# block 1

block_1/clock_wires.png
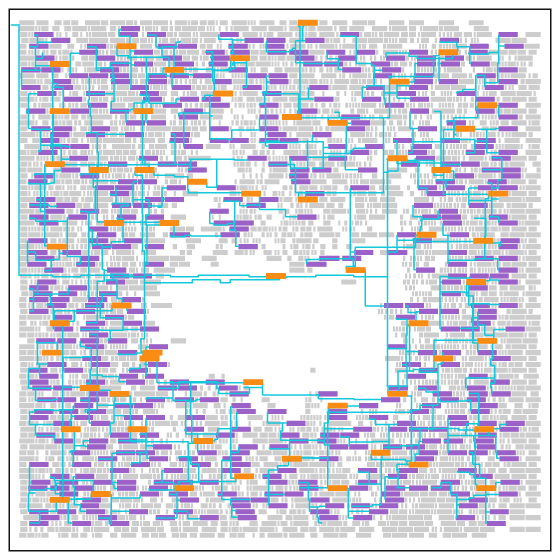

## config.mk

```make
export PLATFORM = sky130hd
export DESIGN_NAME = pe_2d_driver
export DESIGN_NICKNAME = d
export VERILOG_FILES = /design/src/rtl/pe_2d_driver.sv
export SDC_FILE = /design/constraint.sdc
export NUM_CORES = 1
export LEC_CHECK = 0
export ABC_AREA = 1
export CAP_MARGIN = 20
export CORE_MARGIN = 4
export CORE_UTILIZATION = 45
export DETAILED_ROUTE_END_ITERATION = 10
export PLACE_DENSITY = 0.8
export SYNTH_ARGS = -nofsm -noshare
export SYNTH_HDL_FRONTEND = slang
export SYNTH_SLANG_ARGS = --single-unit
```

## constraint.sdc

```tcl
create_clock -name clk -period 2.15 [get_ports clk]
set_input_delay 0.5375 -clock clk [delete_from_list [all_inputs] [get_ports clk]]
set_output_delay 0.5375 -clock clk [all_outputs]
set_load 0.05 [all_outputs]
```

## src/rtl/pe_2d_driver.sv

```systemverilog
// Sequencer for a 2x2 processing-element array: feeds A/B operands over four
// beats, collects four serialized result words, and hands them out with a timeout.
module pe_2d_driver #(
  parameter int W   = 32,
  parameter int TMO = 16,
  parameter int GAP = 3
) (
  input  logic             clk,
  input  logic             rstn,
  input  logic             s_valid,
  output logic             s_ready,
  input  logic [4*W-1:0]   s_a,
  input  logic [4*W-1:0]   s_b,
  output logic             o_en,
  output logic [W-1:0]     o_r1,
  output logic [W-1:0]     o_r2,
  input  logic             i_flag,
  input  logic [2*W-1:0]   i_mat,
  output logic             m_valid,
  input  logic             m_ready,
  output logic [8*W-1:0]   m_c,
  output logic             m_err
);

  localparam logic [2:0] S_IDLE = 3'd0;
  localparam logic [2:0] S_FEED = 3'd1;
  localparam logic [2:0] S_WAIT = 3'd2;
  localparam logic [2:0] S_COLL = 3'd3;
  localparam logic [2:0] S_DONE = 3'd4;
  localparam logic [2:0] S_REST = 3'd5;

  localparam int TW = (TMO < 1) ? 1 : $clog2(TMO + 1);
  localparam int RW = (GAP < 1) ? 1 : $clog2(GAP + 1);

  logic [2:0]     state_q, state_d;
  logic [1:0]     beat_q, beat_d;
  logic [1:0]     coll_q, coll_d;
  logic [TW-1:0]  tmo_q, tmo_d;
  logic [RW-1:0]  rest_q, rest_d;
  logic [4*W-1:0] a_q, a_d;
  logic [4*W-1:0] b_q, b_d;
  logic [8*W-1:0] c_q, c_d;
  logic           err_q, err_d;
  logic           flag_q;
  logic           flag_edge;
  logic [1:0]     b_sel;
  int             coll_idx;

  assign flag_edge = i_flag & ~flag_q;
  // B is fed column-major: beat1 carries b10, beat2 carries b01.
  assign b_sel     = {beat_q[0], beat_q[1]};
  assign coll_idx  = int'(coll_q) + 1;

  always_comb begin
    state_d = state_q;
    beat_d  = beat_q;
    coll_d  = coll_q;
    tmo_d   = tmo_q;
    rest_d  = rest_q;
    a_d     = a_q;
    b_d     = b_q;
    c_d     = c_q;
    err_d   = err_q;
    case (state_q)
      S_IDLE: begin
        if (s_valid) begin
          a_d     = s_a;
          b_d     = s_b;
          c_d     = '0;
          err_d   = 1'b0;
          beat_d  = 2'd0;
          state_d = S_FEED;
        end
      end
      S_FEED: begin
        if (beat_q == 2'd3) begin
          if (flag_edge) begin
            c_d[2*W-1:0] = i_mat;
            coll_d       = 2'd0;
            state_d      = S_COLL;
          end else begin
            tmo_d   = '0;
            state_d = S_WAIT;
          end
        end else begin
          beat_d = beat_q + 2'd1;
        end
      end
      S_WAIT: begin
        if (flag_edge) begin
          c_d[2*W-1:0] = i_mat;
          coll_d       = 2'd0;
          state_d      = S_COLL;
        end else if (int'(tmo_q) + 1 >= TMO) begin
          err_d   = 1'b1;
          c_d     = '0;
          state_d = S_DONE;
        end else begin
          tmo_d = tmo_q + TW'(1);
        end
      end
      S_COLL: begin
        // Words after c00 arrive on consecutive cycles; i_flag is not consulted.
        c_d[coll_idx*2*W +: 2*W] = i_mat;
        if (coll_q == 2'd2) begin
          state_d = S_DONE;
        end else begin
          coll_d = coll_q + 2'd1;
        end
      end
      S_DONE: begin
        if (m_ready) begin
          rest_d  = '0;
          state_d = S_REST;
        end
      end
      S_REST: begin
        if (int'(rest_q) + 1 >= GAP) begin
          state_d = S_IDLE;
        end else begin
          rest_d = rest_q + RW'(1);
        end
      end
      default: state_d = S_IDLE;
    endcase
  end

  always_ff @(posedge clk or negedge rstn) begin
    if (!rstn) begin
      state_q <= S_IDLE;
      beat_q  <= '0;
      coll_q  <= '0;
      tmo_q   <= '0;
      rest_q  <= '0;
      a_q     <= '0;
      b_q     <= '0;
      c_q     <= '0;
      err_q   <= 1'b0;
      flag_q  <= 1'b0;
    end else begin
      state_q <= state_d;
      beat_q  <= beat_d;
      coll_q  <= coll_d;
      tmo_q   <= tmo_d;
      rest_q  <= rest_d;
      a_q     <= a_d;
      b_q     <= b_d;
      c_q     <= c_d;
      err_q   <= err_d;
      flag_q  <= i_flag;
    end
  end

  // s_ready is gated by rstn so it reads 0 throughout reset.
  assign s_ready = rstn & (state_q == S_IDLE);
  assign o_en    = (state_q == S_FEED);
  assign o_r1    = o_en ? a_q[int'(beat_q)*W +: W] : '0;
  assign o_r2    = o_en ? b_q[int'(b_sel)*W +: W] : '0;
  assign m_valid = (state_q == S_DONE);
  assign m_c     = m_valid ? c_q : '0;
  assign m_err   = m_valid & err_q;

endmodule

```

# block 2

**src/rtl/uart_pkg.sv**
```systemverilog
// rtl/uart_pkg.sv - shared UART constants, default widths and state encodings
package uart_pkg;

  localparam int TICKS_PER_BIT     = 16;
  localparam int DEF_NB_STATE      = 3;
  localparam int DEF_NB_COUNT      = 4;
  localparam int DEF_NB_DATA_COUNT = 4;
  localparam int DEF_NB_DATA       = 8;
  localparam int DEF_N_STOP_BITS   = 2;

  typedef enum logic [DEF_NB_STATE-1:0] {
    ST_IDLE   = 3'd0,
    ST_START  = 3'd1,
    ST_DATA   = 3'd2,
    ST_PARITY = 3'd3,
    ST_STOP   = 3'd4
  } uart_state_t;

endpackage

```
**src/rtl/tx_uart.sv**
```systemverilog
// rtl/tx_uart.sv - UART transmitter, 16 ticks per bit, LSB first, registered line
// Optional even parity bit between data and stop bits when TX_PARITY_EN is defined.
module tx_uart
  import uart_pkg::*;
#(
  parameter int NB_STATE      = DEF_NB_STATE,
  parameter int NB_COUNT      = DEF_NB_COUNT,
  parameter int NB_DATA_COUNT = DEF_NB_DATA_COUNT,
  parameter int NB_DATA       = DEF_NB_DATA,
  parameter int N_STOP_BITS   = DEF_N_STOP_BITS
) (
  input  logic               i_clock,
  input  logic               i_reset,
  input  logic               i_tick,
  input  logic               i_tx_start,
  input  logic [NB_DATA-1:0] i_data,
  output logic               o_tx,
  output logic               o_tx_done_tick,
  output logic               o_busy
);

  localparam logic [NB_STATE-1:0]      S_IDLE    = NB_STATE'(ST_IDLE);
  localparam logic [NB_STATE-1:0]      S_START   = NB_STATE'(ST_START);
  localparam logic [NB_STATE-1:0]      S_DATA    = NB_STATE'(ST_DATA);
  localparam logic [NB_STATE-1:0]      S_STOP    = NB_STATE'(ST_STOP);
`ifdef TX_PARITY_EN
  localparam logic [NB_STATE-1:0]      S_PARITY  = NB_STATE'(ST_PARITY);
`endif
  localparam logic [NB_COUNT-1:0]      TICK_LAST = NB_COUNT'(TICKS_PER_BIT - 1);
  localparam logic [NB_DATA_COUNT-1:0] DATA_LAST = NB_DATA_COUNT'(NB_DATA - 1);
  localparam logic [NB_DATA_COUNT-1:0] STOP_LAST = NB_DATA_COUNT'(N_STOP_BITS - 1);

  logic [NB_STATE-1:0]      state_q, state_d;
  logic [NB_COUNT-1:0]      tick_q, tick_d, tick_adv;
  logic [NB_DATA_COUNT-1:0] bitc_q, bitc_d;
  logic [NB_DATA-1:0]       shreg_q, shreg_d;
  logic                     tx_q, tx_d;
  logic                     done_q, done_d;
  logic                     bit_end;

`ifdef TX_PARITY_EN
  logic parity_q;

  // Parity is captured with the payload so later i_data changes cannot disturb it.
  always_ff @(posedge i_clock or negedge i_reset) begin
    if (!i_reset) begin
      parity_q <= 1'b0;
    end else if (state_q == S_IDLE && i_tx_start) begin
      parity_q <= ^i_data;
    end
  end
`endif

  always_ff @(posedge i_clock or negedge i_reset) begin
    if (!i_reset) begin
      state_q <= S_IDLE;
      tick_q  <= '0;
      bitc_q  <= '0;
      shreg_q <= '0;
      tx_q    <= 1'b1;
      done_q  <= 1'b0;
    end else begin
      state_q <= state_d;
      tick_q  <= tick_d;
      bitc_q  <= bitc_d;
      shreg_q <= shreg_d;
      tx_q    <= tx_d;
      done_q  <= done_d;
    end
  end

  assign bit_end  = i_tick && (tick_q == TICK_LAST);
  assign tick_adv = (tick_q == TICK_LAST) ? '0 : tick_q + 1'b1;

  always_comb begin
    state_d = state_q;
    tick_d  = tick_q;
    bitc_d  = bitc_q;
    shreg_d = shreg_q;
    tx_d    = tx_q;
    done_d  = 1'b0;
    if (state_q != S_IDLE && i_tick) begin
      tick_d = tick_adv;
    end
    case (state_q)
      S_IDLE: begin
        tx_d = 1'b1;
        if (i_tx_start) begin
          shreg_d = i_data;
          tick_d  = '0;
          bitc_d  = '0;
          tx_d    = 1'b0;
          state_d = S_START;
        end
      end
      S_START: begin
        if (bit_end) begin
          tx_d    = shreg_q[0];
          state_d = S_DATA;
        end
      end
      S_DATA: begin
        if (bit_end) begin
          shreg_d = shreg_q >> 1;
          if (bitc_q == DATA_LAST) begin
            bitc_d = '0;
`ifdef TX_PARITY_EN
            tx_d    = parity_q;
            state_d = S_PARITY;
`else
            tx_d    = 1'b1;
            state_d = S_STOP;
`endif
          end else begin
            bitc_d = bitc_q + 1'b1;
            tx_d   = shreg_d[0];
          end
        end
      end
`ifdef TX_PARITY_EN
      S_PARITY: begin
        if (bit_end) begin
          tx_d    = 1'b1;
          state_d = S_STOP;
        end
      end
`endif
      S_STOP: begin
        tx_d = 1'b1;
        if (bit_end) begin
          if (bitc_q == STOP_LAST) begin
            bitc_d  = '0;
            done_d  = 1'b1;
            state_d = S_IDLE;
          end else begin
            bitc_d = bitc_q + 1'b1;
          end
        end
      end
      default: begin
        // Unused encodings (including PARITY when it is compiled out) fall back to idle.
        tx_d    = 1'b1;
        tick_d  = '0;
        bitc_d  = '0;
        state_d = S_IDLE;
      end
    endcase
  end

  assign o_tx           = tx_q;
  assign o_tx_done_tick = done_q;
  assign o_busy         = (state_q != S_IDLE);

endmodule

```
**config.mk**
```make
export PLATFORM = sky130hd
export DESIGN_NAME = tx_uart
export DESIGN_NICKNAME = d
export VERILOG_FILES = /design/src/rtl/uart_pkg.sv /design/src/rtl/tx_uart.sv
export SDC_FILE = /design/constraint.sdc
export NUM_CORES = 1
export LEC_CHECK = 0
export ABC_AREA = 0
export ABC_CLOCK_PERIOD_IN_PS = 3900
export CAP_MARGIN = 15
export CORE_MARGIN = 2
export CORE_UTILIZATION = 45
export CTS_CLUSTER_DIAMETER = 150
export CTS_CLUSTER_SIZE = 10
export DETAILED_ROUTE_END_ITERATION = 6
export GPL_TIMING_DRIVEN = 0
export MAX_ROUTING_LAYER = met4
export PLACE_DENSITY = 0.67
export SYNTH_ARGS = -nofsm -noshare
export SYNTH_HDL_FRONTEND = slang
export SYNTH_SLANG_ARGS = --single-unit
```
**constraint.sdc**
```tcl
create_clock -name i_clock -period 3.9 [get_ports i_clock]
set_input_delay 0.975 -clock i_clock [delete_from_list [all_inputs] [get_ports i_clock]]
set_output_delay 0.975 -clock i_clock [all_outputs]
set_load 0.005 [all_outputs]
```
# block 3

File: config.mk
export PLATFORM = sky130hd
export DESIGN_NAME = dataset_row_streamer
export DESIGN_NICKNAME = d
export VERILOG_FILES = /design/src/rtl/dataset_row_streamer.sv
export SDC_FILE = /design/constraint.sdc
export NUM_CORES = 2
export LEC_CHECK = 0
export CORE_MARGIN = 2
export CORE_UTILIZATION = 25
export DETAILED_ROUTE_END_ITERATION = 7
export PLACE_DENSITY = 0.42
export SLEW_MARGIN = 20
export SYNTH_ARGS = -nofsm -noshare
export SYNTH_HDL_FRONTEND = slang
export SYNTH_SLANG_ARGS = --single-unit
export TNS_END_PERCENT = 1
File: constraint.sdc
create_clock -name i_clk -period 27.2 [get_ports i_clk]
set_clock_uncertainty 0.2 [all_clocks]
set_input_delay 4.08 -clock i_clk [delete_from_list [all_inputs] [get_ports i_clk]]
set_output_delay 4.08 -clock i_clk [all_outputs]
set_load 0.02 [all_outputs]
File: src/rtl/dataset_row_streamer.sv
// Row buffer between the deserializer and the regression engine: captures packed rows,
// then replays them field by field over a valid/ready handshake.
module dataset_row_streamer #(
  parameter int ADDR_WIDTH   = 12,
  parameter int MAX_FEATURES = 15,
  parameter int FIELD_W      = 16,
  parameter int DATA_WIDTH   = FIELD_W*(MAX_FEATURES+1),
  parameter int DEPTH        = 10
) (
  input  logic                  i_clk,
  input  logic                  i_rst_n,
  input  logic [11:0]           i_num_dp,
  input  logic [3:0]            i_feat,
  input  logic                  i_wr_en,
  input  logic [ADDR_WIDTH-1:0] i_wr_addr,
  input  logic [DATA_WIDTH-1:0] i_wr_data,
  input  logic                  i_load_done,
  input  logic                  i_start,
  input  logic                  i_clear,
  input  logic                  i_out_ready,
  output logic                  o_out_valid,
  output logic [FIELD_W-1:0]    o_out_data,
  output logic [3:0]            o_out_field,
  output logic [ADDR_WIDTH-1:0] o_out_row,
  output logic                  o_out_eor,
  output logic                  o_out_last,
  output logic                  o_busy,
  output logic                  o_done,
  output logic                  o_err_ovf
);

  localparam int IDX_W = (DEPTH > 1) ? $clog2(DEPTH) : 1;
  localparam logic [ADDR_WIDTH-1:0] DEPTH_A = ADDR_WIDTH'(DEPTH);
  localparam logic [11:0]           DEPTH_N = 12'(DEPTH);

  typedef enum logic [1:0] {ST_IDLE, ST_LOADED, ST_STREAM, ST_DONE} state_t;

  state_t r_state;
  state_t w_state_next;

  logic [DATA_WIDTH-1:0] r_mem [DEPTH];
  logic [DATA_WIDTH-1:0] r_rd_data;

  logic [3:0]            r_feat;
  logic [ADDR_WIDTH-1:0] r_last_row;
  logic [ADDR_WIDTH-1:0] r_iss_row;
  logic [3:0]            r_iss_field;
  logic                  r_iss_active;

  logic                  r_b_valid;
  logic [ADDR_WIDTH-1:0] r_b_row;
  logic [3:0]            r_b_field;
  logic                  r_b_eor;
  logic                  r_b_last;

  logic                  r_out_valid;
  logic [FIELD_W-1:0]    r_out_data;
  logic [3:0]            r_out_field;
  logic [ADDR_WIDTH-1:0] r_out_row;
  logic                  r_out_eor;
  logic                  r_out_last;
  logic                  r_done;
  logic                  r_err_ovf;

  logic                  w_wr_state;
  logic                  w_wr_ok;
  logic                  w_wr_bad;
  logic                  w_start_acc;
  logic [11:0]           w_eff_rows;
  logic                  w_adv;
  logic                  w_final;
  logic                  w_rd_en;
  logic                  w_iss_eor;
  logic                  w_iss_last;
  logic [3:0]            w_sel;
  logic [FIELD_W-1:0]    w_fields [MAX_FEATURES+1];

  assign w_wr_state  = (r_state == ST_IDLE) || (r_state == ST_LOADED);
  assign w_wr_ok     = i_wr_en && w_wr_state && (i_wr_addr <  DEPTH_A);
  assign w_wr_bad    = i_wr_en && w_wr_state && (i_wr_addr >= DEPTH_A);
  assign w_start_acc = i_start && !i_clear && ((r_state == ST_LOADED) || (r_state == ST_DONE));
  assign w_eff_rows  = (i_num_dp > DEPTH_N) ? DEPTH_N : i_num_dp;

  // The pipeline (issue -> RAM register -> output register) advances whenever the
  // output slot is empty or being accepted, giving one field per cycle at full rate.
  assign w_adv      = !r_out_valid || i_out_ready;
  assign w_final    = r_out_valid && i_out_ready && r_out_last;
  assign w_rd_en    = (r_state == ST_STREAM) && w_adv && r_iss_active && !i_clear;
  assign w_iss_eor  = (r_iss_field == r_feat);
  assign w_iss_last = w_iss_eor && (r_iss_row == r_last_row);

  // Used fields sit at the top of the row, so field k lives in slot MAX_FEATURES-feat+k.
  assign w_sel = 4'(MAX_FEATURES) - r_feat + r_b_field;

  generate
    for (genvar gi = 0; gi <= MAX_FEATURES; gi++) begin : g_field
      assign w_fields[gi] = r_rd_data[gi*FIELD_W +: FIELD_W];
    end
  endgenerate

  always_ff @(posedge i_clk) begin
    if (w_wr_ok)
      r_mem[i_wr_addr[IDX_W-1:0]] <= i_wr_data;
    if (w_rd_en)
      r_rd_data <= r_mem[r_iss_row[IDX_W-1:0]];
  end

  always_ff @(posedge i_clk or negedge i_rst_n) begin
    if (!i_rst_n)
      r_state <= ST_IDLE;
    else
      r_state <= w_state_next;
  end

  always_comb begin
    w_state_next = r_state;
    if (i_clear) begin
      w_state_next = ST_IDLE;
    end else begin
      case (r_state)
        ST_IDLE:   if (i_load_done) w_state_next = ST_LOADED;
        ST_LOADED,
        ST_DONE:   if (i_start) w_state_next = (w_eff_rows == 12'd0) ? ST_DONE : ST_STREAM;
        ST_STREAM: if (w_final) w_state_next = ST_DONE;
        default:   w_state_next = ST_IDLE;
      endcase
    end
  end

  always_ff @(posedge i_clk or negedge i_rst_n) begin
    if (!i_rst_n) begin
      r_feat       <= '0;
      r_last_row   <= '0;
      r_iss_row    <= '0;
      r_iss_field  <= '0;
      r_iss_active <= 1'b0;
      r_b_valid    <= 1'b0;
      r_b_row      <= '0;
      r_b_field    <= '0;
      r_b_eor      <= 1'b0;
      r_b_last     <= 1'b0;
      r_out_valid  <= 1'b0;
      r_out_data   <= '0;
      r_out_field  <= '0;
      r_out_row    <= '0;
      r_out_eor    <= 1'b0;
      r_out_last   <= 1'b0;
      r_done       <= 1'b0;
      r_err_ovf    <= 1'b0;
    end else begin
      r_done <= 1'b0;
      if (w_wr_bad || (w_start_acc && (i_num_dp > DEPTH_N)))
        r_err_ovf <= 1'b1;

      if (i_clear) begin
        r_iss_active <= 1'b0;
        r_b_valid    <= 1'b0;
        r_out_valid  <= 1'b0;
      end else if (w_start_acc) begin
        r_feat       <= i_feat;
        r_last_row   <= ADDR_WIDTH'(w_eff_rows) - 1'b1;
        r_iss_row    <= '0;
        r_iss_field  <= '0;
        r_iss_active <= (w_eff_rows != 12'd0);
        r_b_valid    <= 1'b0;
        r_out_valid  <= 1'b0;
        r_done       <= (w_eff_rows == 12'd0);
      end else if ((r_state == ST_STREAM) && w_adv) begin
        if (w_final)
          r_done <= 1'b1;
        r_out_valid <= r_b_valid;
        if (r_b_valid) begin
          r_out_data  <= w_fields[w_sel];
          r_out_field <= r_b_field;
          r_out_row   <= r_b_row;
          r_out_eor   <= r_b_eor;
          r_out_last  <= r_b_last;
        end
        r_b_valid <= r_iss_active;
        if (r_iss_active) begin
          r_b_row   <= r_iss_row;
          r_b_field <= r_iss_field;
          r_b_eor   <= w_iss_eor;
          r_b_last  <= w_iss_last;
          if (w_iss_last)
            r_iss_active <= 1'b0;
          if (w_iss_eor) begin
            r_iss_field <= '0;
            r_iss_row   <= r_iss_row + 1'b1;
          end else begin
            r_iss_field <= r_iss_field + 1'b1;
          end
        end
      end
    end
  end

  assign o_out_valid = r_out_valid;
  assign o_out_data  = r_out_data;
  assign o_out_field = r_out_field;
  assign o_out_row   = r_out_row;
  assign o_out_eor   = r_out_eor;
  assign o_out_last  = r_out_last;
  assign o_busy      = (r_state == ST_STREAM);
  assign o_done      = r_done;
  assign o_err_ovf   = r_err_ovf;

endmodule

# block 4

<file path="src/rtl/waveform_analyzer_if.sv">
// Sample stream into the analyzer and per-window measurement results out of it.
`timescale 1ns/1ps
interface waveform_analyzer_if;
    logic        sample_valid;
    logic [11:0] sample;
    logic [11:0] maximum;
    logic [11:0] minimum;
    logic [11:0] amplitude;
    logic [15:0] period;
    logic        result_valid;

    modport master (
        output sample_valid, sample,
        input  maximum, minimum, amplitude, period, result_valid
    );

    modport slave (
        input  sample_valid, sample,
        output maximum, minimum, amplitude, period, result_valid
    );
endinterface

</file>
<file path="src/rtl/waveform_analyzer.sv">
// Per-window max/min/amplitude and hysteretic rising-crossing period of a 12-bit sample stream.
// Results register on the final window sample's edge; no backpressure, every valid sample is consumed.
`timescale 1ns/1ps
module waveform_analyzer #(
    parameter int WINDOW = 1024,
    parameter int HYST   = 8
) (
    input  logic            clock,
    input  logic            resetn,
    waveform_analyzer_if.slave bus
);
    localparam int CW = $clog2(WINDOW);

    typedef enum logic {BELOW, ABOVE} cross_t;

    cross_t        state;
    logic [CW-1:0] wcnt;
    logic [11:0]   run_max;
    logic [11:0]   run_min;
    logic [12:0]   mid;
    logic [15:0]   icnt;
    logic [15:0]   cap_period;
    logic          seen_rise;
    logic          got_period;

    logic [11:0] smp;
    logic [13:0] hi_sum;
    logic [11:0] hi_th;
    logic [11:0] lo_th;
    logic        rising;
    logic        falling;
    logic        capture;
    logic        got_next;
    logic [15:0] per_next;
    logic [11:0] new_max;
    logic [11:0] new_min;
    logic [12:0] sum13;
    logic        last;

    assign smp = bus.sample;

    always_comb begin
        hi_sum   = {1'b0, mid} + 14'(HYST);
        hi_th    = (hi_sum > 14'd4095) ? 12'hFFF : hi_sum[11:0];
        lo_th    = (mid < 13'(HYST)) ? 12'd0 : (mid[11:0] - 12'(HYST));
        rising   = bus.sample_valid && (state == BELOW) && (smp >= hi_th);
        falling  = bus.sample_valid && (state == ABOVE) && (smp <= lo_th);
        // The first rising edge after reset only arms the interval measurement.
        capture  = rising && seen_rise;
        got_next = got_period | capture;
        per_next = capture ? icnt : cap_period;
        new_max  = (smp > run_max) ? smp : run_max;
        new_min  = (smp < run_min) ? smp : run_min;
        sum13    = {1'b0, new_max} + {1'b0, new_min};
        last     = (wcnt == CW'(WINDOW - 1));
    end

    always_ff @(posedge clock) begin
        if (!resetn) begin
            state            <= BELOW;
            wcnt             <= '0;
            run_max          <= 12'd0;
            run_min          <= 12'hFFF;
            mid              <= 13'd2048;
            icnt             <= 16'd0;
            cap_period       <= 16'd0;
            seen_rise        <= 1'b0;
            got_period       <= 1'b0;
            bus.maximum      <= 12'd0;
            bus.minimum      <= 12'd0;
            bus.amplitude    <= 12'd0;
            bus.period       <= 16'd0;
            bus.result_valid <= 1'b0;
        end else begin
            bus.result_valid <= 1'b0;
            if (bus.sample_valid) begin
                wcnt       <= last ? '0 : wcnt + CW'(1);
                cap_period <= per_next;
                if (rising) begin
                    state     <= ABOVE;
                    seen_rise <= 1'b1;
                    icnt      <= 16'd1;
                end else begin
                    if (falling)
                        state <= BELOW;
                    if (icnt != 16'hFFFF)
                        icnt <= icnt + 16'd1;
                end
                if (last) begin
                    bus.maximum      <= new_max;
                    bus.minimum      <= new_min;
                    bus.amplitude    <= new_max - new_min;
                    bus.period       <= got_next ? per_next : 16'd0;
                    bus.result_valid <= 1'b1;
                    // Thresholds for the next window derive from this window's extremes.
                    mid              <= sum13 >> 1;
                    run_max          <= 12'd0;
                    run_min          <= 12'hFFF;
                    got_period       <= 1'b0;
                end else begin
                    run_max    <= new_max;
                    run_min    <= new_min;
                    got_period <= got_next;
                end
            end
        end
    end
endmodule

</file>
<file path="src/flat_wrapper.sv">
// flat-port wrapper written by rule: the top's interface ports become plain ports
module waveform_analyzer_flat 
#(
    parameter int WINDOW = 1024,
    parameter int HYST   = 8
)
  (clock, resetn, bus_sample_valid, bus_sample, bus_maximum, bus_minimum, bus_amplitude, bus_period, bus_result_valid);
  waveform_analyzer_if bus_i ();
  input  logic clock;
  input  logic resetn;
  input wire logic [$bits(bus_i.sample_valid)-1:0] bus_sample_valid;
  input wire logic [$bits(bus_i.sample)-1:0] bus_sample;
  output wire logic [$bits(bus_i.maximum)-1:0] bus_maximum;
  output wire logic [$bits(bus_i.minimum)-1:0] bus_minimum;
  output wire logic [$bits(bus_i.amplitude)-1:0] bus_amplitude;
  output wire logic [$bits(bus_i.period)-1:0] bus_period;
  output wire logic [$bits(bus_i.result_valid)-1:0] bus_result_valid;
  assign bus_i.sample_valid = bus_sample_valid;
  assign bus_i.sample = bus_sample;
  assign bus_maximum = bus_i.maximum;
  assign bus_minimum = bus_i.minimum;
  assign bus_amplitude = bus_i.amplitude;
  assign bus_period = bus_i.period;
  assign bus_result_valid = bus_i.result_valid;
  waveform_analyzer #(.WINDOW(WINDOW), .HYST(HYST)) u_core (.clock(clock), .resetn(resetn), .bus(bus_i));
endmodule
</file>
<file path="config.mk">
export PLATFORM = sky130hd
export DESIGN_NAME = waveform_analyzer_flat
export DESIGN_NICKNAME = d
export VERILOG_FILES = /design/src/rtl/waveform_analyzer_if.sv /design/src/rtl/waveform_analyzer.sv /design/src/flat_wrapper.sv
export SDC_FILE = /design/constraint.sdc
export NUM_CORES = 1
export LEC_CHECK = 0
export CAP_MARGIN = 0
export CORE_MARGIN = 5
export CORE_UTILIZATION = 65
export CTS_CLUSTER_DIAMETER = 30
export CTS_CLUSTER_SIZE = 10
export DETAILED_ROUTE_END_ITERATION = 6
export DONT_BUFFER_PORTS = 1
export PLACE_DENSITY_LB_ADDON = 0.3
export REMOVE_ABC_BUFFERS = 1
export SLEW_MARGIN = 20
export SYNTH_ARGS = -nofsm -noshare
export SYNTH_HDL_FRONTEND = slang
export SYNTH_SLANG_ARGS = --single-unit
</file>
<file path="constraint.sdc">
create_clock -name clock -period 5.1 [get_ports clock]
set_clock_uncertainty 0.15 [all_clocks]
set_input_delay 1.275 -clock clock [delete_from_list [all_inputs] [get_ports clock]]
set_output_delay 1.275 -clock clock [all_outputs]
set_load 0.005 [all_outputs]
</file>
block_3/class_map.png
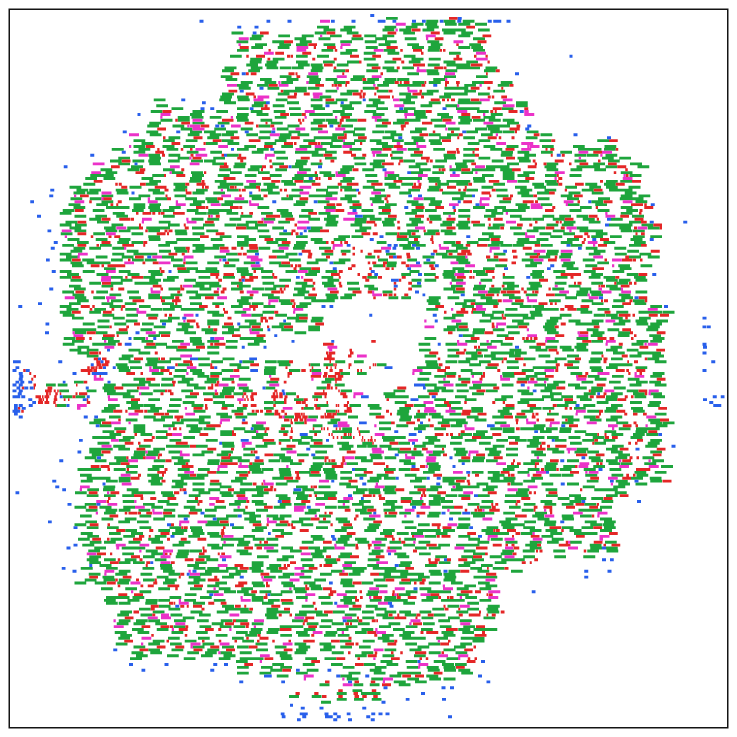
legend:
  sequential cells:
    color: green
    cells: 2907
    share_of_their_area: 70%
  remaining logic cells:
    color: red
    cells: 1938
    share_of_their_area: 18%
  clock drivers and dummy loads:
    color: magenta
    cells: 592
    share_of_their_area: 8.2%
  remaining buffers and delay cells:
    color: blue
    cells: 432
    share_of_their_area: 3.5%
Seq/total area: 0.660
core area: 442000 µm²
Finished Cell Area: 132000 µm²
fin util: 0.298

==> impl_metrics.toml, block 3 <==
# synthesis and place-and-route metrics
[worst_setup_path]
r2r_start = "r_state[1]"
r2r_end = "r_mem[6][193]"
worstSetupPathDepth = 9
cp_num_buf_inv = 5
cp_max_fo = 51
crit_top_cell = "buf_4"

[sta]
slew_viol_final = 0
period_used_share = 0.340

[outcome]
outcome = "completed"

[hold_path]
min_from = "r_b_valid"
holdPathEnd = "r_b_valid"

[finish]
logic_gate_count = 1929
buffers = 432
layout.nonclk_buf_frac = 0.0326
nClkBuffers = 406

[synth]
edf_count = 2816
synth_area_per_cell_um2 = 21.6
synth-adder-area-share = 0.000970
ys_seq_share = 0.783

[placement]
placed_cells = 11200

[power]
peakVddDrop_mv = 0.0538
clkPwrFrac = 0.443

[cts]
cts_tree = "done"

[routing]
wirelength_mm = 321
==> block 3: sequential cells by signal, summed over array words and instances, names as in the netlist, 2 cells and up <==
register,count
r_b_field,4
o_out_field,4
o_out_row,12
r_last_row,12
r_state,2
r_b_row,12
o_out_data,16
r_feat,4
r_iss_field,4
r_rd_data,256
r_iss_row,12
r_mem,2560
==> block 3: metrics by stage <==
stage | area (µm²) | hold slack (ps) | util
floorplan | 111000 | 242 | -
global placement | 121000 | 271 | 0.275
detailed placement | 121000 | 283 | 0.275
CTS | 132000 | 295 | 0.298
global route | 132000 | 306 | 0.298
finish | 132000 | 285 | 0.298
==> block 3: layer usage <==
layer	GRT usage	routed length (µm)	vias to the layer above
met2	0.230	155000	1183
met3	0.0299	16300	524
met5	0	261	-
met1	0.185	140000	28300
met4	0.0401	9310	42
li1	-	-	22400
==> block 3: power by group through the flow <==
stage | clock network (mW) | logic (mW) | registers (mW)
finish | 4.25 | 0.421 | 4.92
global route | 4.55 | 0.451 | 4.92
CTS | 4.38 | 0.441 | 4.92
detailed placement | 0 | 0.439 | 5.01
global placement | 0 | 0.434 | 5.01
floorplan | 0 | 0.190 | 5.01
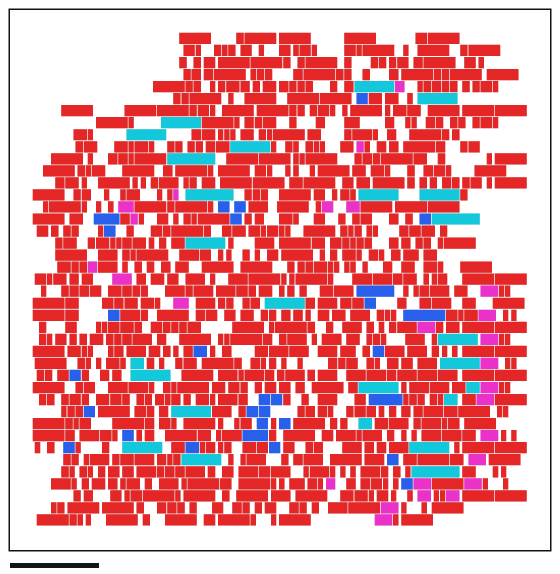
block_4/sizing.png
Scale bar: 20 µm.
legend:
  x1 and smaller:
    color: red
    cells: 911
  x6 and larger:
    color: cyan
    cells: 25
  x3 and x4:
    color: blue
    cells: 29
  x2:
    color: magenta
    cells: 26

==> impl_metrics.toml, block 4 <==
# synthesis and place-and-route metrics
[global_routing]
grt_pass1_vias = 7086
grtUsageTotal = 0.302
antenna_found_initial = 0

[finish]
combGateArea_um2 = 5010
buffers = 20
clock_tree_area_fraction = 0.0705
dominant_cells = "multi-input combinational cells"

[synth]
ys_cells = 1006
yosys.stat.chipArea_um2 = 8160
top_area_frac = 0.329
async_flop_share = 0

[worst_setup_path]
crit_top_cell = "ha_1"
crit_path_end = "u_core.mid[10]"

[outcome]
outcome = "completed"

[flow_run]
openroad.warnings = 39

[cts]
cts_tree = "done"
cts_resized = 0

[power]
power_leader = "the clock network"

[hold_path]
holdPathStages = 2
-- block 4: routing by layer --
metal  up-vias  GRT usage  share of wire
met3        56     0.0822          0.096
met4         0      0.135          0.030
li1       3576          -              -
met5         -          0              0
met1      3463      0.405           0.44
met2       323      0.456           0.43
-- block 4: metrics by stage --
step                TNS [ps]  utilization  area (µm²)
detailed placement         0        0.662        8260
floorplan               -233            -        7890
CTS                        0        0.713        8880
finish                     0        0.713        8890
global placement           0        0.662        8260
global route               0        0.713        8890
-- block 4: cells in the mapped netlist, types with 3 or more instances --
cell type and instances:
buf_1 7, a31oi_1 15, buf_2 14, and3_1 9
and2_1 5, xor2_1 23, xnor2_1 21, nor2_1 100
o21ai_1 17, o221a_2 12, nand2_1 66, a211o_1 16
nor3_1 15, a211oi_1 13, nand3b_1 5, nand3_1 51
mux2i_1 3, o211ai_1 22, nand4_1 33, dfxtp_1 134
nor2b_1 6, nor4_1 12, o21a_1 17, ha_1 76
o21ai_0 66, a21oi_1 64, clkbuf_1 45, inv_1 51
o31ai_1 4, or3_1 4, o21bai_1 3, a22o_1 12
nand2b_1 14, a21o_1 15, and4_1 4
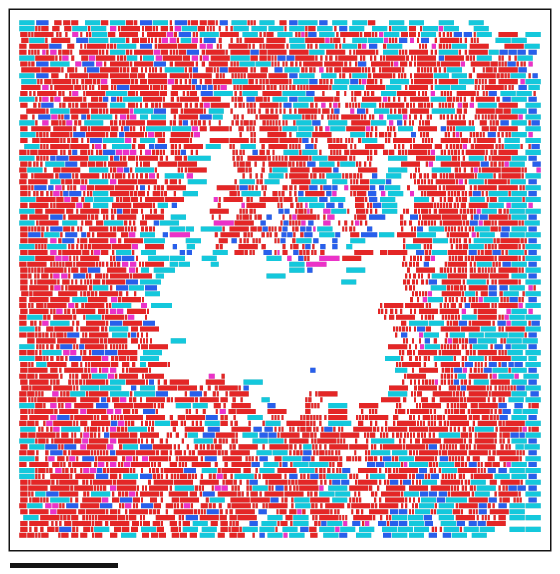
block_1/sizing.png
Scale bar: 50 µm.
legend:
  x2:
    color: magenta
    cells: 209
  x6 and larger:
    color: cyan
    cells: 492
  x1 and smaller:
    color: red
    cells: 3264
  x3 and x4:
    color: blue
    cells: 339

## Picture notes: block_1/clock_wires.png
legend:
  clock wires:
    color: cyan
    length: 7180 µm
  flip-flops:
    color: purple
    count: 528
  clock-net drivers:
    color: orange
    count: 57
flops lie: spread over the die
routed clock nets: 58
Final Skew: 21.8 ps
clock power share: 0.195
clk pwr: 10.5 mW

==> impl_metrics.toml, block 1 <==
# synthesis and place-and-route metrics
[outcome]
outcome = "finished with violations"
violations = "setup timing"

[synth]
simple_gate_share = 0.303
syn_inst = 3616

[worst_setup_path]
rr_worst_depth = 7
cp_slowest_cell = "dfrtp_2"
rrSetupSlack_ps = -40
worstSetupPathDepth = 7
crit_type = "reg2out"

[cts]
clk_latency_ps = 610

[sta]
fin_ws_ps = -575
finalSetupViolCount = 327
slew_headroom = 0.279

[power]
p_sw_frac = 0.450

[routing]
ant_nets = 0
met1_length_mm = 37.2

[placement]
place_ws_ps = -119

[finish]
seq_share = 0.307

[flow_run]
max-cap-violations = 0

[global_routing]
grt_util_met2 = 0.533
block 1: cells in the mapped netlist, drive strengths merged:
master / instances / area share
ha: 11 / 0.0053
inv: 419 / 0.060
o211ai: 2 / 0.00057
clkinv: 3 / 0.00043
nor4: 2 / 0.0013
xor2: 2 / 0.00067
or2: 1 / 0.00024
nor2: 279 / 0.040
o21ai: 265 / 0.051
nand3: 228 / 0.044
nand4: 3 / 0.00072
buf: 91 / 0.018
clkbuf: 142 / 0.020
nand2: 1384 / 0.20
nand3b: 61 / 0.017
dfrtp: 528 / 0.50
a21oi: 194 / 0.037
and3: 1 / 0.00024
block 1: power by group through the flow:
stage	clock network [mW]	registers (mW)	logic (mW)
finish	10.5	15.0	28.3
global route	10.9	15.3	30.0
CTS	10.5	14.8	25.9
detailed placement	0	14.8	23.9
global placement	0	14.6	23.5
floorplan	0	14.3	14.2
block 1: kinds of logic after synthesis:
family,after synthesis
compound gates,461
flops,528
buf+inv,655
fa+ha+maj,11
xor+xnor,2
simple gates,1959
block 1: what timing repair did:
item,4_1_cts,5_1_grt
endpoints found under the setup margin,325,484
resized,327,218
setup buffers,13,7
pin swaps,37,35
cloned,8,12
hold buffers,1,0
hold endpoints to repair,36,0
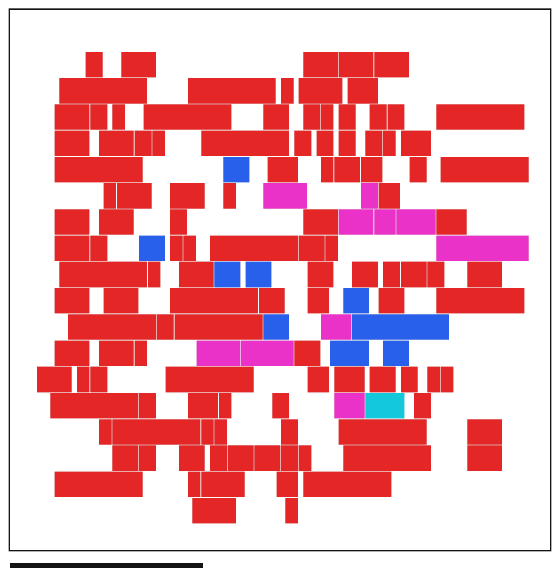
block_2/sizing.png
Scale bar: 20 µm.
legend:
  x2:
    color: magenta
    cells: 10
  x3 and x4:
    color: blue
    cells: 9
  x1 and smaller:
    color: red
    cells: 119
  x6 and larger:
    color: cyan
    cells: 1
Finished Cell Area: 1420 µm²
area delta synth->final: 16.8%
final worst slack: 1180 ps
Buffers excl. clock: 20

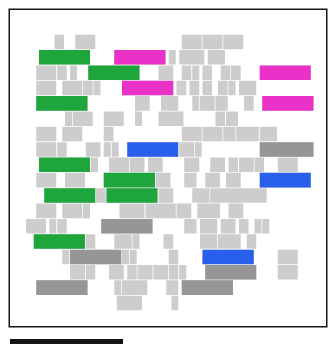
block_2/ff_map.png
Scale bar: 20 µm. Other sequential cells in the stronger gray, the rest of the logic in the fainter gray.
legend:
  `shreg_q`:
    color: green
    placed_flops: 8
  `tick_q`:
    color: magenta
    placed_flops: 4
  `state_q`:
    color: blue
    placed_flops: 3
Seq/total area: 0.371
fin util: 0.563
seq pwr: 0.357 mW

==> impl_metrics.toml, block 2 <==
# synthesis and place-and-route metrics
[cts]
cts_setup_buffers = 0
cts_root_buffer = "clkbuf_4"

[synth]
xor_share = 0.0216
syn-num-nets = 136
simple_gate_share = 0.207
synth-adder-area-share = 0.0391
ys_warn_count = 0
syn_area_um2 = 1220
synth.cellmix.compoundShare = 0.182
yosys.stat.chipArea_um2 = 1220
syn_inst = 121

[global_routing]
antenna_found_initial = 0

[sta]
min_period_ps = 2720
finClkSkew_ps = 7.75
slew_headroom = 0.378

[flow_run]
max-cap-violations = 0

[routing]
ant_nets = 0

[placement]
dpl-instance-area_um2 = 1390
gp_congestion = 0.782
hpwl_mm = 1.77

[outcome]
outcome = "completed"

[hold_path]
holdPathStages = 2

[worst_setup_path]
cp_num_buf_inv = 3
worstPathCellList = "buf_4, nor3_2, inv_1, clkdlybuf4s50_1"

[finish]
stdcell_count = 169

[power]
clkPwrFrac = 0.160
clk-power_mw = 0.107
p_int_mw = 0.439
block 2: synthesized netlist by cell type (2+ instances only):
master    count  area share
inv_1         4       0.012
buf_4         4       0.025
a21oi_1       5       0.021
dfrtp_1      20        0.41
o21ai_0      13       0.053
nand3b_1      3       0.019
nor2_1        3      0.0093
and2b_1       2       0.012
o21bai_1      2       0.012
xor2_1        2       0.014
nand3_1       6       0.025
nor3_1        2      0.0082
nor3b_1       2       0.012
mux2i_1       7       0.058
ha_1          3       0.031
nand2_1      15       0.046
block 2: final cells by class:
cell class | count | area, µm² | area share
buffer | 6 | 46.3 | 0.0326
clock buffer | 4 | 26.3 | 0.0185
inverter | 4 | 15.0 | 0.0106
multi-input combinational | 90 | 628 | 0.442
sequential | 21 | 527 | 0.371
tap | 30 | 37.5 | 0.0264
timing repair buffer | 14 | 140 | 0.0987
block 2: state kept, by name (all words and copies together), names as in the netlist:
name	count
tick_q	4
shreg_q	8
state_q	3
o_tx_done_tick	1
o_tx	1
bitc_q	4
block 2: per-layer routing:
layer,global-route usage,routed length (µm)
met5,-,0
met4,0.0306,15
met3,0.0233,66
met2,0.272,1110
met1,0.205,1150

==> notes/layouts.md <==
Pictures saved along the way, in no particular order.

Clock routing.
(a)
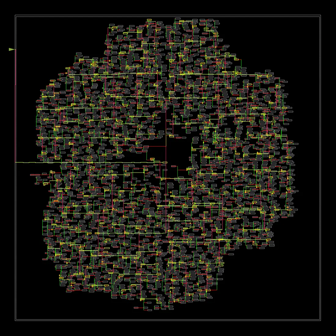
(b)
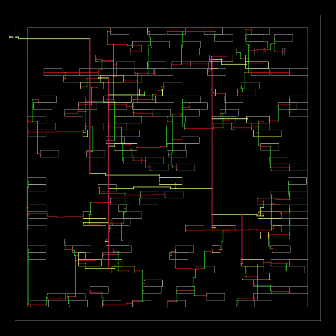
(c)
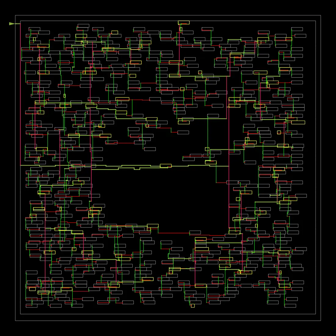
(d)
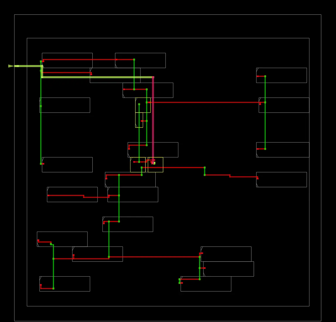
The one with the fewest sequential cells is (d).
The one with the most sequential cells is (a).
- (a) = block 3
- (b) = block 4
- (d) = block 2
- (c) = block 1


# block 5

block_5/clock_nets.png
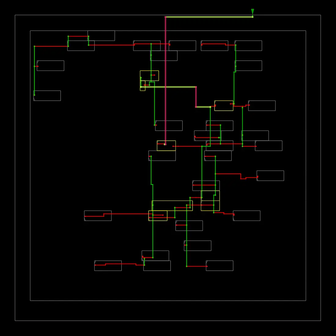

`config.mk`:
```
export PLATFORM = sky130hd
export DESIGN_NAME = vend_ctrl
export DESIGN_NICKNAME = d
export VERILOG_FILES = /design/src/rtl/vend_pkg.sv /design/src/rtl/vend_timer.sv /design/src/rtl/vend_ctrl.sv
export SDC_FILE = /design/constraint.sdc
export NUM_CORES = 1
export LEC_CHECK = 0
export CAP_MARGIN = 25
export CORE_MARGIN = 4
export CORE_UTILIZATION = 35
export DETAILED_ROUTE_END_ITERATION = 6
export PLACE_DENSITY = 0.56
export SETUP_SLACK_MARGIN = 0.05
export SLEW_MARGIN = 15
export SYNTH_ARGS = -nofsm -noshare
export SYNTH_HDL_FRONTEND = slang
export SYNTH_SLANG_ARGS = --single-unit
```
`constraint.sdc`:
```
create_clock -name clk1k -period 2.9 [get_ports clk1k]
set_input_delay 0.58 -clock clk1k [delete_from_list [all_inputs] [get_ports clk1k]]
set_output_delay 0.58 -clock clk1k [all_outputs]
set_load 0.005 [all_outputs]
```
`src/rtl/vend_pkg.sv`:
```
// Shared definitions for the vending-machine controller: state encoding,
// key bit positions, coin values and the key priority decoder.
package vend_pkg;

    localparam int CREDIT_W = 5;

    typedef enum logic [1:0] {
        ST_IDLE   = 2'd0,
        ST_CREDIT = 2'd1,
        ST_VEND   = 2'd2,
        ST_CHANGE = 2'd3
    } state_t;

    localparam int KEY_C05 = 0;
    localparam int KEY_C10 = 1;
    localparam int KEY_BUY = 2;
    localparam int KEY_CAN = 3;

    localparam logic [CREDIT_W-1:0] COIN_C05_VAL = 5'd1;
    localparam logic [CREDIT_W-1:0] COIN_C10_VAL = 5'd2;

    typedef enum logic [2:0] {
        ACT_NONE = 3'd0,
        ACT_C05  = 3'd1,
        ACT_C10  = 3'd2,
        ACT_BUY  = 3'd3,
        ACT_CAN  = 3'd4
    } key_act_t;

    // Keep only the highest-priority key: cancel > buy > coin 1.0 > coin 0.5.
    function automatic key_act_t decode_key(input logic [3:0] keys);
        key_act_t act;
        if (keys[KEY_CAN])      act = ACT_CAN;
        else if (keys[KEY_BUY]) act = ACT_BUY;
        else if (keys[KEY_C10]) act = ACT_C10;
        else if (keys[KEY_C05]) act = ACT_C05;
        else                    act = ACT_NONE;
        return act;
    endfunction

    // Credit value of a coin action; zero for anything that is not a coin.
    function automatic logic [CREDIT_W-1:0] coin_value(input key_act_t act);
        logic [CREDIT_W-1:0] val;
        case (act)
            ACT_C05: val = COIN_C05_VAL;
            ACT_C10: val = COIN_C10_VAL;
            default: val = '0;
        endcase
        return val;
    endfunction

endpackage

```
`src/rtl/vend_timer.sv`:
```
// Loadable down-counter that parks at zero; done is high while the count is zero.
// Loading N makes done rise N cycles after the load edge.
module vend_timer #(
    parameter int W = 10
) (
    input  logic         clk1k,
    input  logic         clr,
    input  logic         load,
    input  logic [W-1:0] load_val,
    output logic         done
);

    logic [W-1:0] cnt_reg;

    // Load has priority; otherwise count down and hold at zero.
    always_ff @(posedge clk1k) begin
        if (clr) begin
            cnt_reg <= '0;
        end else if (load) begin
            cnt_reg <= load_val;
        end else if (cnt_reg != '0) begin
            cnt_reg <= cnt_reg - W'(1);
        end
    end

    assign done = (cnt_reg == '0);

endmodule

```
`src/rtl/vend_ctrl.sv`:
```
// Vending-machine controller: accumulates coin credit, grants a purchase with a
// timed vend output, and returns remaining credit as paced change pulses.
// Optional auto-refund after inactivity in CREDIT: define VEND_AUTO_REFUND_EN.
module vend_ctrl
    import vend_pkg::*;
#(
    parameter int PRICE      = 5,
    parameter int MAX_CREDIT = 20,
    parameter int VEND_CYC   = 1000,
    parameter int CHG_GAP    = 200
`ifdef VEND_AUTO_REFUND_EN
    ,
    parameter int TIMEOUT_CYC = 10000
`endif
) (
    input  logic                clk1k,
    input  logic                clr,
    input  logic [3:0]          key_pulse,
    output logic [CREDIT_W-1:0] credit,
    output logic                vend,
    output logic                change_pulse,
    output logic                busy,
    output logic                reject
);

    localparam int VEND_W = $clog2(VEND_CYC + 1);
    localparam int GAP_W  = $clog2(CHG_GAP + 1);

    // Timers are loaded one less than the period because the action fires on
    // the edge after done is seen.
    localparam logic [VEND_W-1:0]   VEND_LOAD = VEND_W'(VEND_CYC - 1);
    localparam logic [GAP_W-1:0]    GAP_LOAD  = GAP_W'(CHG_GAP - 1);
    localparam logic [CREDIT_W-1:0] PRICE_VAL = CREDIT_W'(PRICE);
    localparam logic [CREDIT_W:0]   MAX_EXT   = (CREDIT_W + 1)'(MAX_CREDIT);

    state_t              state_reg, state_next;
    logic [CREDIT_W-1:0] credit_reg, credit_next;
    logic                vend_reg, vend_next;
    logic                change_pulse_reg, change_pulse_next;
    logic                busy_reg, busy_next;
    logic                reject_reg, reject_next;

    key_act_t            act;
    logic [CREDIT_W-1:0] coin_val;
    logic [CREDIT_W:0]   credit_sum;
    logic                is_coin;
    logic                go_change;
    logic                vend_load, vend_done;
    logic                gap_load, gap_done;

    vend_timer #(.W(VEND_W)) u_vend_timer (
        .clk1k    (clk1k),
        .clr      (clr),
        .load     (vend_load),
        .load_val (VEND_LOAD),
        .done     (vend_done)
    );

    vend_timer #(.W(GAP_W)) u_gap_timer (
        .clk1k    (clk1k),
        .clr      (clr),
        .load     (gap_load),
        .load_val (GAP_LOAD),
        .done     (gap_done)
    );

`ifdef VEND_AUTO_REFUND_EN
    localparam int                REF_W    = $clog2(TIMEOUT_CYC + 1);
    localparam logic [REF_W-1:0]  REF_LOAD = REF_W'(TIMEOUT_CYC - 1);

    logic refund_load, refund_done;

    // Restart the inactivity window on every key and whenever we are not in CREDIT.
    assign refund_load = (key_pulse != 4'd0) || (state_reg != ST_CREDIT);

    vend_timer #(.W(REF_W)) u_refund_timer (
        .clk1k    (clk1k),
        .clr      (clr),
        .load     (refund_load),
        .load_val (REF_LOAD),
        .done     (refund_done)
    );
`endif

    // Next-state, credit arithmetic and output pulses.
    always_comb begin
        act        = decode_key(key_pulse);
        coin_val   = coin_value(act);
        is_coin    = (act == ACT_C05) || (act == ACT_C10);
        credit_sum = {1'b0, credit_reg} + {1'b0, coin_val};

        state_next        = state_reg;
        credit_next       = credit_reg;
        vend_next         = vend_reg;
        change_pulse_next = 1'b0;
        reject_next       = 1'b0;
        vend_load         = 1'b0;
        gap_load          = 1'b0;
        go_change         = 1'b0;

        case (state_reg)
            ST_IDLE: begin
                if (act == ACT_BUY) begin
                    reject_next = 1'b1;
                end else if (is_coin) begin
                    credit_next = credit_sum[CREDIT_W-1:0];
                    state_next  = ST_CREDIT;
                end
            end
            ST_CREDIT: begin
                if (act == ACT_CAN) begin
                    go_change = 1'b1;
                end else if (act == ACT_BUY) begin
                    if (credit_reg >= PRICE_VAL) begin
                        credit_next = credit_reg - PRICE_VAL;
                        vend_next   = 1'b1;
                        vend_load   = 1'b1;
                        state_next  = ST_VEND;
                    end else begin
                        reject_next = 1'b1;
                    end
                end else if (is_coin) begin
                    if (credit_sum > MAX_EXT) begin
                        reject_next = 1'b1;
                    end else begin
                        credit_next = credit_sum[CREDIT_W-1:0];
                    end
                end
`ifdef VEND_AUTO_REFUND_EN
                else if (refund_done) begin
                    go_change = 1'b1;
                end
`endif
            end
            ST_VEND: begin
                if (is_coin || act == ACT_BUY) begin
                    reject_next = 1'b1;
                end
                if (vend_done) begin
                    vend_next = 1'b0;
                    if (credit_reg != '0) begin
                        go_change = 1'b1;
                    end else begin
                        state_next = ST_IDLE;
                    end
                end
            end
            ST_CHANGE: begin
                if (is_coin || act == ACT_BUY) begin
                    reject_next = 1'b1;
                end
                if (credit_reg == '0) begin
                    state_next = ST_IDLE;
                end else if (gap_done) begin
                    change_pulse_next = 1'b1;
                    credit_next       = credit_reg - CREDIT_W'(1);
                    gap_load          = 1'b1;
                end
            end
            default: begin
                state_next = ST_IDLE;
            end
        endcase

        // Entering CHANGE pays the first coin immediately and starts the gap timer.
        if (go_change) begin
            state_next        = ST_CHANGE;
            change_pulse_next = 1'b1;
            credit_next       = credit_reg - CREDIT_W'(1);
            gap_load          = 1'b1;
        end

        busy_next = (state_next == ST_VEND) || (state_next == ST_CHANGE);
    end

    // State and registered outputs.
    always_ff @(posedge clk1k) begin
        if (clr) begin
            state_reg        <= ST_IDLE;
            credit_reg       <= '0;
            vend_reg         <= 1'b0;
            change_pulse_reg <= 1'b0;
            busy_reg         <= 1'b0;
            reject_reg       <= 1'b0;
        end else begin
            state_reg        <= state_next;
            credit_reg       <= credit_next;
            vend_reg         <= vend_next;
            change_pulse_reg <= change_pulse_next;
            busy_reg         <= busy_next;
            reject_reg       <= reject_next;
        end
    end

    assign credit       = credit_reg;
    assign vend         = vend_reg;
    assign change_pulse = change_pulse_reg;
    assign busy         = busy_reg;
    assign reject       = reject_reg;

endmodule
```
# block 6

[src/rtl/cbd_poly_packer.sv]
// cbd_poly_packer
//
// Takes signed 4-bit CBD coefficients over a valid/ready handshake, maps each
// one into [0, Q), packs coefficient pairs into one RAM word (even coefficient
// in the low half) and writes the words to consecutive addresses through a
// write-request/grant handshake.
//
// Optional feature macro: CBD_PACK_RANGE_CHECK_EN
//   defined   : any accepted coefficient outside [-3, 3] sets err_range (sticky
//               until the next accepted start); the coefficient is still written.
//   undefined : no range-check logic, err_range tied low.
//
// Ports
//   clk, rst                 clock, synchronous active-high reset
//   start, base_addr         begin a polynomial (IDLE only); first word address
//   busy, done               not-IDLE indicator; one-cycle completion pulse
//   err_odd                  polynomial ended on an odd coefficient count
//   err_overflow             POLY_LENGTH coefficients arrived without coeff_last
//   err_range                out-of-range coefficient seen (see macro above)
//   coeff_valid/ready/data/last   upstream coefficient stream
//   mem_we, mem_addr, mem_wdata   RAM write request, held until mem_grant
//   mem_grant                RAM accepts the write this cycle
module cbd_poly_packer #(
  parameter int POLY_LENGTH = 256,
  parameter int COEFF_WIDTH = 12,
  parameter int Q           = 3329,
  parameter int ADDR_WIDTH  = 7
) (
  input  logic                     clk,
  input  logic                     rst,
  input  logic                     start,
  input  logic [ADDR_WIDTH-1:0]    base_addr,
  output logic                     busy,
  output logic                     done,
  output logic                     err_odd,
  output logic                     err_overflow,
  output logic                     err_range,
  input  logic                     coeff_valid,
  output logic                     coeff_ready,
  input  logic [3:0]               coeff_data,
  input  logic                     coeff_last,
  output logic                     mem_we,
  output logic [ADDR_WIDTH-1:0]    mem_addr,
  output logic [2*COEFF_WIDTH-1:0] mem_wdata,
  input  logic                     mem_grant
);

  localparam int CNT_W = $clog2(POLY_LENGTH + 1);
  localparam logic [COEFF_WIDTH:0] Q_EXT   = (COEFF_WIDTH+1)'(Q);
  localparam logic [CNT_W-1:0]     CNT_MAX = CNT_W'(POLY_LENGTH);

  typedef enum logic [2:0] {
    S_IDLE,
    S_LO,
    S_HI,
    S_WRITE,
    S_DONE
  } state_t;

  state_t                 state;
  state_t                 state_next;
  logic                   accept;
  logic [CNT_W-1:0]       count;
  logic [CNT_W-1:0]       count_inc;
  logic [COEFF_WIDTH-1:0] lo_reg;
  logic [COEFF_WIDTH:0]   c_ext;
  logic [COEFF_WIDTH-1:0] r;
  logic                   pair_last;

  assign coeff_ready = (state == S_LO) || (state == S_HI);
  assign accept      = coeff_valid && coeff_ready;
  assign busy        = (state != S_IDLE);
  assign done        = (state == S_DONE);
  assign mem_we      = (state == S_WRITE);
  assign count_inc   = count + CNT_W'(1);

  // Negative inputs are lifted by Q in COEFF_WIDTH+1 bits, then truncated.
  always_comb begin
    c_ext = {{(COEFF_WIDTH-3){coeff_data[3]}}, coeff_data};
    r     = COEFF_WIDTH'(coeff_data[3] ? (Q_EXT + c_ext) : c_ext);
  end

  always_ff @(posedge clk) begin
    if (rst) state <= S_IDLE;
    else     state <= state_next;
  end

  always_comb begin
    state_next = state;
    case (state)
      S_IDLE:  if (start) state_next = S_LO;
      S_LO:    if (accept) state_next = coeff_last ? S_WRITE : S_HI;
      S_HI:    if (accept) state_next = S_WRITE;
      S_WRITE: if (mem_grant)
                 state_next = (pair_last || count == CNT_MAX) ? S_DONE : S_LO;
      S_DONE:  state_next = S_IDLE;
      default: state_next = S_IDLE;
    endcase
  end

  always_ff @(posedge clk) begin
    if (rst) begin
      mem_addr     <= '0;
      mem_wdata    <= '0;
      count        <= '0;
      lo_reg       <= '0;
      pair_last    <= 1'b0;
      err_odd      <= 1'b0;
      err_overflow <= 1'b0;
    end else begin
      case (state)
        S_IDLE: if (start) begin
          mem_addr     <= base_addr;
          count        <= '0;
          err_odd      <= 1'b0;
          err_overflow <= 1'b0;
        end
        S_LO: if (accept) begin
          lo_reg    <= r;
          count     <= count_inc;
          pair_last <= coeff_last;
          if (coeff_last) begin
            mem_wdata <= {{COEFF_WIDTH{1'b0}}, r};
            err_odd   <= 1'b1;
          end
        end
        S_HI: if (accept) begin
          mem_wdata <= {r, lo_reg};
          count     <= count_inc;
          pair_last <= coeff_last;
          if (!coeff_last && count_inc == CNT_MAX) err_overflow <= 1'b1;
        end
        S_WRITE: if (mem_grant) mem_addr <= mem_addr + ADDR_WIDTH'(1);
        default: ;
      endcase
    end
  end

`ifdef CBD_PACK_RANGE_CHECK_EN
  logic signed [3:0] c_s;
  assign c_s = coeff_data;

  always_ff @(posedge clk) begin
    if (rst)                             err_range <= 1'b0;
    else if (state == S_IDLE && start)   err_range <= 1'b0;
    else if (accept && (c_s < -4'sd3 || c_s > 4'sd3))
                                         err_range <= 1'b1;
  end
`else
  assign err_range = 1'b0;
`endif

endmodule

[config.mk]
export PLATFORM = sky130hd
export DESIGN_NAME = cbd_poly_packer
export DESIGN_NICKNAME = d
export VERILOG_FILES = /design/src/rtl/cbd_poly_packer.sv
export SDC_FILE = /design/constraint.sdc
export NUM_CORES = 1
export LEC_CHECK = 0
export CAP_MARGIN = 5
export CORE_MARGIN = 3
export CORE_UTILIZATION = 55
export DETAILED_ROUTE_END_ITERATION = 8
export PLACE_DENSITY = 0.86
export SLEW_MARGIN = 0
export SYNTH_ARGS = -nofsm -noshare
export SYNTH_HDL_FRONTEND = slang
export SYNTH_SLANG_ARGS = --single-unit
[constraint.sdc]
create_clock -name clk -period 2.3 [get_ports clk]
set_input_delay 0.46 -clock clk [delete_from_list [all_inputs] [get_ports clk]]
set_output_delay 0.46 -clock clk [all_outputs]
set_load 0.02 [all_outputs]
block_6/sizing.png
Scale bar: 20 µm.
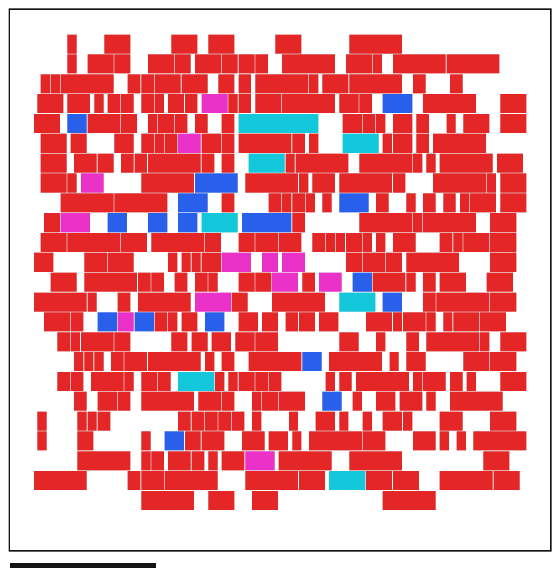
legend:
  x1 and smaller:
    color: red
    cells: 320
  x2:
    color: magenta
    cells: 12
  x3 and x4:
    color: blue
    cells: 17
  x6 and larger:
    color: cyan
    cells: 7
Finished Cell Area: 3150 µm²
area delta synth->final: 23.9%
final worst slack: 147 ps

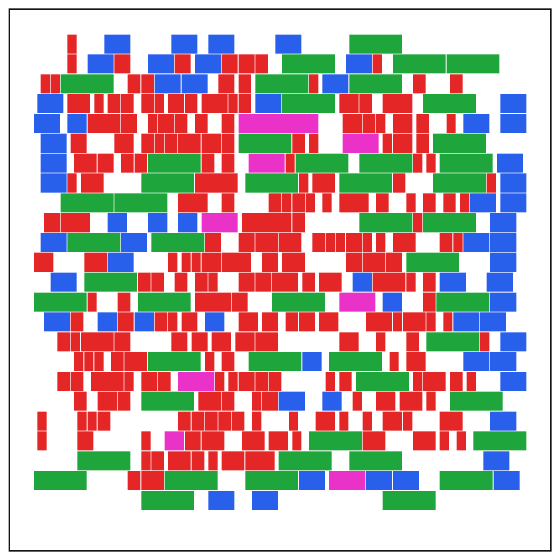
block_6/class_map.png
legend:
  remaining buffers and delay cells:
    color: blue
    cells: 62
    share_of_their_area: 19%
  remaining logic cells:
    color: red
    cells: 237
    share_of_their_area: 45%
  clock drivers and dummy loads:
    color: magenta
    cells: 8
    share_of_their_area: 3.9%
  sequential cells:
    color: green
    cells: 49
    share_of_their_area: 32%

==> impl_metrics.toml, block 6 <==
# synthesis and place-and-route metrics
[placement]
place_ws_ps = 115
gp_congestion = 0.816

[global_routing]
grt_pass1_wl_mm = 9.77

[sta]
fmax_mhz = 465
rsz0062_at_grt = "false"

[hold_path]
min_from = "mem_wdata[2]"

[outcome]
outcome = "completed"

[synth]
synthTopCellsByArea = "dfxtp_1 (39%), nand2_1 (6.0%), a21oi_1 (5.3%)"
syn_inst = 309

[worst_setup_path]
cp_top_family = "buffers and inverters"
end_kind = "output pin"
crit_path_start = "state[0]"

[flow_run]
max-cap-violations = 0

[finish]
fin_nets = 376

[routing]
wirelength_mm = 5.80
==> block 6: routing by layer <==
metal	global-route usage	up-vias	share of wire
met1	0.280	1121	0.44
met4	0.0644	0	0.011
li1	-	1186	-
met2	0.385	74	0.49
met3	0.0527	7	0.055
met5	0	-	0
==> block 6: power by group through the flow <==
stage	Combinational (mW)	Clock, mW	Sequential [mW]
global placement	0.375	0	0.937
CTS	0.385	0.658	0.919
global route	0.418	0.690	0.925
detailed placement	0.383	0	0.939
floorplan	0.229	0	0.959
finish	0.385	0.645	0.919
==> block 6: cells by family (layout without fill, tap and decap cells) <==
kind of cell	after synthesis	after routing	share of synthesized area
buffers and inverters	28	73	0.0742
xor gates and xnor gates	4	4	0.0138
adders and majority gates	4	4	0.0197
other	1	3	0.00147
and+or+nand+nor	132	132	0.268
muxes	4	4	0.0182
AOI/OAI and AO/OA	87	87	0.219
DFF	49	49	0.385
==> block 6: layout make-up <==
type / instances / area [µm²] / area share
sequential: 49 / 981 / 0.311
tap: 52 / 65.1 / 0.0206
multi-input combinational: 234 / 1380 / 0.439
clock inverter: 2 / 37.5 / 0.0119
timing repair buffer: 62 / 593 / 0.188
inverter: 3 / 11.3 / 0.00357
clock buffer: 6 / 82.6 / 0.0262
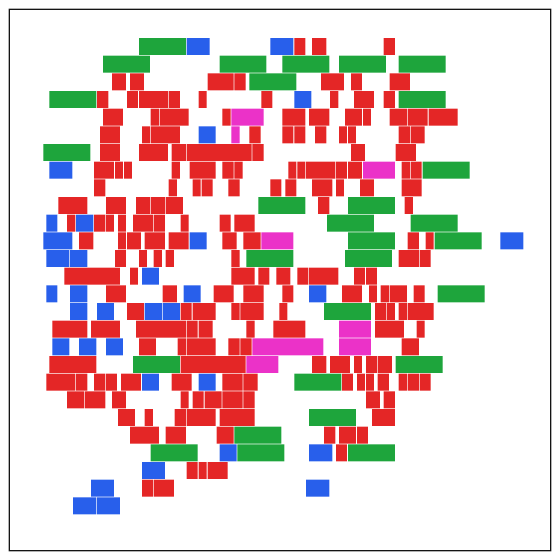
block_5/class_map.png
legend:
  sequential cells:
    color: green
    cells: 29
    share_of_their_area: 25%
  clock drivers and dummy loads:
    color: magenta
    cells: 8
    share_of_their_area: 4.9%
  remaining buffers and delay cells:
    color: blue
    cells: 33
    share_of_their_area: 12%
  remaining logic cells:
    color: red
    cells: 199
    share_of_their_area: 59%
row cnt: 27
Seq/total area: 0.237
Finished Cell Area: 2450 µm²
fin util: 0.445

## Picture notes: block_5/clock_nets.png
Num Clock Sinks: 29
Clock buffer cells: 7
clk latency of the worst-skew pair: 280 ps
CTS Buf Count: 5

==> impl_metrics.toml, block 5 <==
# synthesis and place-and-route metrics
[synth]
async_flop_share = 0
synth_area_per_cell_um2 = 8.20
top_area_frac = 0.294
simple_gate_share = 0.231
ys_sh_mux = 0.0158

[global_routing]
antenna_found_initial = 0

[hold_path]
holdPathStages = 2
hold_path.class = "reg2reg"

[placement]
dpl-instance-area_um2 = 2270

[routing]
wl_per_cell_um = 14.2
viasPerCell = 5.38
firstDrtPassIters = 4

[finish]
stdcell_count = 341

[cts]
cts_tree = "done"
cts-htree-levels = 2

[power]
p_leak_nw = 0.930

[sta]
slew_viol_final = 0
slew_headroom = 0.590

[outcome]
outcome = "completed"
block 5: report_power, final:
| part | leakage, nW | total [mW] | internal, mW | switching [mW] |
|---|---|---|---|---|
| registers | 0.238 | 0.609 | 0.499 | 0.110 |
| clock network | 0.0585 | 0.434 | 0.280 | 0.155 |
| logic | 0.634 | 0.780 | 0.360 | 0.420 |
| total | 0.930 | 1.82 | 1.14 | 0.685 |
block 5: per-layer routing:
layer / GRT usage / vias up
li1: - / 947
met1: 0.183 / 864
met2: 0.249 / 18
met3: 0.0298 / 6
met4: 0.0505 / 0
met5: 0 / -
block 5: cells by family (layout without fill, tap and decap cells):
logic type | after synthesis | in the layout
simple gates | 83 | 83
compound gates | 75 | 75
flops | 29 | 29
buf+inv | 28 | 56
xor+xnor | 12 | 12
fa+ha+maj | 11 | 11
mux | 3 | 3
block 5: critical path, stage by stage:
cell             delay [ps]
clkdlybuf4s15_1         220
nor4b_4                 230
ha_2                    230
fa_1                    440
o22ai_2                 150
a21oi_2                  60
o211ai_1                310
a31oi_4                 210
a2111oi_4               300
a31o_1                  130

==> notes/layouts.md <==
Pictures saved along the way, in no particular order.

Sequential cells grouped by signal name.
Scale bar: 20 µm. Other sequential cells in the stronger gray, the rest of the logic in the fainter gray.
shot_01.png
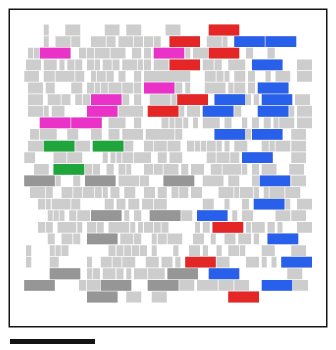
shot_02.png
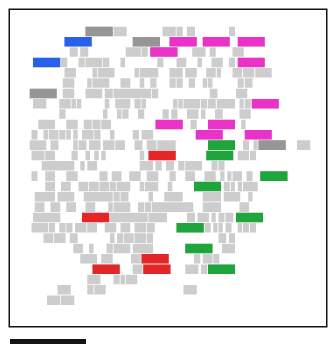
The one with the most sequential cells is shot_01.png.
The one with the most cells is shot_01.png.
block 5: shot_02.png
block 6: shot_01.png

Key to shot_02.png:
legend:
  `state_reg`:
    color: blue
    placed_flops: 2
  `credit`:
    color: red
    placed_flops: 5
    where: bottom middle
  `u_vend_timer.cnt_reg`:
    color: magenta
    placed_flops: 10
  `u_gap_timer.cnt_reg`:
    color: green
    placed_flops: 8
not colored: 4


# block 7

block_7/clock_wires.png
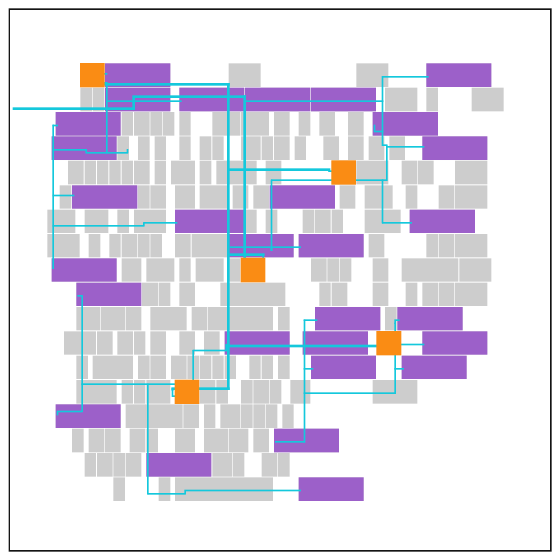

File: config.mk
export PLATFORM = sky130hd
export DESIGN_NAME = crc4_serial_rx
export DESIGN_NICKNAME = d
export VERILOG_FILES = /design/src/rtl/crc4_serial_rx.sv
export SDC_FILE = /design/constraint.sdc
export NUM_CORES = 1
export LEC_CHECK = 0
export ABC_AREA = 1
export CORE_MARGIN = 4
export CORE_UTILIZATION = 51
export DETAILED_ROUTE_END_ITERATION = 12
export PLACE_DENSITY = 0.84
export SYNTH_ARGS = -nofsm -noshare
export SYNTH_HDL_FRONTEND = slang
export SYNTH_SLANG_ARGS = --single-unit
export TNS_END_PERCENT = 5
File: constraint.sdc
create_clock -name clk -period 1.8 [get_ports clk]
set_input_delay 0.36 -clock clk [delete_from_list [all_inputs] [get_ports clk]]
set_output_delay 0.36 -clock clk [all_outputs]
set_load 0.02 [all_outputs]
File: src/rtl/crc4_serial_rx.sv
// crc4_serial_rx: bit-serial CRC-4 frame receiver and checker.
//
// A frame is NUM_BITS message bits followed by 4 CRC bits, MSB first, one bit
// per clk edge where wr_en=1. The CRC-4 is computed over the message as it
// arrives. Once the last CRC bit is sampled, the received CRC is compared
// with the computed value and the result is published with a one-cycle done
// pulse.
//
// Ports:
//   clk      - rising-edge clock
//   rst      - synchronous active-high reset
//   wr_en    - bit-valid qualifier for data_in
//   data_in  - serial frame bit, MSB first
//   busy     - a frame is partially received
//   done     - one-cycle pulse after the last CRC bit is sampled
//   msg_out  - last completed message, first-received bit in the MSB
//   crc_out  - last received CRC field, first-received bit in bit 3
//   crc_ok   - computed CRC matched crc_out for the last completed frame
module crc4_serial_rx #(
    parameter logic [7:0] NUM_BITS = 8'd3,
    parameter logic [3:0] POLY     = 4'b0011,
    parameter logic [3:0] INIT     = 4'b0000
) (
    input  logic                clk,
    input  logic                rst,
    input  logic                wr_en,
    input  logic                data_in,
    output logic                busy,
    output logic                done,
    output logic [NUM_BITS-1:0] msg_out,
    output logic [3:0]          crc_out,
    output logic                crc_ok
);

    typedef enum logic [1:0] {
        StIdle,
        StMsg,
        StCrc
    } state_e;

    localparam logic [7:0] LastMsg = NUM_BITS - 8'd1;

    state_e              state_q, state_d;
    logic [7:0]          cnt_q, cnt_d;
    logic [3:0]          crc_q, crc_d;
    logic [NUM_BITS-1:0] msg_sr_q, msg_sr_d;
    logic [2:0]          crc_sr_q, crc_sr_d;
    logic                done_q, done_d;
    logic [NUM_BITS-1:0] msg_out_q, msg_out_d;
    logic [3:0]          crc_out_q, crc_out_d;
    logic                crc_ok_q, crc_ok_d;

    logic                fb;
    logic [3:0]          crc_step;
    logic [NUM_BITS-1:0] msg_shift;
    logic [3:0]          crc_rx;

    // A one-bit message has nothing to shift through.
    if (NUM_BITS == 8'd1) begin : g_msg_one
        assign msg_shift = data_in;
    end else begin : g_msg_many
        assign msg_shift = {msg_sr_q[NUM_BITS-2:0], data_in};
    end

    // Serial CRC step: the incoming bit is folded in at the top of the register.
    assign fb       = crc_q[3] ^ data_in;
    assign crc_step = {crc_q[2:0], 1'b0} ^ (fb ? POLY : 4'b0000);

    // Full received CRC field, including the bit being sampled now.
    assign crc_rx   = {crc_sr_q, data_in};

    always_ff @(posedge clk) begin
        if (rst) begin
            state_q   <= StIdle;
            cnt_q     <= 8'd0;
            crc_q     <= INIT;
            msg_sr_q  <= '0;
            crc_sr_q  <= 3'b000;
            done_q    <= 1'b0;
            msg_out_q <= '0;
            crc_out_q <= 4'b0000;
            crc_ok_q  <= 1'b0;
        end else begin
            state_q   <= state_d;
            cnt_q     <= cnt_d;
            crc_q     <= crc_d;
            msg_sr_q  <= msg_sr_d;
            crc_sr_q  <= crc_sr_d;
            done_q    <= done_d;
            msg_out_q <= msg_out_d;
            crc_out_q <= crc_out_d;
            crc_ok_q  <= crc_ok_d;
        end
    end

    always_comb begin
        state_d   = state_q;
        cnt_d     = cnt_q;
        crc_d     = crc_q;
        msg_sr_d  = msg_sr_q;
        crc_sr_d  = crc_sr_q;
        done_d    = 1'b0;
        msg_out_d = msg_out_q;
        crc_out_d = crc_out_q;
        crc_ok_d  = crc_ok_q;

        if (wr_en) begin
            case (state_q)
                StIdle: begin
                    msg_sr_d = msg_shift;
                    crc_d    = crc_step;
                    if (NUM_BITS == 8'd1) begin
                        cnt_d   = 8'd0;
                        state_d = StCrc;
                    end else begin
                        cnt_d   = 8'd1;
                        state_d = StMsg;
                    end
                end
                StMsg: begin
                    msg_sr_d = msg_shift;
                    crc_d    = crc_step;
                    if (cnt_q == LastMsg) begin
                        cnt_d   = 8'd0;
                        state_d = StCrc;
                    end else begin
                        cnt_d = cnt_q + 8'd1;
                    end
                end
                StCrc: begin
                    // Computed CRC stays frozen while the received field shifts in.
                    crc_sr_d = crc_rx[2:0];
                    if (cnt_q == 8'd3) begin
                        msg_out_d = msg_sr_q;
                        crc_out_d = crc_rx;
                        crc_ok_d  = (crc_q == crc_rx);
                        done_d    = 1'b1;
                        crc_d     = INIT;
                        cnt_d     = 8'd0;
                        state_d   = StIdle;
                    end else begin
                        cnt_d = cnt_q + 8'd1;
                    end
                end
                default: begin
                    state_d = StIdle;
                    cnt_d   = 8'd0;
                    crc_d   = INIT;
                end
            endcase
        end
    end

    assign busy    = (state_q != StIdle);
    assign done    = done_q;
    assign msg_out = msg_out_q;
    assign crc_out = crc_out_q;
    assign crc_ok  = crc_ok_q;

endmodule

# block 8

`src/rtl/axis_uart_tx_arbiter.sv`:
```
// axis_uart_tx_arbiter: round-robin packet arbiter merging N AXI-Stream sources into one UART TX FIFO stream
// Ports: clk, rst (asynchronous, active-high)
//   s_data/s_valid/s_last/s_ready : N source streams, source i at s_data[i*WIDTH +: WIDTH]
//   m_data/m_valid/m_last/m_ready : merged downstream stream
//   grant       : one-hot owner of the path, zero when idle
//   busy        : a packet is being passed
//   timeout_err : one-cycle pulse when a stalled source is forcibly released
// Optional feature: define AXIS_UART_ARB_TIMEOUT_EN to release a source that keeps s_valid low
//   for TIMEOUT cycles in the middle of a packet.
module axis_uart_tx_arbiter #(
    parameter int N       = 3,
    parameter int WIDTH   = 8,
    parameter int TIMEOUT = 1024
) (
    input  logic               clk,
    input  logic               rst,
    input  logic [N*WIDTH-1:0] s_data,
    input  logic [N-1:0]       s_valid,
    input  logic [N-1:0]       s_last,
    output logic [N-1:0]       s_ready,
    output logic [WIDTH-1:0]   m_data,
    output logic               m_valid,
    output logic               m_last,
    input  logic               m_ready,
    output logic [N-1:0]       grant,
    output logic               busy,
    output logic               timeout_err
);
    localparam int PW = $clog2(N);

    typedef enum logic {IDLE, PASS} state_t;

    state_t        state;
    logic [PW-1:0] ptr;
    logic [PW-1:0] gidx;
    logic [PW-1:0] pick;
    logic [PW-1:0] j;
    logic          found;
    logic          pass;
    logic          hs;
    logic          expire;

    // first requester strictly after the last winner, wrapping
    always_comb begin
        pick  = ptr;
        found = 1'b0;
        j     = '0;
        for (int k = 1; k <= N; k++) begin
            j = PW'((int'(ptr) + k) % N);
            if (!found && s_valid[j]) begin
                pick  = j;
                found = 1'b1;
            end
        end
    end

    assign pass    = (state == PASS);
    assign busy    = pass;
    assign m_valid = pass & s_valid[gidx];
    assign m_last  = pass & s_last[gidx];
    assign m_data  = pass ? s_data[32'(gidx)*WIDTH +: WIDTH] : '0;
    assign s_ready = pass ? (N'(m_ready) << gidx) : '0;
    assign hs      = m_valid & m_ready;

`ifdef AXIS_UART_ARB_TIMEOUT_EN
    logic [15:0] cnt;

    // counts PASS cycles with the owner idle; any accepted beat restarts it
    assign expire = pass & ~s_valid[gidx] & (cnt == 16'(TIMEOUT - 1));
`else
    assign expire      = 1'b0;
    assign timeout_err = 1'b0;
`endif

    always_ff @(posedge clk or posedge rst) begin
        if (rst) begin
            state <= IDLE;
            ptr   <= PW'(N - 1);
            gidx  <= '0;
            grant <= '0;
`ifdef AXIS_UART_ARB_TIMEOUT_EN
            cnt         <= '0;
            timeout_err <= 1'b0;
`endif
        end else begin
            if (!pass) begin
                if (found) begin
                    state <= PASS;
                    gidx  <= pick;
                    grant <= N'(1) << pick;
                end
            end else if ((hs && m_last) || expire) begin
                state <= IDLE;
                ptr   <= gidx;
                grant <= '0;
            end
`ifdef AXIS_UART_ARB_TIMEOUT_EN
            timeout_err <= expire;
            cnt         <= (!pass || hs || expire) ? '0 : (s_valid[gidx] ? cnt : cnt + 16'd1);
`endif
        end
    end
endmodule

```
`config.mk`:
```
export PLATFORM = sky130hd
export DESIGN_NAME = axis_uart_tx_arbiter
export DESIGN_NICKNAME = d
export VERILOG_FILES = /design/src/rtl/axis_uart_tx_arbiter.sv
export SDC_FILE = /design/constraint.sdc
export NUM_CORES = 1
export LEC_CHECK = 0
export CAP_MARGIN = 5
export CORE_UTILIZATION = 35
export CTS_CLUSTER_DIAMETER = 40
export CTS_CLUSTER_SIZE = 40
export DETAILED_ROUTE_END_ITERATION = 16
export PLACE_DENSITY = 0.76
export REMOVE_ABC_BUFFERS = 1
export SKIP_CTS_REPAIR_TIMING = 1
export SYNTH_ARGS = -nofsm -noshare
export SYNTH_HDL_FRONTEND = slang
export SYNTH_SLANG_ARGS = --single-unit
```
`constraint.sdc`:
```
create_clock -name clk -period 2.15 [get_ports clk]
set_input_delay 0.215 -clock clk [delete_from_list [all_inputs] [get_ports clk]]
set_output_delay 0.215 -clock clk [all_outputs]
set_load 0.01 [all_outputs]
```
# block 9

**src/rtl/conv_window_streamer.sv**
```systemverilog
`default_nettype none
// ============================================================================
// Module   : conv_window_streamer
// Function : Buffers an MxM pixel frame (raster order, valid/ready) and streams
//            every stride-STRIDE KSIZExKSIZE window as a registered flat bus.
//            Optional: define CONV_WIN_PINGPONG_EN for two banks (load while emit).
// Revision : 1.0 - initial release
// ============================================================================
module conv_window_streamer #(
    parameter  int M      = 7,
    parameter  int KSIZE  = 3,
    parameter  int STRIDE = 2,
    parameter  int DW     = 8,
    localparam int OUT_N  = (M - KSIZE) / STRIDE + 1,
    localparam int CW     = (OUT_N > 1) ? $clog2(OUT_N) : 1
) (
    input  logic                      clock,
    input  logic                      reset,
    input  logic [DW-1:0]             pix_data,
    input  logic                      pix_valid,
    input  logic                      pix_first,
    output logic                      pix_ready,
    output logic [DW*KSIZE*KSIZE-1:0] win_data,
    output logic                      win_valid,
    input  logic                      win_ready,
    output logic [CW-1:0]             win_row,
    output logic [CW-1:0]             win_col,
    output logic                      win_last,
    output logic                      sync_err,
    output logic [7:0]                frames_done
);

`ifdef CONV_WIN_PINGPONG_EN
    localparam int NBANK = 2;
`else
    localparam int NBANK = 1;
`endif
    localparam int NPIX  = M * M;
    localparam int DEPTH = NBANK * NPIX;
    localparam int IW    = $clog2(NPIX);
    localparam int AW    = $clog2(DEPTH);
    localparam int WW    = DW * KSIZE * KSIZE;
    localparam logic [CW-1:0] LAST_RC = CW'(OUT_N - 1);

    typedef enum logic [0:0] {
        ST_LOAD = 1'b0,
        ST_EMIT = 1'b1
    } state_t;

    state_t        state;
    logic [DW-1:0] fbuf [DEPTH];
    logic [IW-1:0] wr_idx;
    logic [1:0]    full;
    logic [1:0]    full_next;
    logic          load_bank;
    logic          load_bank_next;
    logic          emit_bank;
    logic          other_bank;
    logic          pix_accept;
    logic          resync;
    logic          load_done;
    logic          win_hs;
    logic [AW-1:0] wr_addr;
    logic [CW-1:0] row_next;
    logic [CW-1:0] col_next;
    logic          last_next;
    logic          sel_bank;
    logic [CW-1:0] sel_row;
    logic [CW-1:0] sel_col;
    logic [WW-1:0] gather;

    // In the single-bank build both bank pointers stay at 0.
    function automatic logic flip(input logic b);
        return b ^ (NBANK == 2);
    endfunction

    function automatic logic [AW-1:0] bank_base(input logic b);
        return b ? AW'(NPIX) : '0;
    endfunction

    always_comb begin
        pix_accept = pix_valid && pix_ready;
        win_hs     = win_valid && win_ready;
        resync     = pix_accept && pix_first && (wr_idx != '0);
        load_done  = pix_accept && !resync && (wr_idx == IW'(NPIX - 1));
        wr_addr    = bank_base(load_bank) + (resync ? '0 : AW'(wr_idx));

        full_next = full;
        if (load_done) begin
            full_next[load_bank] = 1'b1;
        end
        if (win_hs && win_last) begin
            full_next[emit_bank] = 1'b0;
        end
        load_bank_next = load_done ? flip(load_bank) : load_bank;
        other_bank     = flip(emit_bank);

        if (win_col == LAST_RC) begin
            col_next = '0;
            row_next = win_row + CW'(1);
        end else begin
            col_next = win_col + CW'(1);
            row_next = win_row;
        end
        last_next = (row_next == LAST_RC) && (col_next == LAST_RC);

        // Window to load on the next update: the following window of the
        // current frame, or (0,0) of whichever bank starts emitting.
        if (state == ST_EMIT && !win_last) begin
            sel_bank = emit_bank;
            sel_row  = row_next;
            sel_col  = col_next;
        end else begin
            sel_bank = (state == ST_EMIT) ? other_bank : emit_bank;
            sel_row  = '0;
            sel_col  = '0;
        end
    end

    // Window (0,0) never touches the final raster pixel, so it can be
    // gathered on the same edge that writes that pixel.
    always_comb begin
        gather = '0;
        for (int r = 0; r < KSIZE; r++) begin
            for (int c = 0; c < KSIZE; c++) begin
                gather[DW*(r*KSIZE+c) +: DW] = fbuf[bank_base(sel_bank)
                    + AW'((STRIDE * int'(sel_row) + r) * M
                          + STRIDE * int'(sel_col) + c)];
            end
        end
    end

    always_ff @(posedge clock) begin
        if (pix_accept) begin
            fbuf[wr_addr] <= pix_data;
        end
    end

    always_ff @(posedge clock or posedge reset) begin
        if (reset) begin
            state       <= ST_LOAD;
            wr_idx      <= '0;
            full        <= '0;
            load_bank   <= 1'b0;
            emit_bank   <= 1'b0;
            pix_ready   <= 1'b1;
            win_valid   <= 1'b0;
            win_data    <= '0;
            win_row     <= '0;
            win_col     <= '0;
            win_last    <= 1'b0;
            sync_err    <= 1'b0;
            frames_done <= '0;
        end else begin
            sync_err  <= resync;
            full      <= full_next;
            load_bank <= load_bank_next;
            pix_ready <= !full_next[load_bank_next];

            if (pix_accept) begin
                if (resync) begin
                    wr_idx <= IW'(1);
                end else if (load_done) begin
                    wr_idx <= '0;
                end else begin
                    wr_idx <= wr_idx + IW'(1);
                end
            end

            case (state)
                ST_LOAD: begin
                    if (full_next[emit_bank]) begin
                        state     <= ST_EMIT;
                        win_valid <= 1'b1;
                        win_row   <= '0;
                        win_col   <= '0;
                        win_last  <= (OUT_N == 1);
                        win_data  <= gather;
                    end
                end
                ST_EMIT: begin
                    if (win_hs) begin
                        if (win_last) begin
                            frames_done <= frames_done + 8'd1;
                            emit_bank   <= other_bank;
                            if (full_next[other_bank]) begin
                                win_row  <= '0;
                                win_col  <= '0;
                                win_last <= (OUT_N == 1);
                                win_data <= gather;
                            end else begin
                                state     <= ST_LOAD;
                                win_valid <= 1'b0;
                            end
                        end else begin
                            win_row  <= row_next;
                            win_col  <= col_next;
                            win_last <= last_next;
                            win_data <= gather;
                        end
                    end
                end
                default: state <= ST_LOAD;
            endcase
        end
    end

endmodule
`default_nettype wire

```
**config.mk**
```make
export PLATFORM = sky130hd
export DESIGN_NAME = conv_window_streamer
export DESIGN_NICKNAME = d
export VERILOG_FILES = /design/src/rtl/conv_window_streamer.sv
export SDC_FILE = /design/constraint.sdc
export NUM_CORES = 1
export LEC_CHECK = 0
export ABC_AREA = 1
export CAP_MARGIN = 20
export CORE_MARGIN = 1
export CORE_UTILIZATION = 50
export CTS_BUF_LIST = sky130_fd_sc_hd__clkbuf_4 sky130_fd_sc_hd__clkbuf_8
export DETAILED_ROUTE_END_ITERATION = 8
export HOLD_SLACK_MARGIN = 0.05
export MAX_ROUTING_LAYER = met4
export PLACE_DENSITY_LB_ADDON = 0.12
export SETUP_SLACK_MARGIN = 0.1
export SLEW_MARGIN = 10
export SYNTH_ARGS = -nofsm -noshare
export SYNTH_HDL_FRONTEND = slang
export SYNTH_SLANG_ARGS = --single-unit
```
**constraint.sdc**
```tcl
create_clock -name clock -period 11 [get_ports clock]
set_input_delay 2.75 -clock clock [delete_from_list [all_inputs] [get_ports clock]]
set_output_delay 2.75 -clock clock [all_outputs]
set_load 0.005 [all_outputs]
```
# block 10

`src/rtl/ps2_pkg.sv`:
```
// rtl/ps2_pkg.sv - PS/2 host transmitter shared types, commands and timing defaults
package ps2_pkg;

  typedef enum logic [2:0] {
    ST_IDLE      = 3'd0,
    ST_INHIBIT   = 3'd1,
    ST_REQ       = 3'd2,
    ST_DATA      = 3'd3,
    ST_ACK       = 3'd4,
    ST_WAIT_IDLE = 3'd5,
    ST_FAIL      = 3'd6
  } ps2_tx_state_e;

  localparam logic [7:0] CMD_SET_LEDS = 8'hED;
  localparam logic [7:0] CMD_RESET    = 8'hFF;
  localparam logic [7:0] CMD_ECHO     = 8'hEE;

  localparam int DEF_INHIBIT_CYCLES       = 6000;
  localparam int DEF_START_TIMEOUT_CYCLES = 750000;
  localparam int DEF_XFER_TIMEOUT_CYCLES  = 100000;
  localparam int DEF_CNT_W                = 20;

  localparam logic [1:0] RETRY_MAX = 2'd2;

  function automatic logic odd_parity(input logic [7:0] d);
    return ~^d;
  endfunction

endpackage

```
`src/rtl/ps2_host_tx_if.sv`:
```
// rtl/ps2_host_tx_if.sv - command byte request/response bundle for the PS/2 host transmitter
interface ps2_host_tx_if;
  logic [7:0] tx_data;
  logic       tx_valid;
  logic       tx_ready;
  logic       tx_done;
  logic       tx_error;

  modport master (output tx_data, output tx_valid,
                  input  tx_ready, input tx_done, input tx_error);
  modport slave  (input  tx_data, input tx_valid,
                  output tx_ready, output tx_done, output tx_error);
endinterface

```
`src/rtl/ps2_line_sync.sv`:
```
// rtl/ps2_line_sync.sv - PS/2 pin synchronizer with clock falling-edge detect
module ps2_line_sync (
  input  logic clk,
  input  logic rst_n,
  input  logic clk_pin,
  input  logic dat_pin,
  output logic clk_s,
  output logic dat_s,
  output logic clk_fe
);

  logic [1:0] clk_sync;
  logic [1:0] dat_sync;
  logic       clk_prev;

  // Idle bus level is high, so resetting to 1 avoids a false edge after reset.
  always_ff @(posedge clk or negedge rst_n) begin
    if (!rst_n) begin
      clk_sync <= 2'b11;
      dat_sync <= 2'b11;
      clk_prev <= 1'b1;
    end else begin
      clk_sync <= {clk_sync[0], clk_pin};
      dat_sync <= {dat_sync[0], dat_pin};
      clk_prev <= clk_sync[1];
    end
  end

  assign clk_s  = clk_sync[1];
  assign dat_s  = dat_sync[1];
  assign clk_fe = clk_prev & ~clk_sync[1];

endmodule

```
`src/rtl/ps2_host_tx.sv`:
```
// rtl/ps2_host_tx.sv - PS/2 host-to-device command transmitter; PS2_TX_RETRY_EN enables retries
module ps2_host_tx
  import ps2_pkg::*;
#(
  parameter int INHIBIT_CYCLES       = DEF_INHIBIT_CYCLES,
  parameter int START_TIMEOUT_CYCLES = DEF_START_TIMEOUT_CYCLES,
  parameter int XFER_TIMEOUT_CYCLES  = DEF_XFER_TIMEOUT_CYCLES,
  parameter int CNT_W                = DEF_CNT_W
) (
  input  logic             CLOCK_50,
  input  logic             resetn,
  ps2_host_tx_if.slave     tx,
  output logic             rx_inhibit,
  input  logic             ps2_clk_in,
  input  logic             ps2_dat_in,
  output logic             ps2_clk_drive_low,
  output logic             ps2_dat_drive_low
);

  localparam logic [CNT_W-1:0] INH_LAST   = CNT_W'(INHIBIT_CYCLES - 1);
  localparam logic [CNT_W-1:0] START_LAST = CNT_W'(START_TIMEOUT_CYCLES - 1);
  localparam logic [CNT_W-1:0] XFER_LAST  = CNT_W'(XFER_TIMEOUT_CYCLES - 1);

  ps2_tx_state_e    state, state_n;
  logic [CNT_W-1:0] timer, timer_n, timer_inc;
  logic [8:0]       shift, shift_n;
  logic [3:0]       bitcnt, bitcnt_n;
  logic             dat_low, dat_low_n;
  logic             ack, ack_n;
  logic             done, err;
  logic             clk_s, dat_s, clk_fe;
  logic             xfer_expired;

`ifdef PS2_TX_RETRY_EN
  logic [1:0]       retry_cnt, retry_cnt_n;
  logic [8:0]       frame_q, frame_n;
  logic             retryable, retryable_n;
`endif

  ps2_line_sync u_sync (
    .clk     (CLOCK_50),
    .rst_n   (resetn),
    .clk_pin (ps2_clk_in),
    .dat_pin (ps2_dat_in),
    .clk_s   (clk_s),
    .dat_s   (dat_s),
    .clk_fe  (clk_fe)
  );

  assign timer_inc    = (timer == {CNT_W{1'b1}}) ? timer : timer + 1'b1;
  assign xfer_expired = (timer >= XFER_LAST);

  always_ff @(posedge CLOCK_50 or negedge resetn) begin
    if (!resetn) begin
      state     <= ST_IDLE;
      timer     <= '0;
      shift     <= '0;
      bitcnt    <= '0;
      dat_low   <= 1'b0;
      ack       <= 1'b0;
`ifdef PS2_TX_RETRY_EN
      retry_cnt <= '0;
      frame_q   <= '0;
      retryable <= 1'b0;
`endif
    end else begin
      state     <= state_n;
      timer     <= timer_n;
      shift     <= shift_n;
      bitcnt    <= bitcnt_n;
      dat_low   <= dat_low_n;
      ack       <= ack_n;
`ifdef PS2_TX_RETRY_EN
      retry_cnt <= retry_cnt_n;
      frame_q   <= frame_n;
      retryable <= retryable_n;
`endif
    end
  end

  always_comb begin
    state_n     = state;
    timer_n     = timer_inc;
    shift_n     = shift;
    bitcnt_n    = bitcnt;
    dat_low_n   = dat_low;
    ack_n       = ack;
    done        = 1'b0;
    err         = 1'b0;
`ifdef PS2_TX_RETRY_EN
    retry_cnt_n = retry_cnt;
    frame_n     = frame_q;
    retryable_n = retryable;
`endif
    case (state)
      ST_IDLE: begin
        timer_n   = '0;
        dat_low_n = 1'b0;
        if (tx.tx_valid) begin
          shift_n = {odd_parity(tx.tx_data), tx.tx_data};
          ack_n   = 1'b0;
          state_n = ST_INHIBIT;
`ifdef PS2_TX_RETRY_EN
          frame_n     = {odd_parity(tx.tx_data), tx.tx_data};
          retry_cnt_n = '0;
`endif
        end
      end
      ST_INHIBIT: begin
        if (timer >= INH_LAST) begin
          state_n   = ST_REQ;
          timer_n   = '0;
          dat_low_n = 1'b1;
        end
      end
      ST_REQ: begin
        // The request edge already clocks out data bit 0.
        if (clk_fe) begin
          state_n   = ST_DATA;
          timer_n   = '0;
          bitcnt_n  = '0;
          dat_low_n = ~shift[0];
          shift_n   = {1'b0, shift[8:1]};
        end else if (timer >= START_LAST) begin
          state_n = ST_FAIL;
`ifdef PS2_TX_RETRY_EN
          retryable_n = 1'b0;
`endif
        end
      end
      ST_DATA: begin
        if (xfer_expired) begin
          state_n = ST_FAIL;
`ifdef PS2_TX_RETRY_EN
          retryable_n = 1'b1;
`endif
        end else if (clk_fe) begin
          if (bitcnt == 4'd8) begin
            dat_low_n = 1'b0;
            state_n   = ST_ACK;
          end else begin
            dat_low_n = ~shift[0];
            shift_n   = {1'b0, shift[8:1]};
            bitcnt_n  = bitcnt + 4'd1;
          end
        end
      end
      ST_ACK: begin
        if (xfer_expired) begin
          state_n = ST_FAIL;
`ifdef PS2_TX_RETRY_EN
          retryable_n = 1'b1;
`endif
        end else if (clk_fe) begin
          ack_n   = ~dat_s;
          state_n = ST_WAIT_IDLE;
        end
      end
      ST_WAIT_IDLE: begin
        // A missing ACK is only reported once the device has let the bus go idle.
        if (xfer_expired || (clk_s && dat_s && !ack)) begin
          state_n = ST_FAIL;
`ifdef PS2_TX_RETRY_EN
          retryable_n = 1'b1;
`endif
        end else if (clk_s && dat_s) begin
          done    = 1'b1;
          state_n = ST_IDLE;
        end
      end
      ST_FAIL: begin
`ifdef PS2_TX_RETRY_EN
        if (retryable && (retry_cnt != RETRY_MAX)) begin
          retry_cnt_n = retry_cnt + 2'd1;
          shift_n     = frame_q;
          ack_n       = 1'b0;
          timer_n     = '0;
          state_n     = ST_INHIBIT;
        end else begin
          err     = 1'b1;
          state_n = ST_IDLE;
        end
`else
        err     = 1'b1;
        state_n = ST_IDLE;
`endif
      end
      default: state_n = ST_IDLE;
    endcase
    if (state_n == ST_FAIL) dat_low_n = 1'b0;
  end

  assign tx.tx_ready        = (state == ST_IDLE);
  assign tx.tx_done         = done;
  assign tx.tx_error        = err;
  assign rx_inhibit         = (state != ST_IDLE);
  assign ps2_clk_drive_low  = (state == ST_INHIBIT);
  assign ps2_dat_drive_low  = dat_low;

endmodule

```
`src/flat_wrapper.sv`:
```
// flat-port wrapper written by rule: the top's interface ports become plain ports
module ps2_host_tx_flat import ps2_pkg::*;
#(
  parameter int INHIBIT_CYCLES       = DEF_INHIBIT_CYCLES,
  parameter int START_TIMEOUT_CYCLES = DEF_START_TIMEOUT_CYCLES,
  parameter int XFER_TIMEOUT_CYCLES  = DEF_XFER_TIMEOUT_CYCLES,
  parameter int CNT_W                = DEF_CNT_W
)
  (CLOCK_50, resetn, rx_inhibit, ps2_clk_in, ps2_dat_in, ps2_clk_drive_low, ps2_dat_drive_low, tx_tx_data, tx_tx_valid, tx_tx_ready, tx_tx_done, tx_tx_error);
  ps2_host_tx_if tx_i ();
  input  logic CLOCK_50;
  input  logic resetn;
  output logic rx_inhibit;
  input  logic ps2_clk_in;
  input  logic ps2_dat_in;
  output logic ps2_clk_drive_low;
  output logic ps2_dat_drive_low;
  input wire logic [$bits(tx_i.tx_data)-1:0] tx_tx_data;
  input wire logic [$bits(tx_i.tx_valid)-1:0] tx_tx_valid;
  output wire logic [$bits(tx_i.tx_ready)-1:0] tx_tx_ready;
  output wire logic [$bits(tx_i.tx_done)-1:0] tx_tx_done;
  output wire logic [$bits(tx_i.tx_error)-1:0] tx_tx_error;
  assign tx_i.tx_data = tx_tx_data;
  assign tx_i.tx_valid = tx_tx_valid;
  assign tx_tx_ready = tx_i.tx_ready;
  assign tx_tx_done = tx_i.tx_done;
  assign tx_tx_error = tx_i.tx_error;
  ps2_host_tx #(.INHIBIT_CYCLES(INHIBIT_CYCLES), .START_TIMEOUT_CYCLES(START_TIMEOUT_CYCLES), .XFER_TIMEOUT_CYCLES(XFER_TIMEOUT_CYCLES), .CNT_W(CNT_W)) u_core (.CLOCK_50(CLOCK_50), .resetn(resetn), .tx(tx_i), .rx_inhibit(rx_inhibit), .ps2_clk_in(ps2_clk_in), .ps2_dat_in(ps2_dat_in), .ps2_clk_drive_low(ps2_clk_drive_low), .ps2_dat_drive_low(ps2_dat_drive_low));
endmodule
```
`config.mk`:
```
export PLATFORM = sky130hd
export DESIGN_NAME = ps2_host_tx_flat
export DESIGN_NICKNAME = d
export VERILOG_FILES = /design/src/rtl/ps2_pkg.sv /design/src/rtl/ps2_host_tx_if.sv /design/src/rtl/ps2_line_sync.sv /design/src/rtl/ps2_host_tx.sv /design/src/flat_wrapper.sv
export SDC_FILE = /design/constraint.sdc
export NUM_CORES = 1
export LEC_CHECK = 0
export CORE_UTILIZATION = 59
export CTS_CLUSTER_DIAMETER = 80
export DETAILED_ROUTE_END_ITERATION = 10
export PLACE_DENSITY = 0.8
export RECOVER_POWER = 100
export SETUP_SLACK_MARGIN = 0.5
export SKIP_CTS_REPAIR_TIMING = 1
export SYNTH_ARGS = -nofsm -noshare
export SYNTH_HDL_FRONTEND = slang
export SYNTH_SLANG_ARGS = --single-unit
```
`constraint.sdc`:
```
create_clock -name CLOCK_50 -period 2.3 [get_ports CLOCK_50]
set_input_delay 0.345 -clock CLOCK_50 [delete_from_list [all_inputs] [get_ports CLOCK_50]]
set_output_delay 0.345 -clock CLOCK_50 [all_outputs]
set_load 0.01 [all_outputs]
```
block_10/sizing.png
Scale bar: 20 µm.
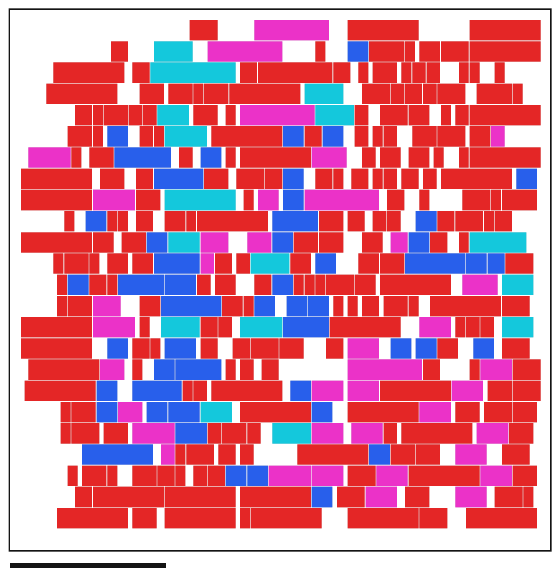
legend:
  x3 and x4:
    color: blue
    cells: 50
  x6 and larger:
    color: cyan
    cells: 16
  x2:
    color: magenta
    cells: 38
  x1 and smaller:
    color: red
    cells: 236
area delta synth->final: 32.6%
Finished Cell Area: 3540 µm²
final worst slack: 156 ps

==> impl_metrics.toml, block 10 <==
# synthesis and place-and-route metrics
[outcome]
outcome = "completed"

[worst_setup_path]
worstPathCellList = "ha_4, buf_4, nand3_4, a21oi_4, nand2_1, a311oi_1, buf_4, clkbuf_16, nor2_1"
cp_slowest_cell = "a311oi_1"
r2r_start = "u_core.timer[0]"
rr_worst_depth = 9
worstSetupPathDepth = 9

[synth]
syn-num-nets = 300
ys_sh_mux = 0.0826
ys_cells = 284

[routing]
top_layer = "met4"
drcViolationCount = 0

[global_routing]
grtUsageTotal = 0.267
met3_usage = 0.0567
grt_pass1_wl_mm = 10.3

[floorplanning]
die_x_um = 69.2

[placement]
place_ws_ps = 69.9

[sta]
period_used_share = 0.932

[flow_run]
openroad.warnings = 29

[power]
clkPwrFrac = 0.418

[hold_path]
hold_path.class = "in2async"

[finish]
fin_util = 0.812
## block 10: area by class of cell
class | instances | area share
clock inverter | 2 | 0.00991
tap | 52 | 0.0184
sequential | 43 | 0.306
multi-input combinational | 218 | 0.476
inverter | 7 | 0.00814
clock buffer | 6 | 0.0234
timing repair buffer | 64 | 0.158
## block 10: cell usage after synthesis (2+ instances only)
library cell and count:
nor4b_1 2, a221o_1 3, o2111ai_1 6, nor2_1 32
a211oi_1 5, and4_1 2, or4_1 2, a211o_1 2
a21oi_1 11, xor2_1 8, and2_1 3, a31oi_1 3
a21boi_0 2, mux2i_1 4, nor2b_1 4, dfstp_2 5
and3_1 4, dfrtp_1 38, clkbuf_1 13, nor4_1 5
nand2b_1 3, or3_1 4, mux2_2 16, ha_1 3
nand4_1 11, o21ai_0 7, nor3b_1 4, buf_2 2
nand2_1 16, inv_1 7, xnor2_1 13, o211ai_1 5
o211a_1 2, nor3_1 6, nand3_1 14
## block 10: state kept, by name, summed over array words and instances, names as in the netlist
register,flops
u_core.timer,20
u_core.shift,9
u_core.bitcnt,4
u_core.state,3
u_core.u_sync.clk_sync,2
u_core.u_sync.dat_sync,2
u_core.ack,1
u_core.ps2_dat_drive_low,1
u_core.u_sync.clk_prev,1
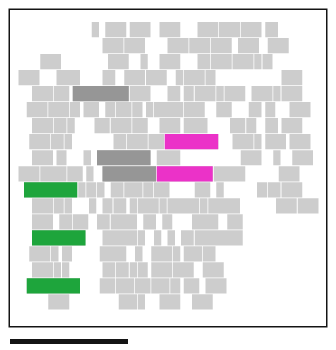
block_8/ff_map.png
Scale bar: 20 µm. Other sequential cells in the stronger gray, the rest of the logic in the fainter gray.
legend:
  `grant`:
    color: green
    placed_flops: 3
  `ptr`:
    color: magenta
    placed_flops: 2

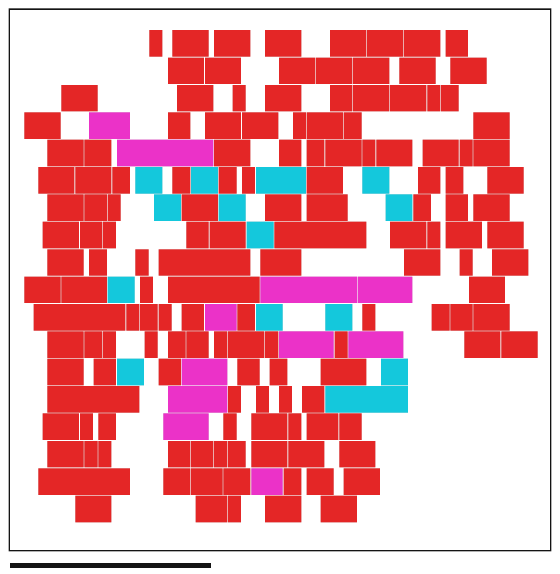
block_8/sizing.png
Scale bar: 20 µm.
legend:
  x3 and x4:
    color: cyan
    cells: 14
  x2:
    color: magenta
    cells: 11
  x1 and smaller:
    color: red
    cells: 148

==> impl_metrics.toml, block 8 <==
# synthesis and place-and-route metrics
[outcome]
outcome = "completed"

[worst_setup_path]
r2r_end = "grant[0]"
cp_top_family = "simple AND/OR/NAND/NOR gates"
rrSetupSlack_ps = 50

[synth]
edf_count = 0
synth_area_per_cell_um2 = 7.84
top_area_frac = 0.188
yosys.stat.chipArea_um2 = 933
ys.flops = 8

[cts]
clkTransAtPathRegs_ps = 60
clk_latency_ps = 250

[finish]
combGateArea_um2 = 688
fin_util = 0.617
regArea_um2 = 203
comb_share = 0.446
clock_tree_area_fraction = 0.0170

[routing]
wirelength_mm = 2.76

[sta]
period_used_share = 0.976

[floorplanning]
fp_util = 0.373
die-area_um2 = 2880
block 8: cell usage after synthesis (all sizes together), types with 2 or more instances:
master  count
nand2      18
mux2i      15
o21ai      13
and2       10
dfrtp       7
inv         7
buf         6
ha          4
nor2        4
a21oi       3
o21a        3
o22ai       3
a31oi       2
clkbuf      2
mux2        2
nand2b      2
nand3b      2
nor2b       2
block 8: logic make-up after synthesis:
family,synth area share
other,0.00402
and+or+nand+nor,0.240
DFF,0.216
buffers and inverters,0.0778
AOI/OAI and AO/OA,0.210
muxes,0.198
adders and majority gates,0.0536
block 8: report_power, final:
part	internal (mW)	switching, mW
clock network	0.0712	0.0539
registers	0.229	0.0783
logic	0.868	0.773
block 8: metal layers:
layer	global-route usage	part of all wire	vias up
met1	0.251	0.42	489
met2	0.369	0.52	36
met4	0.0439	0.0033	0
met5	0	0	-
li1	-	-	523
met3	0.0424	0.054	2
block 8: metrics by stage:
step | setup WS [ps] | instance area, µm²
finish | 52.7 | 1540
global route | -30.8 | 1540
CTS | -37.2 | 1490
detailed placement | -11.7 | 1470
global placement | 82.7 | 1470
floorplan | 116 | 887
block 8: registers in the layout, summed over array words and instances, names as in the netlist:
signal and cells:
grant 3, ptr 2, gidx 2, busy 1
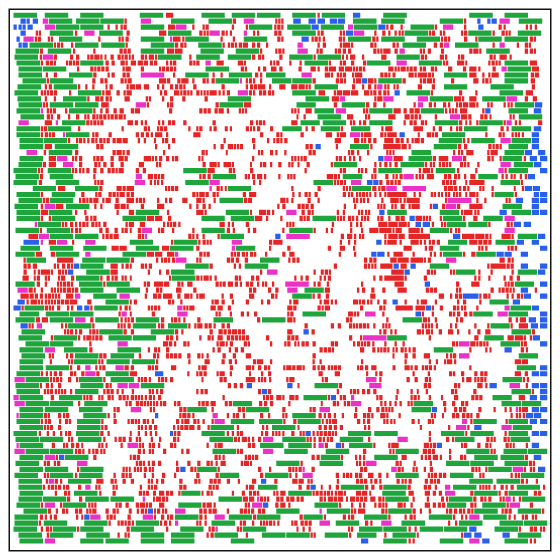
block_9/class_map.png
legend:
  clock drivers and dummy loads:
    color: magenta
    cells: 155
    share_of_their_area: 5.7%
  remaining logic cells:
    color: red
    cells: 2997
    share_of_their_area: 45%
  sequential cells:
    color: green
    cells: 488
    share_of_their_area: 44%
  remaining buffers and delay cells:
    color: blue
    cells: 155
    share_of_their_area: 4.4%

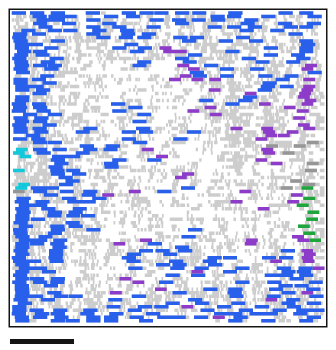
block_9/ff_map.png
Scale bar: 50 µm. Other sequential cells in the stronger gray, the rest of the logic in the fainter gray.
legend:
  `fbuf`:
    color: blue
    placed_flops: 392
    where: spread over the die
  `win_data`:
    color: purple
    placed_flops: 72
  `frames_done`:
    color: green
    placed_flops: 8
  `wr_idx`:
    color: cyan
    placed_flops: 6
    where: left middle
not colored: 10
Seq/total area: 0.432
FF+latch area: 14200 µm²
seq pwr: 2.39 mW

==> impl_metrics.toml, block 9 <==
# synthesis and place-and-route metrics
[routing]
viasPerCell = 6.25
wl_met3_mm = 18.1
met1_length_mm = 52.4

[synth]
top_cell = "nand2_1"
top_area_frac = 0.396
ys.flops = 488
ys_cells = 3744
topCombFamilyByArea = "simple AND/OR/NAND/NOR gates"
ys_seq_share = 0.477
simple_gate_share = 0.231
edf_count = 392
synth-adder-area-share = 0.00935

[worst_setup_path]
crit_type = "reg2reg"
rr_worst_depth = 20
r2r_end = "win_data[16]"
cp-start-kind = "flop"

[sta]
holdWs_ps = 469
finClkSkew_ps = 48.2
final.setup.tns_ps = 0
finalSetupViolCount = 0

[outcome]
outcome = "completed"

[global_routing]
grtUsageTotal = 0.423
antenna_found_initial = 6
grt_pass1_vias = 25300

[finish]
stdcell_count = 4571

[placement]
portBuffers = 100

[floorplanning]
ioPinCount = 101

[cts]
hold_buffers = 0
clkTransAtPathRegs_ps = 60
-- block 9: layout make-up --
type,count,area (µm²)
fillers,5407,26100
flip-flops and latches,488,14200
multi-input cells,2712,13400
clock buffers,121,1500
repair buffers,155,1400
inverters,285,1080
well taps,773,967
clock inverters,34,332
diodes,3,7.51
-- block 9: cells by family (layout without fill, tap and decap cells) --
family	after synthesis	count (layout)
adder cells (fa/ha/maj)	21	21
flip-flops	488	488
buffers and inverters	544	595
XOR/XNOR	23	23
multiplexers	76	76
AND/OR/NAND/NOR	1658	1658
AND-OR/OR-AND	934	934
other	0	3
-- block 9: power breakdown --
part / internal (mW) / switching [mW] / total (mW)
Sequential: 2.20 / 0.190 / 2.39
Clock: 1.02 / 0.811 / 1.83
Combinational: 1.52 / 3.64 / 5.17
-- block 9: worst reg2reg max path: stages (launching register included) --
cell	delay, ps
dfrtp_1	430
inv_2	120
nand2_1	110
xor2_2	180
nand2_4	500
buf_4	720
inv_2	610
ha_1	500
fa_2	680
buf_4	560
ha_1	330
nand2_1	70
nand2_1	80
buf_4	410
clkinv_1	560
o211ai_1	600
nand2_1	120
nand2_1	90
nand2_1	50
nand2_1	60
nand2_1	70
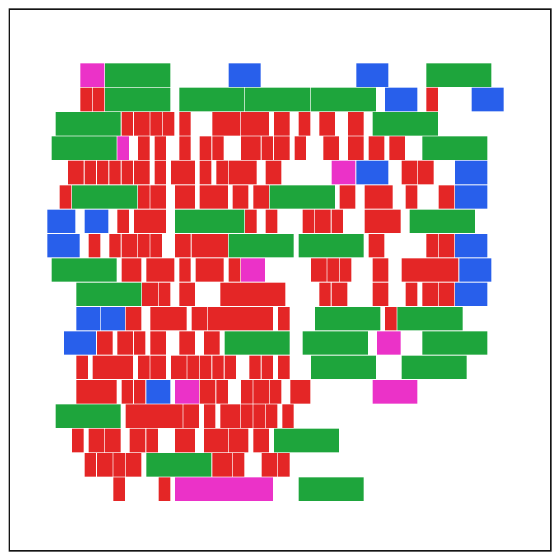
block_7/class_map.png
legend:
  remaining buffers and delay cells:
    color: blue
    cells: 17
    share_of_their_area: 9.8%
  remaining logic cells:
    color: red
    cells: 150
    share_of_their_area: 49%
  clock drivers and dummy loads:
    color: magenta
    cells: 8
    share_of_their_area: 5.2%
  sequential cells:
    color: green
    cells: 29
    share_of_their_area: 36%
Seq/total area: 0.351
core area: 2540 µm²
row cnt: 18

About block_7/clock_wires.png:
legend:
  flip-flops:
    color: purple
    count: 29
  clock-net drivers:
    color: orange
    count: 5
  clock wires:
    color: cyan
    length: 383 µm
routed clock nets: 6
clk latency of the worst-skew pair: 330 ps
Final Skew: 13.2 ps
clock power share: 0.395
clk pwr: 0.559 mW

==> impl_metrics.toml, block 7 <==
# synthesis and place-and-route metrics
[synth]
ys_seq_share = 0.416
syn_inst = 183
flop_cell = "dfxtp_1"
ys_cells = 183
ys.flops = 29
synthTopCellsByArea = "dfxtp_1 (42%), nand2_1 (7.8%), a21oi_1 (6.1%)"

[cts]
cts.path.max_buffers = 2
cts_root_buffer = "clkbuf_4"
cts_setup_buffers = 0
cts_buffers = 5

[sta]
slew_headroom = 0.785
final.setup.tns_ps = 0

[worst_setup_path]
critical-path-max-stage-delay_ps = 450
cp_max_fo = 5
cp_top_family = "flip-flops"
r2r_end = "state_q[1]"
worstPathCellList = "inv_2, nand2_1, dlygate4sd2_1"
crit_type = "reg2out"
cp_num_buf_inv = 2

[routing]
firstDrtPassIters = 4

[finish]
largest_reg_flops = 8
fin_util = 0.652

[floorplanning]
die_x_um = 60.3

[outcome]
outcome = "completed"

[global_routing]
grtUsageTotal = 0.185
-- block 7: placed cells by master (no fill, tap or decap), types with 5 or more instances in the layout --
| cell | n |
|---|---|
| dfxtp_1 | 28 |
| o21ai_1 | 7 |
| o21ai_0 | 11 |
| nand3_1 | 16 |
| a21oi_1 | 17 |
| nand2_1 | 29 |
| inv_1 | 18 |
| clkdlybuf4s50_1 | 12 |
| nor2_1 | 19 |
| clkbuf_4 | 5 |
| inv_2 | 6 |
-- block 7: logic make-up (layout without fill, tap and decap cells) --
logic type | after synthesis | after routing | synth area share
buffers and inverters | 28 | 49 | 0.0788
xor gates and xnor gates | 4 | 4 | 0.0251
DFF | 29 | 29 | 0.416
and+or+nand+nor | 80 | 80 | 0.308
adders and majority gates | 2 | 2 | 0.0179
AOI/OAI and AO/OA | 40 | 40 | 0.154
-- block 7: layout make-up --
cell class | count | area, µm²
fill | 237 | 886
tap | 30 | 37.5
timing repair buffer | 17 | 159
inverter | 24 | 90.1
multi-input combinational | 126 | 706
sequential | 29 | 582
clock inverter | 1 | 30.0
clock buffer | 7 | 55.1


## Gallery

Routed clock nets over the placement.
image #1
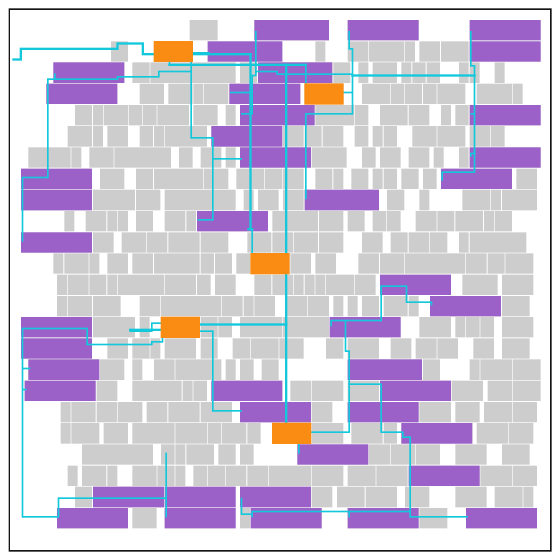
image #2
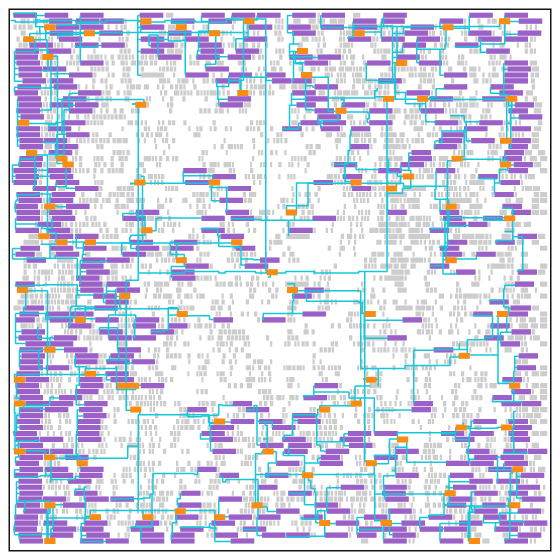
image #3
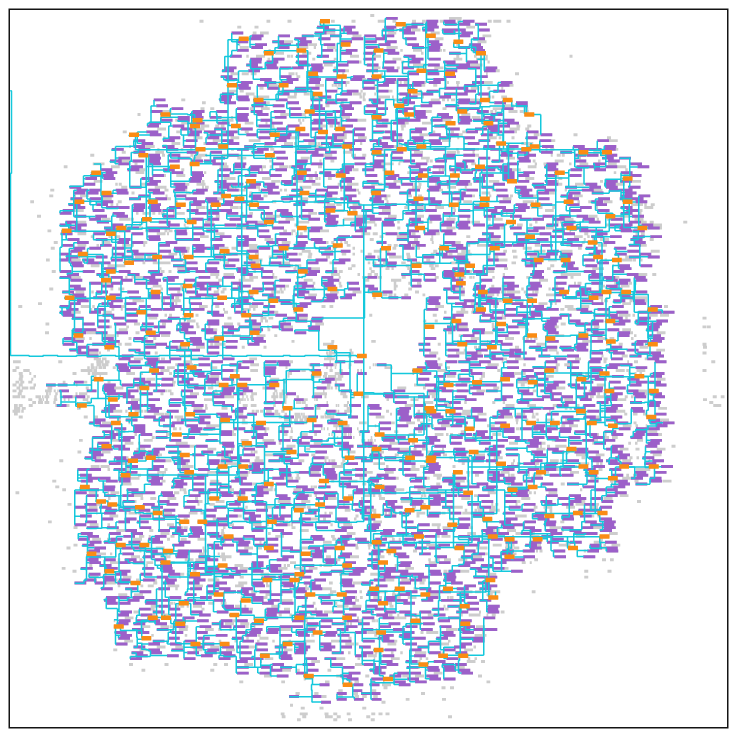
image #4
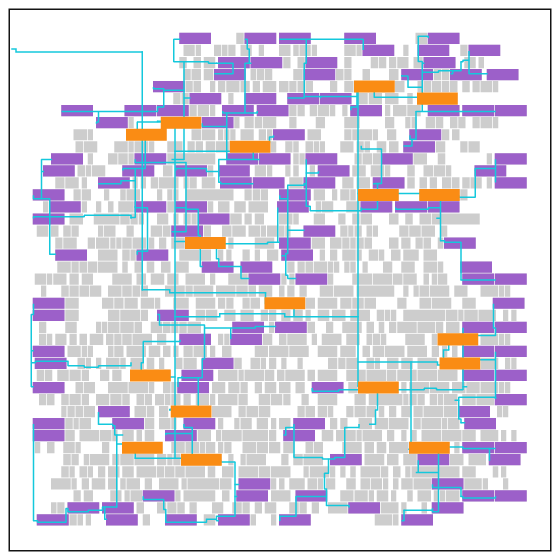
image #5
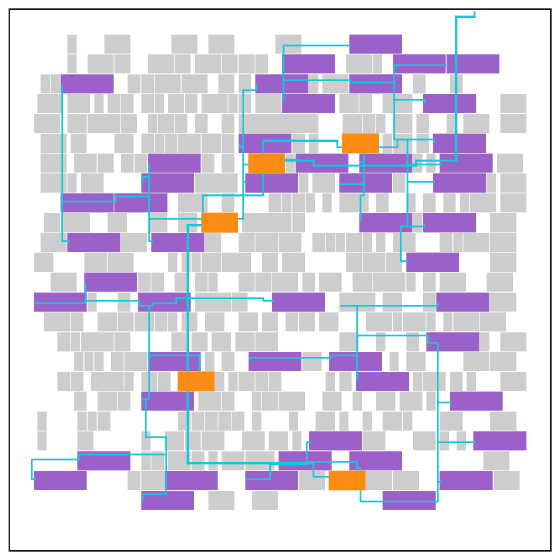
image #6
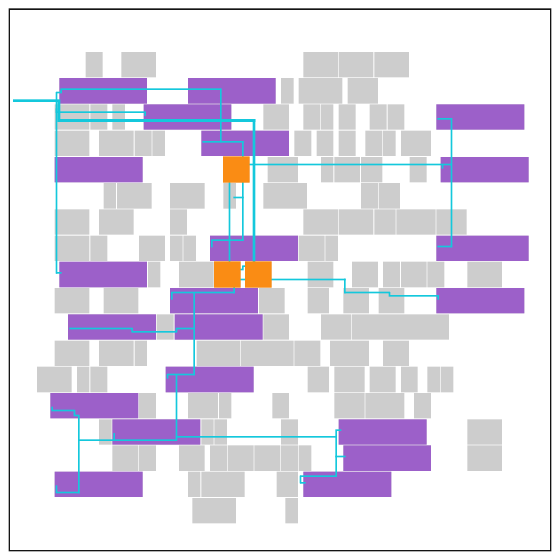
image #1: block 10
image #3: block 3
image #4: block 4
image #5: block 6
image #2: block 9
image #6: block 2


==> layout pictures side by side <==
Sizing map.
Plate I
Scale bar: 50 µm.
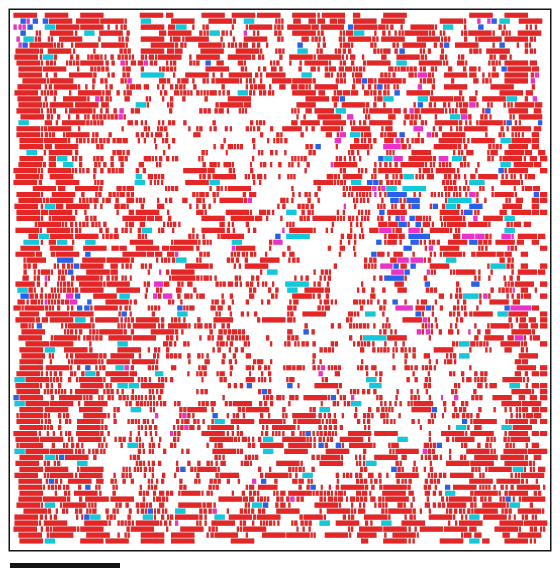
Plate II
Scale bar: 20 µm.
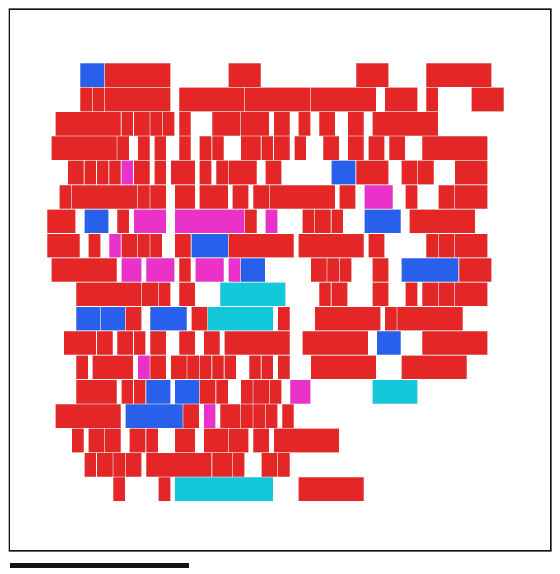
Plate III
Scale bar: 20 µm.
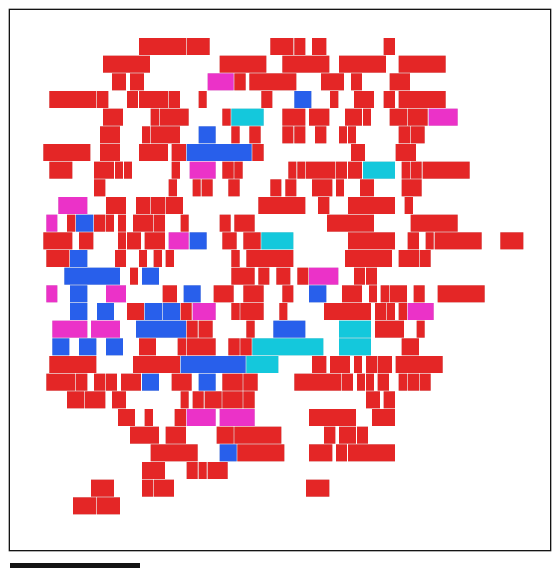
block 5 -> Plate III
block 7 -> Plate II
block 9 -> Plate I
The one with the smallest die is Plate II.
The one with the largest die is Plate I.

Power and IR drop assume default switching activity.
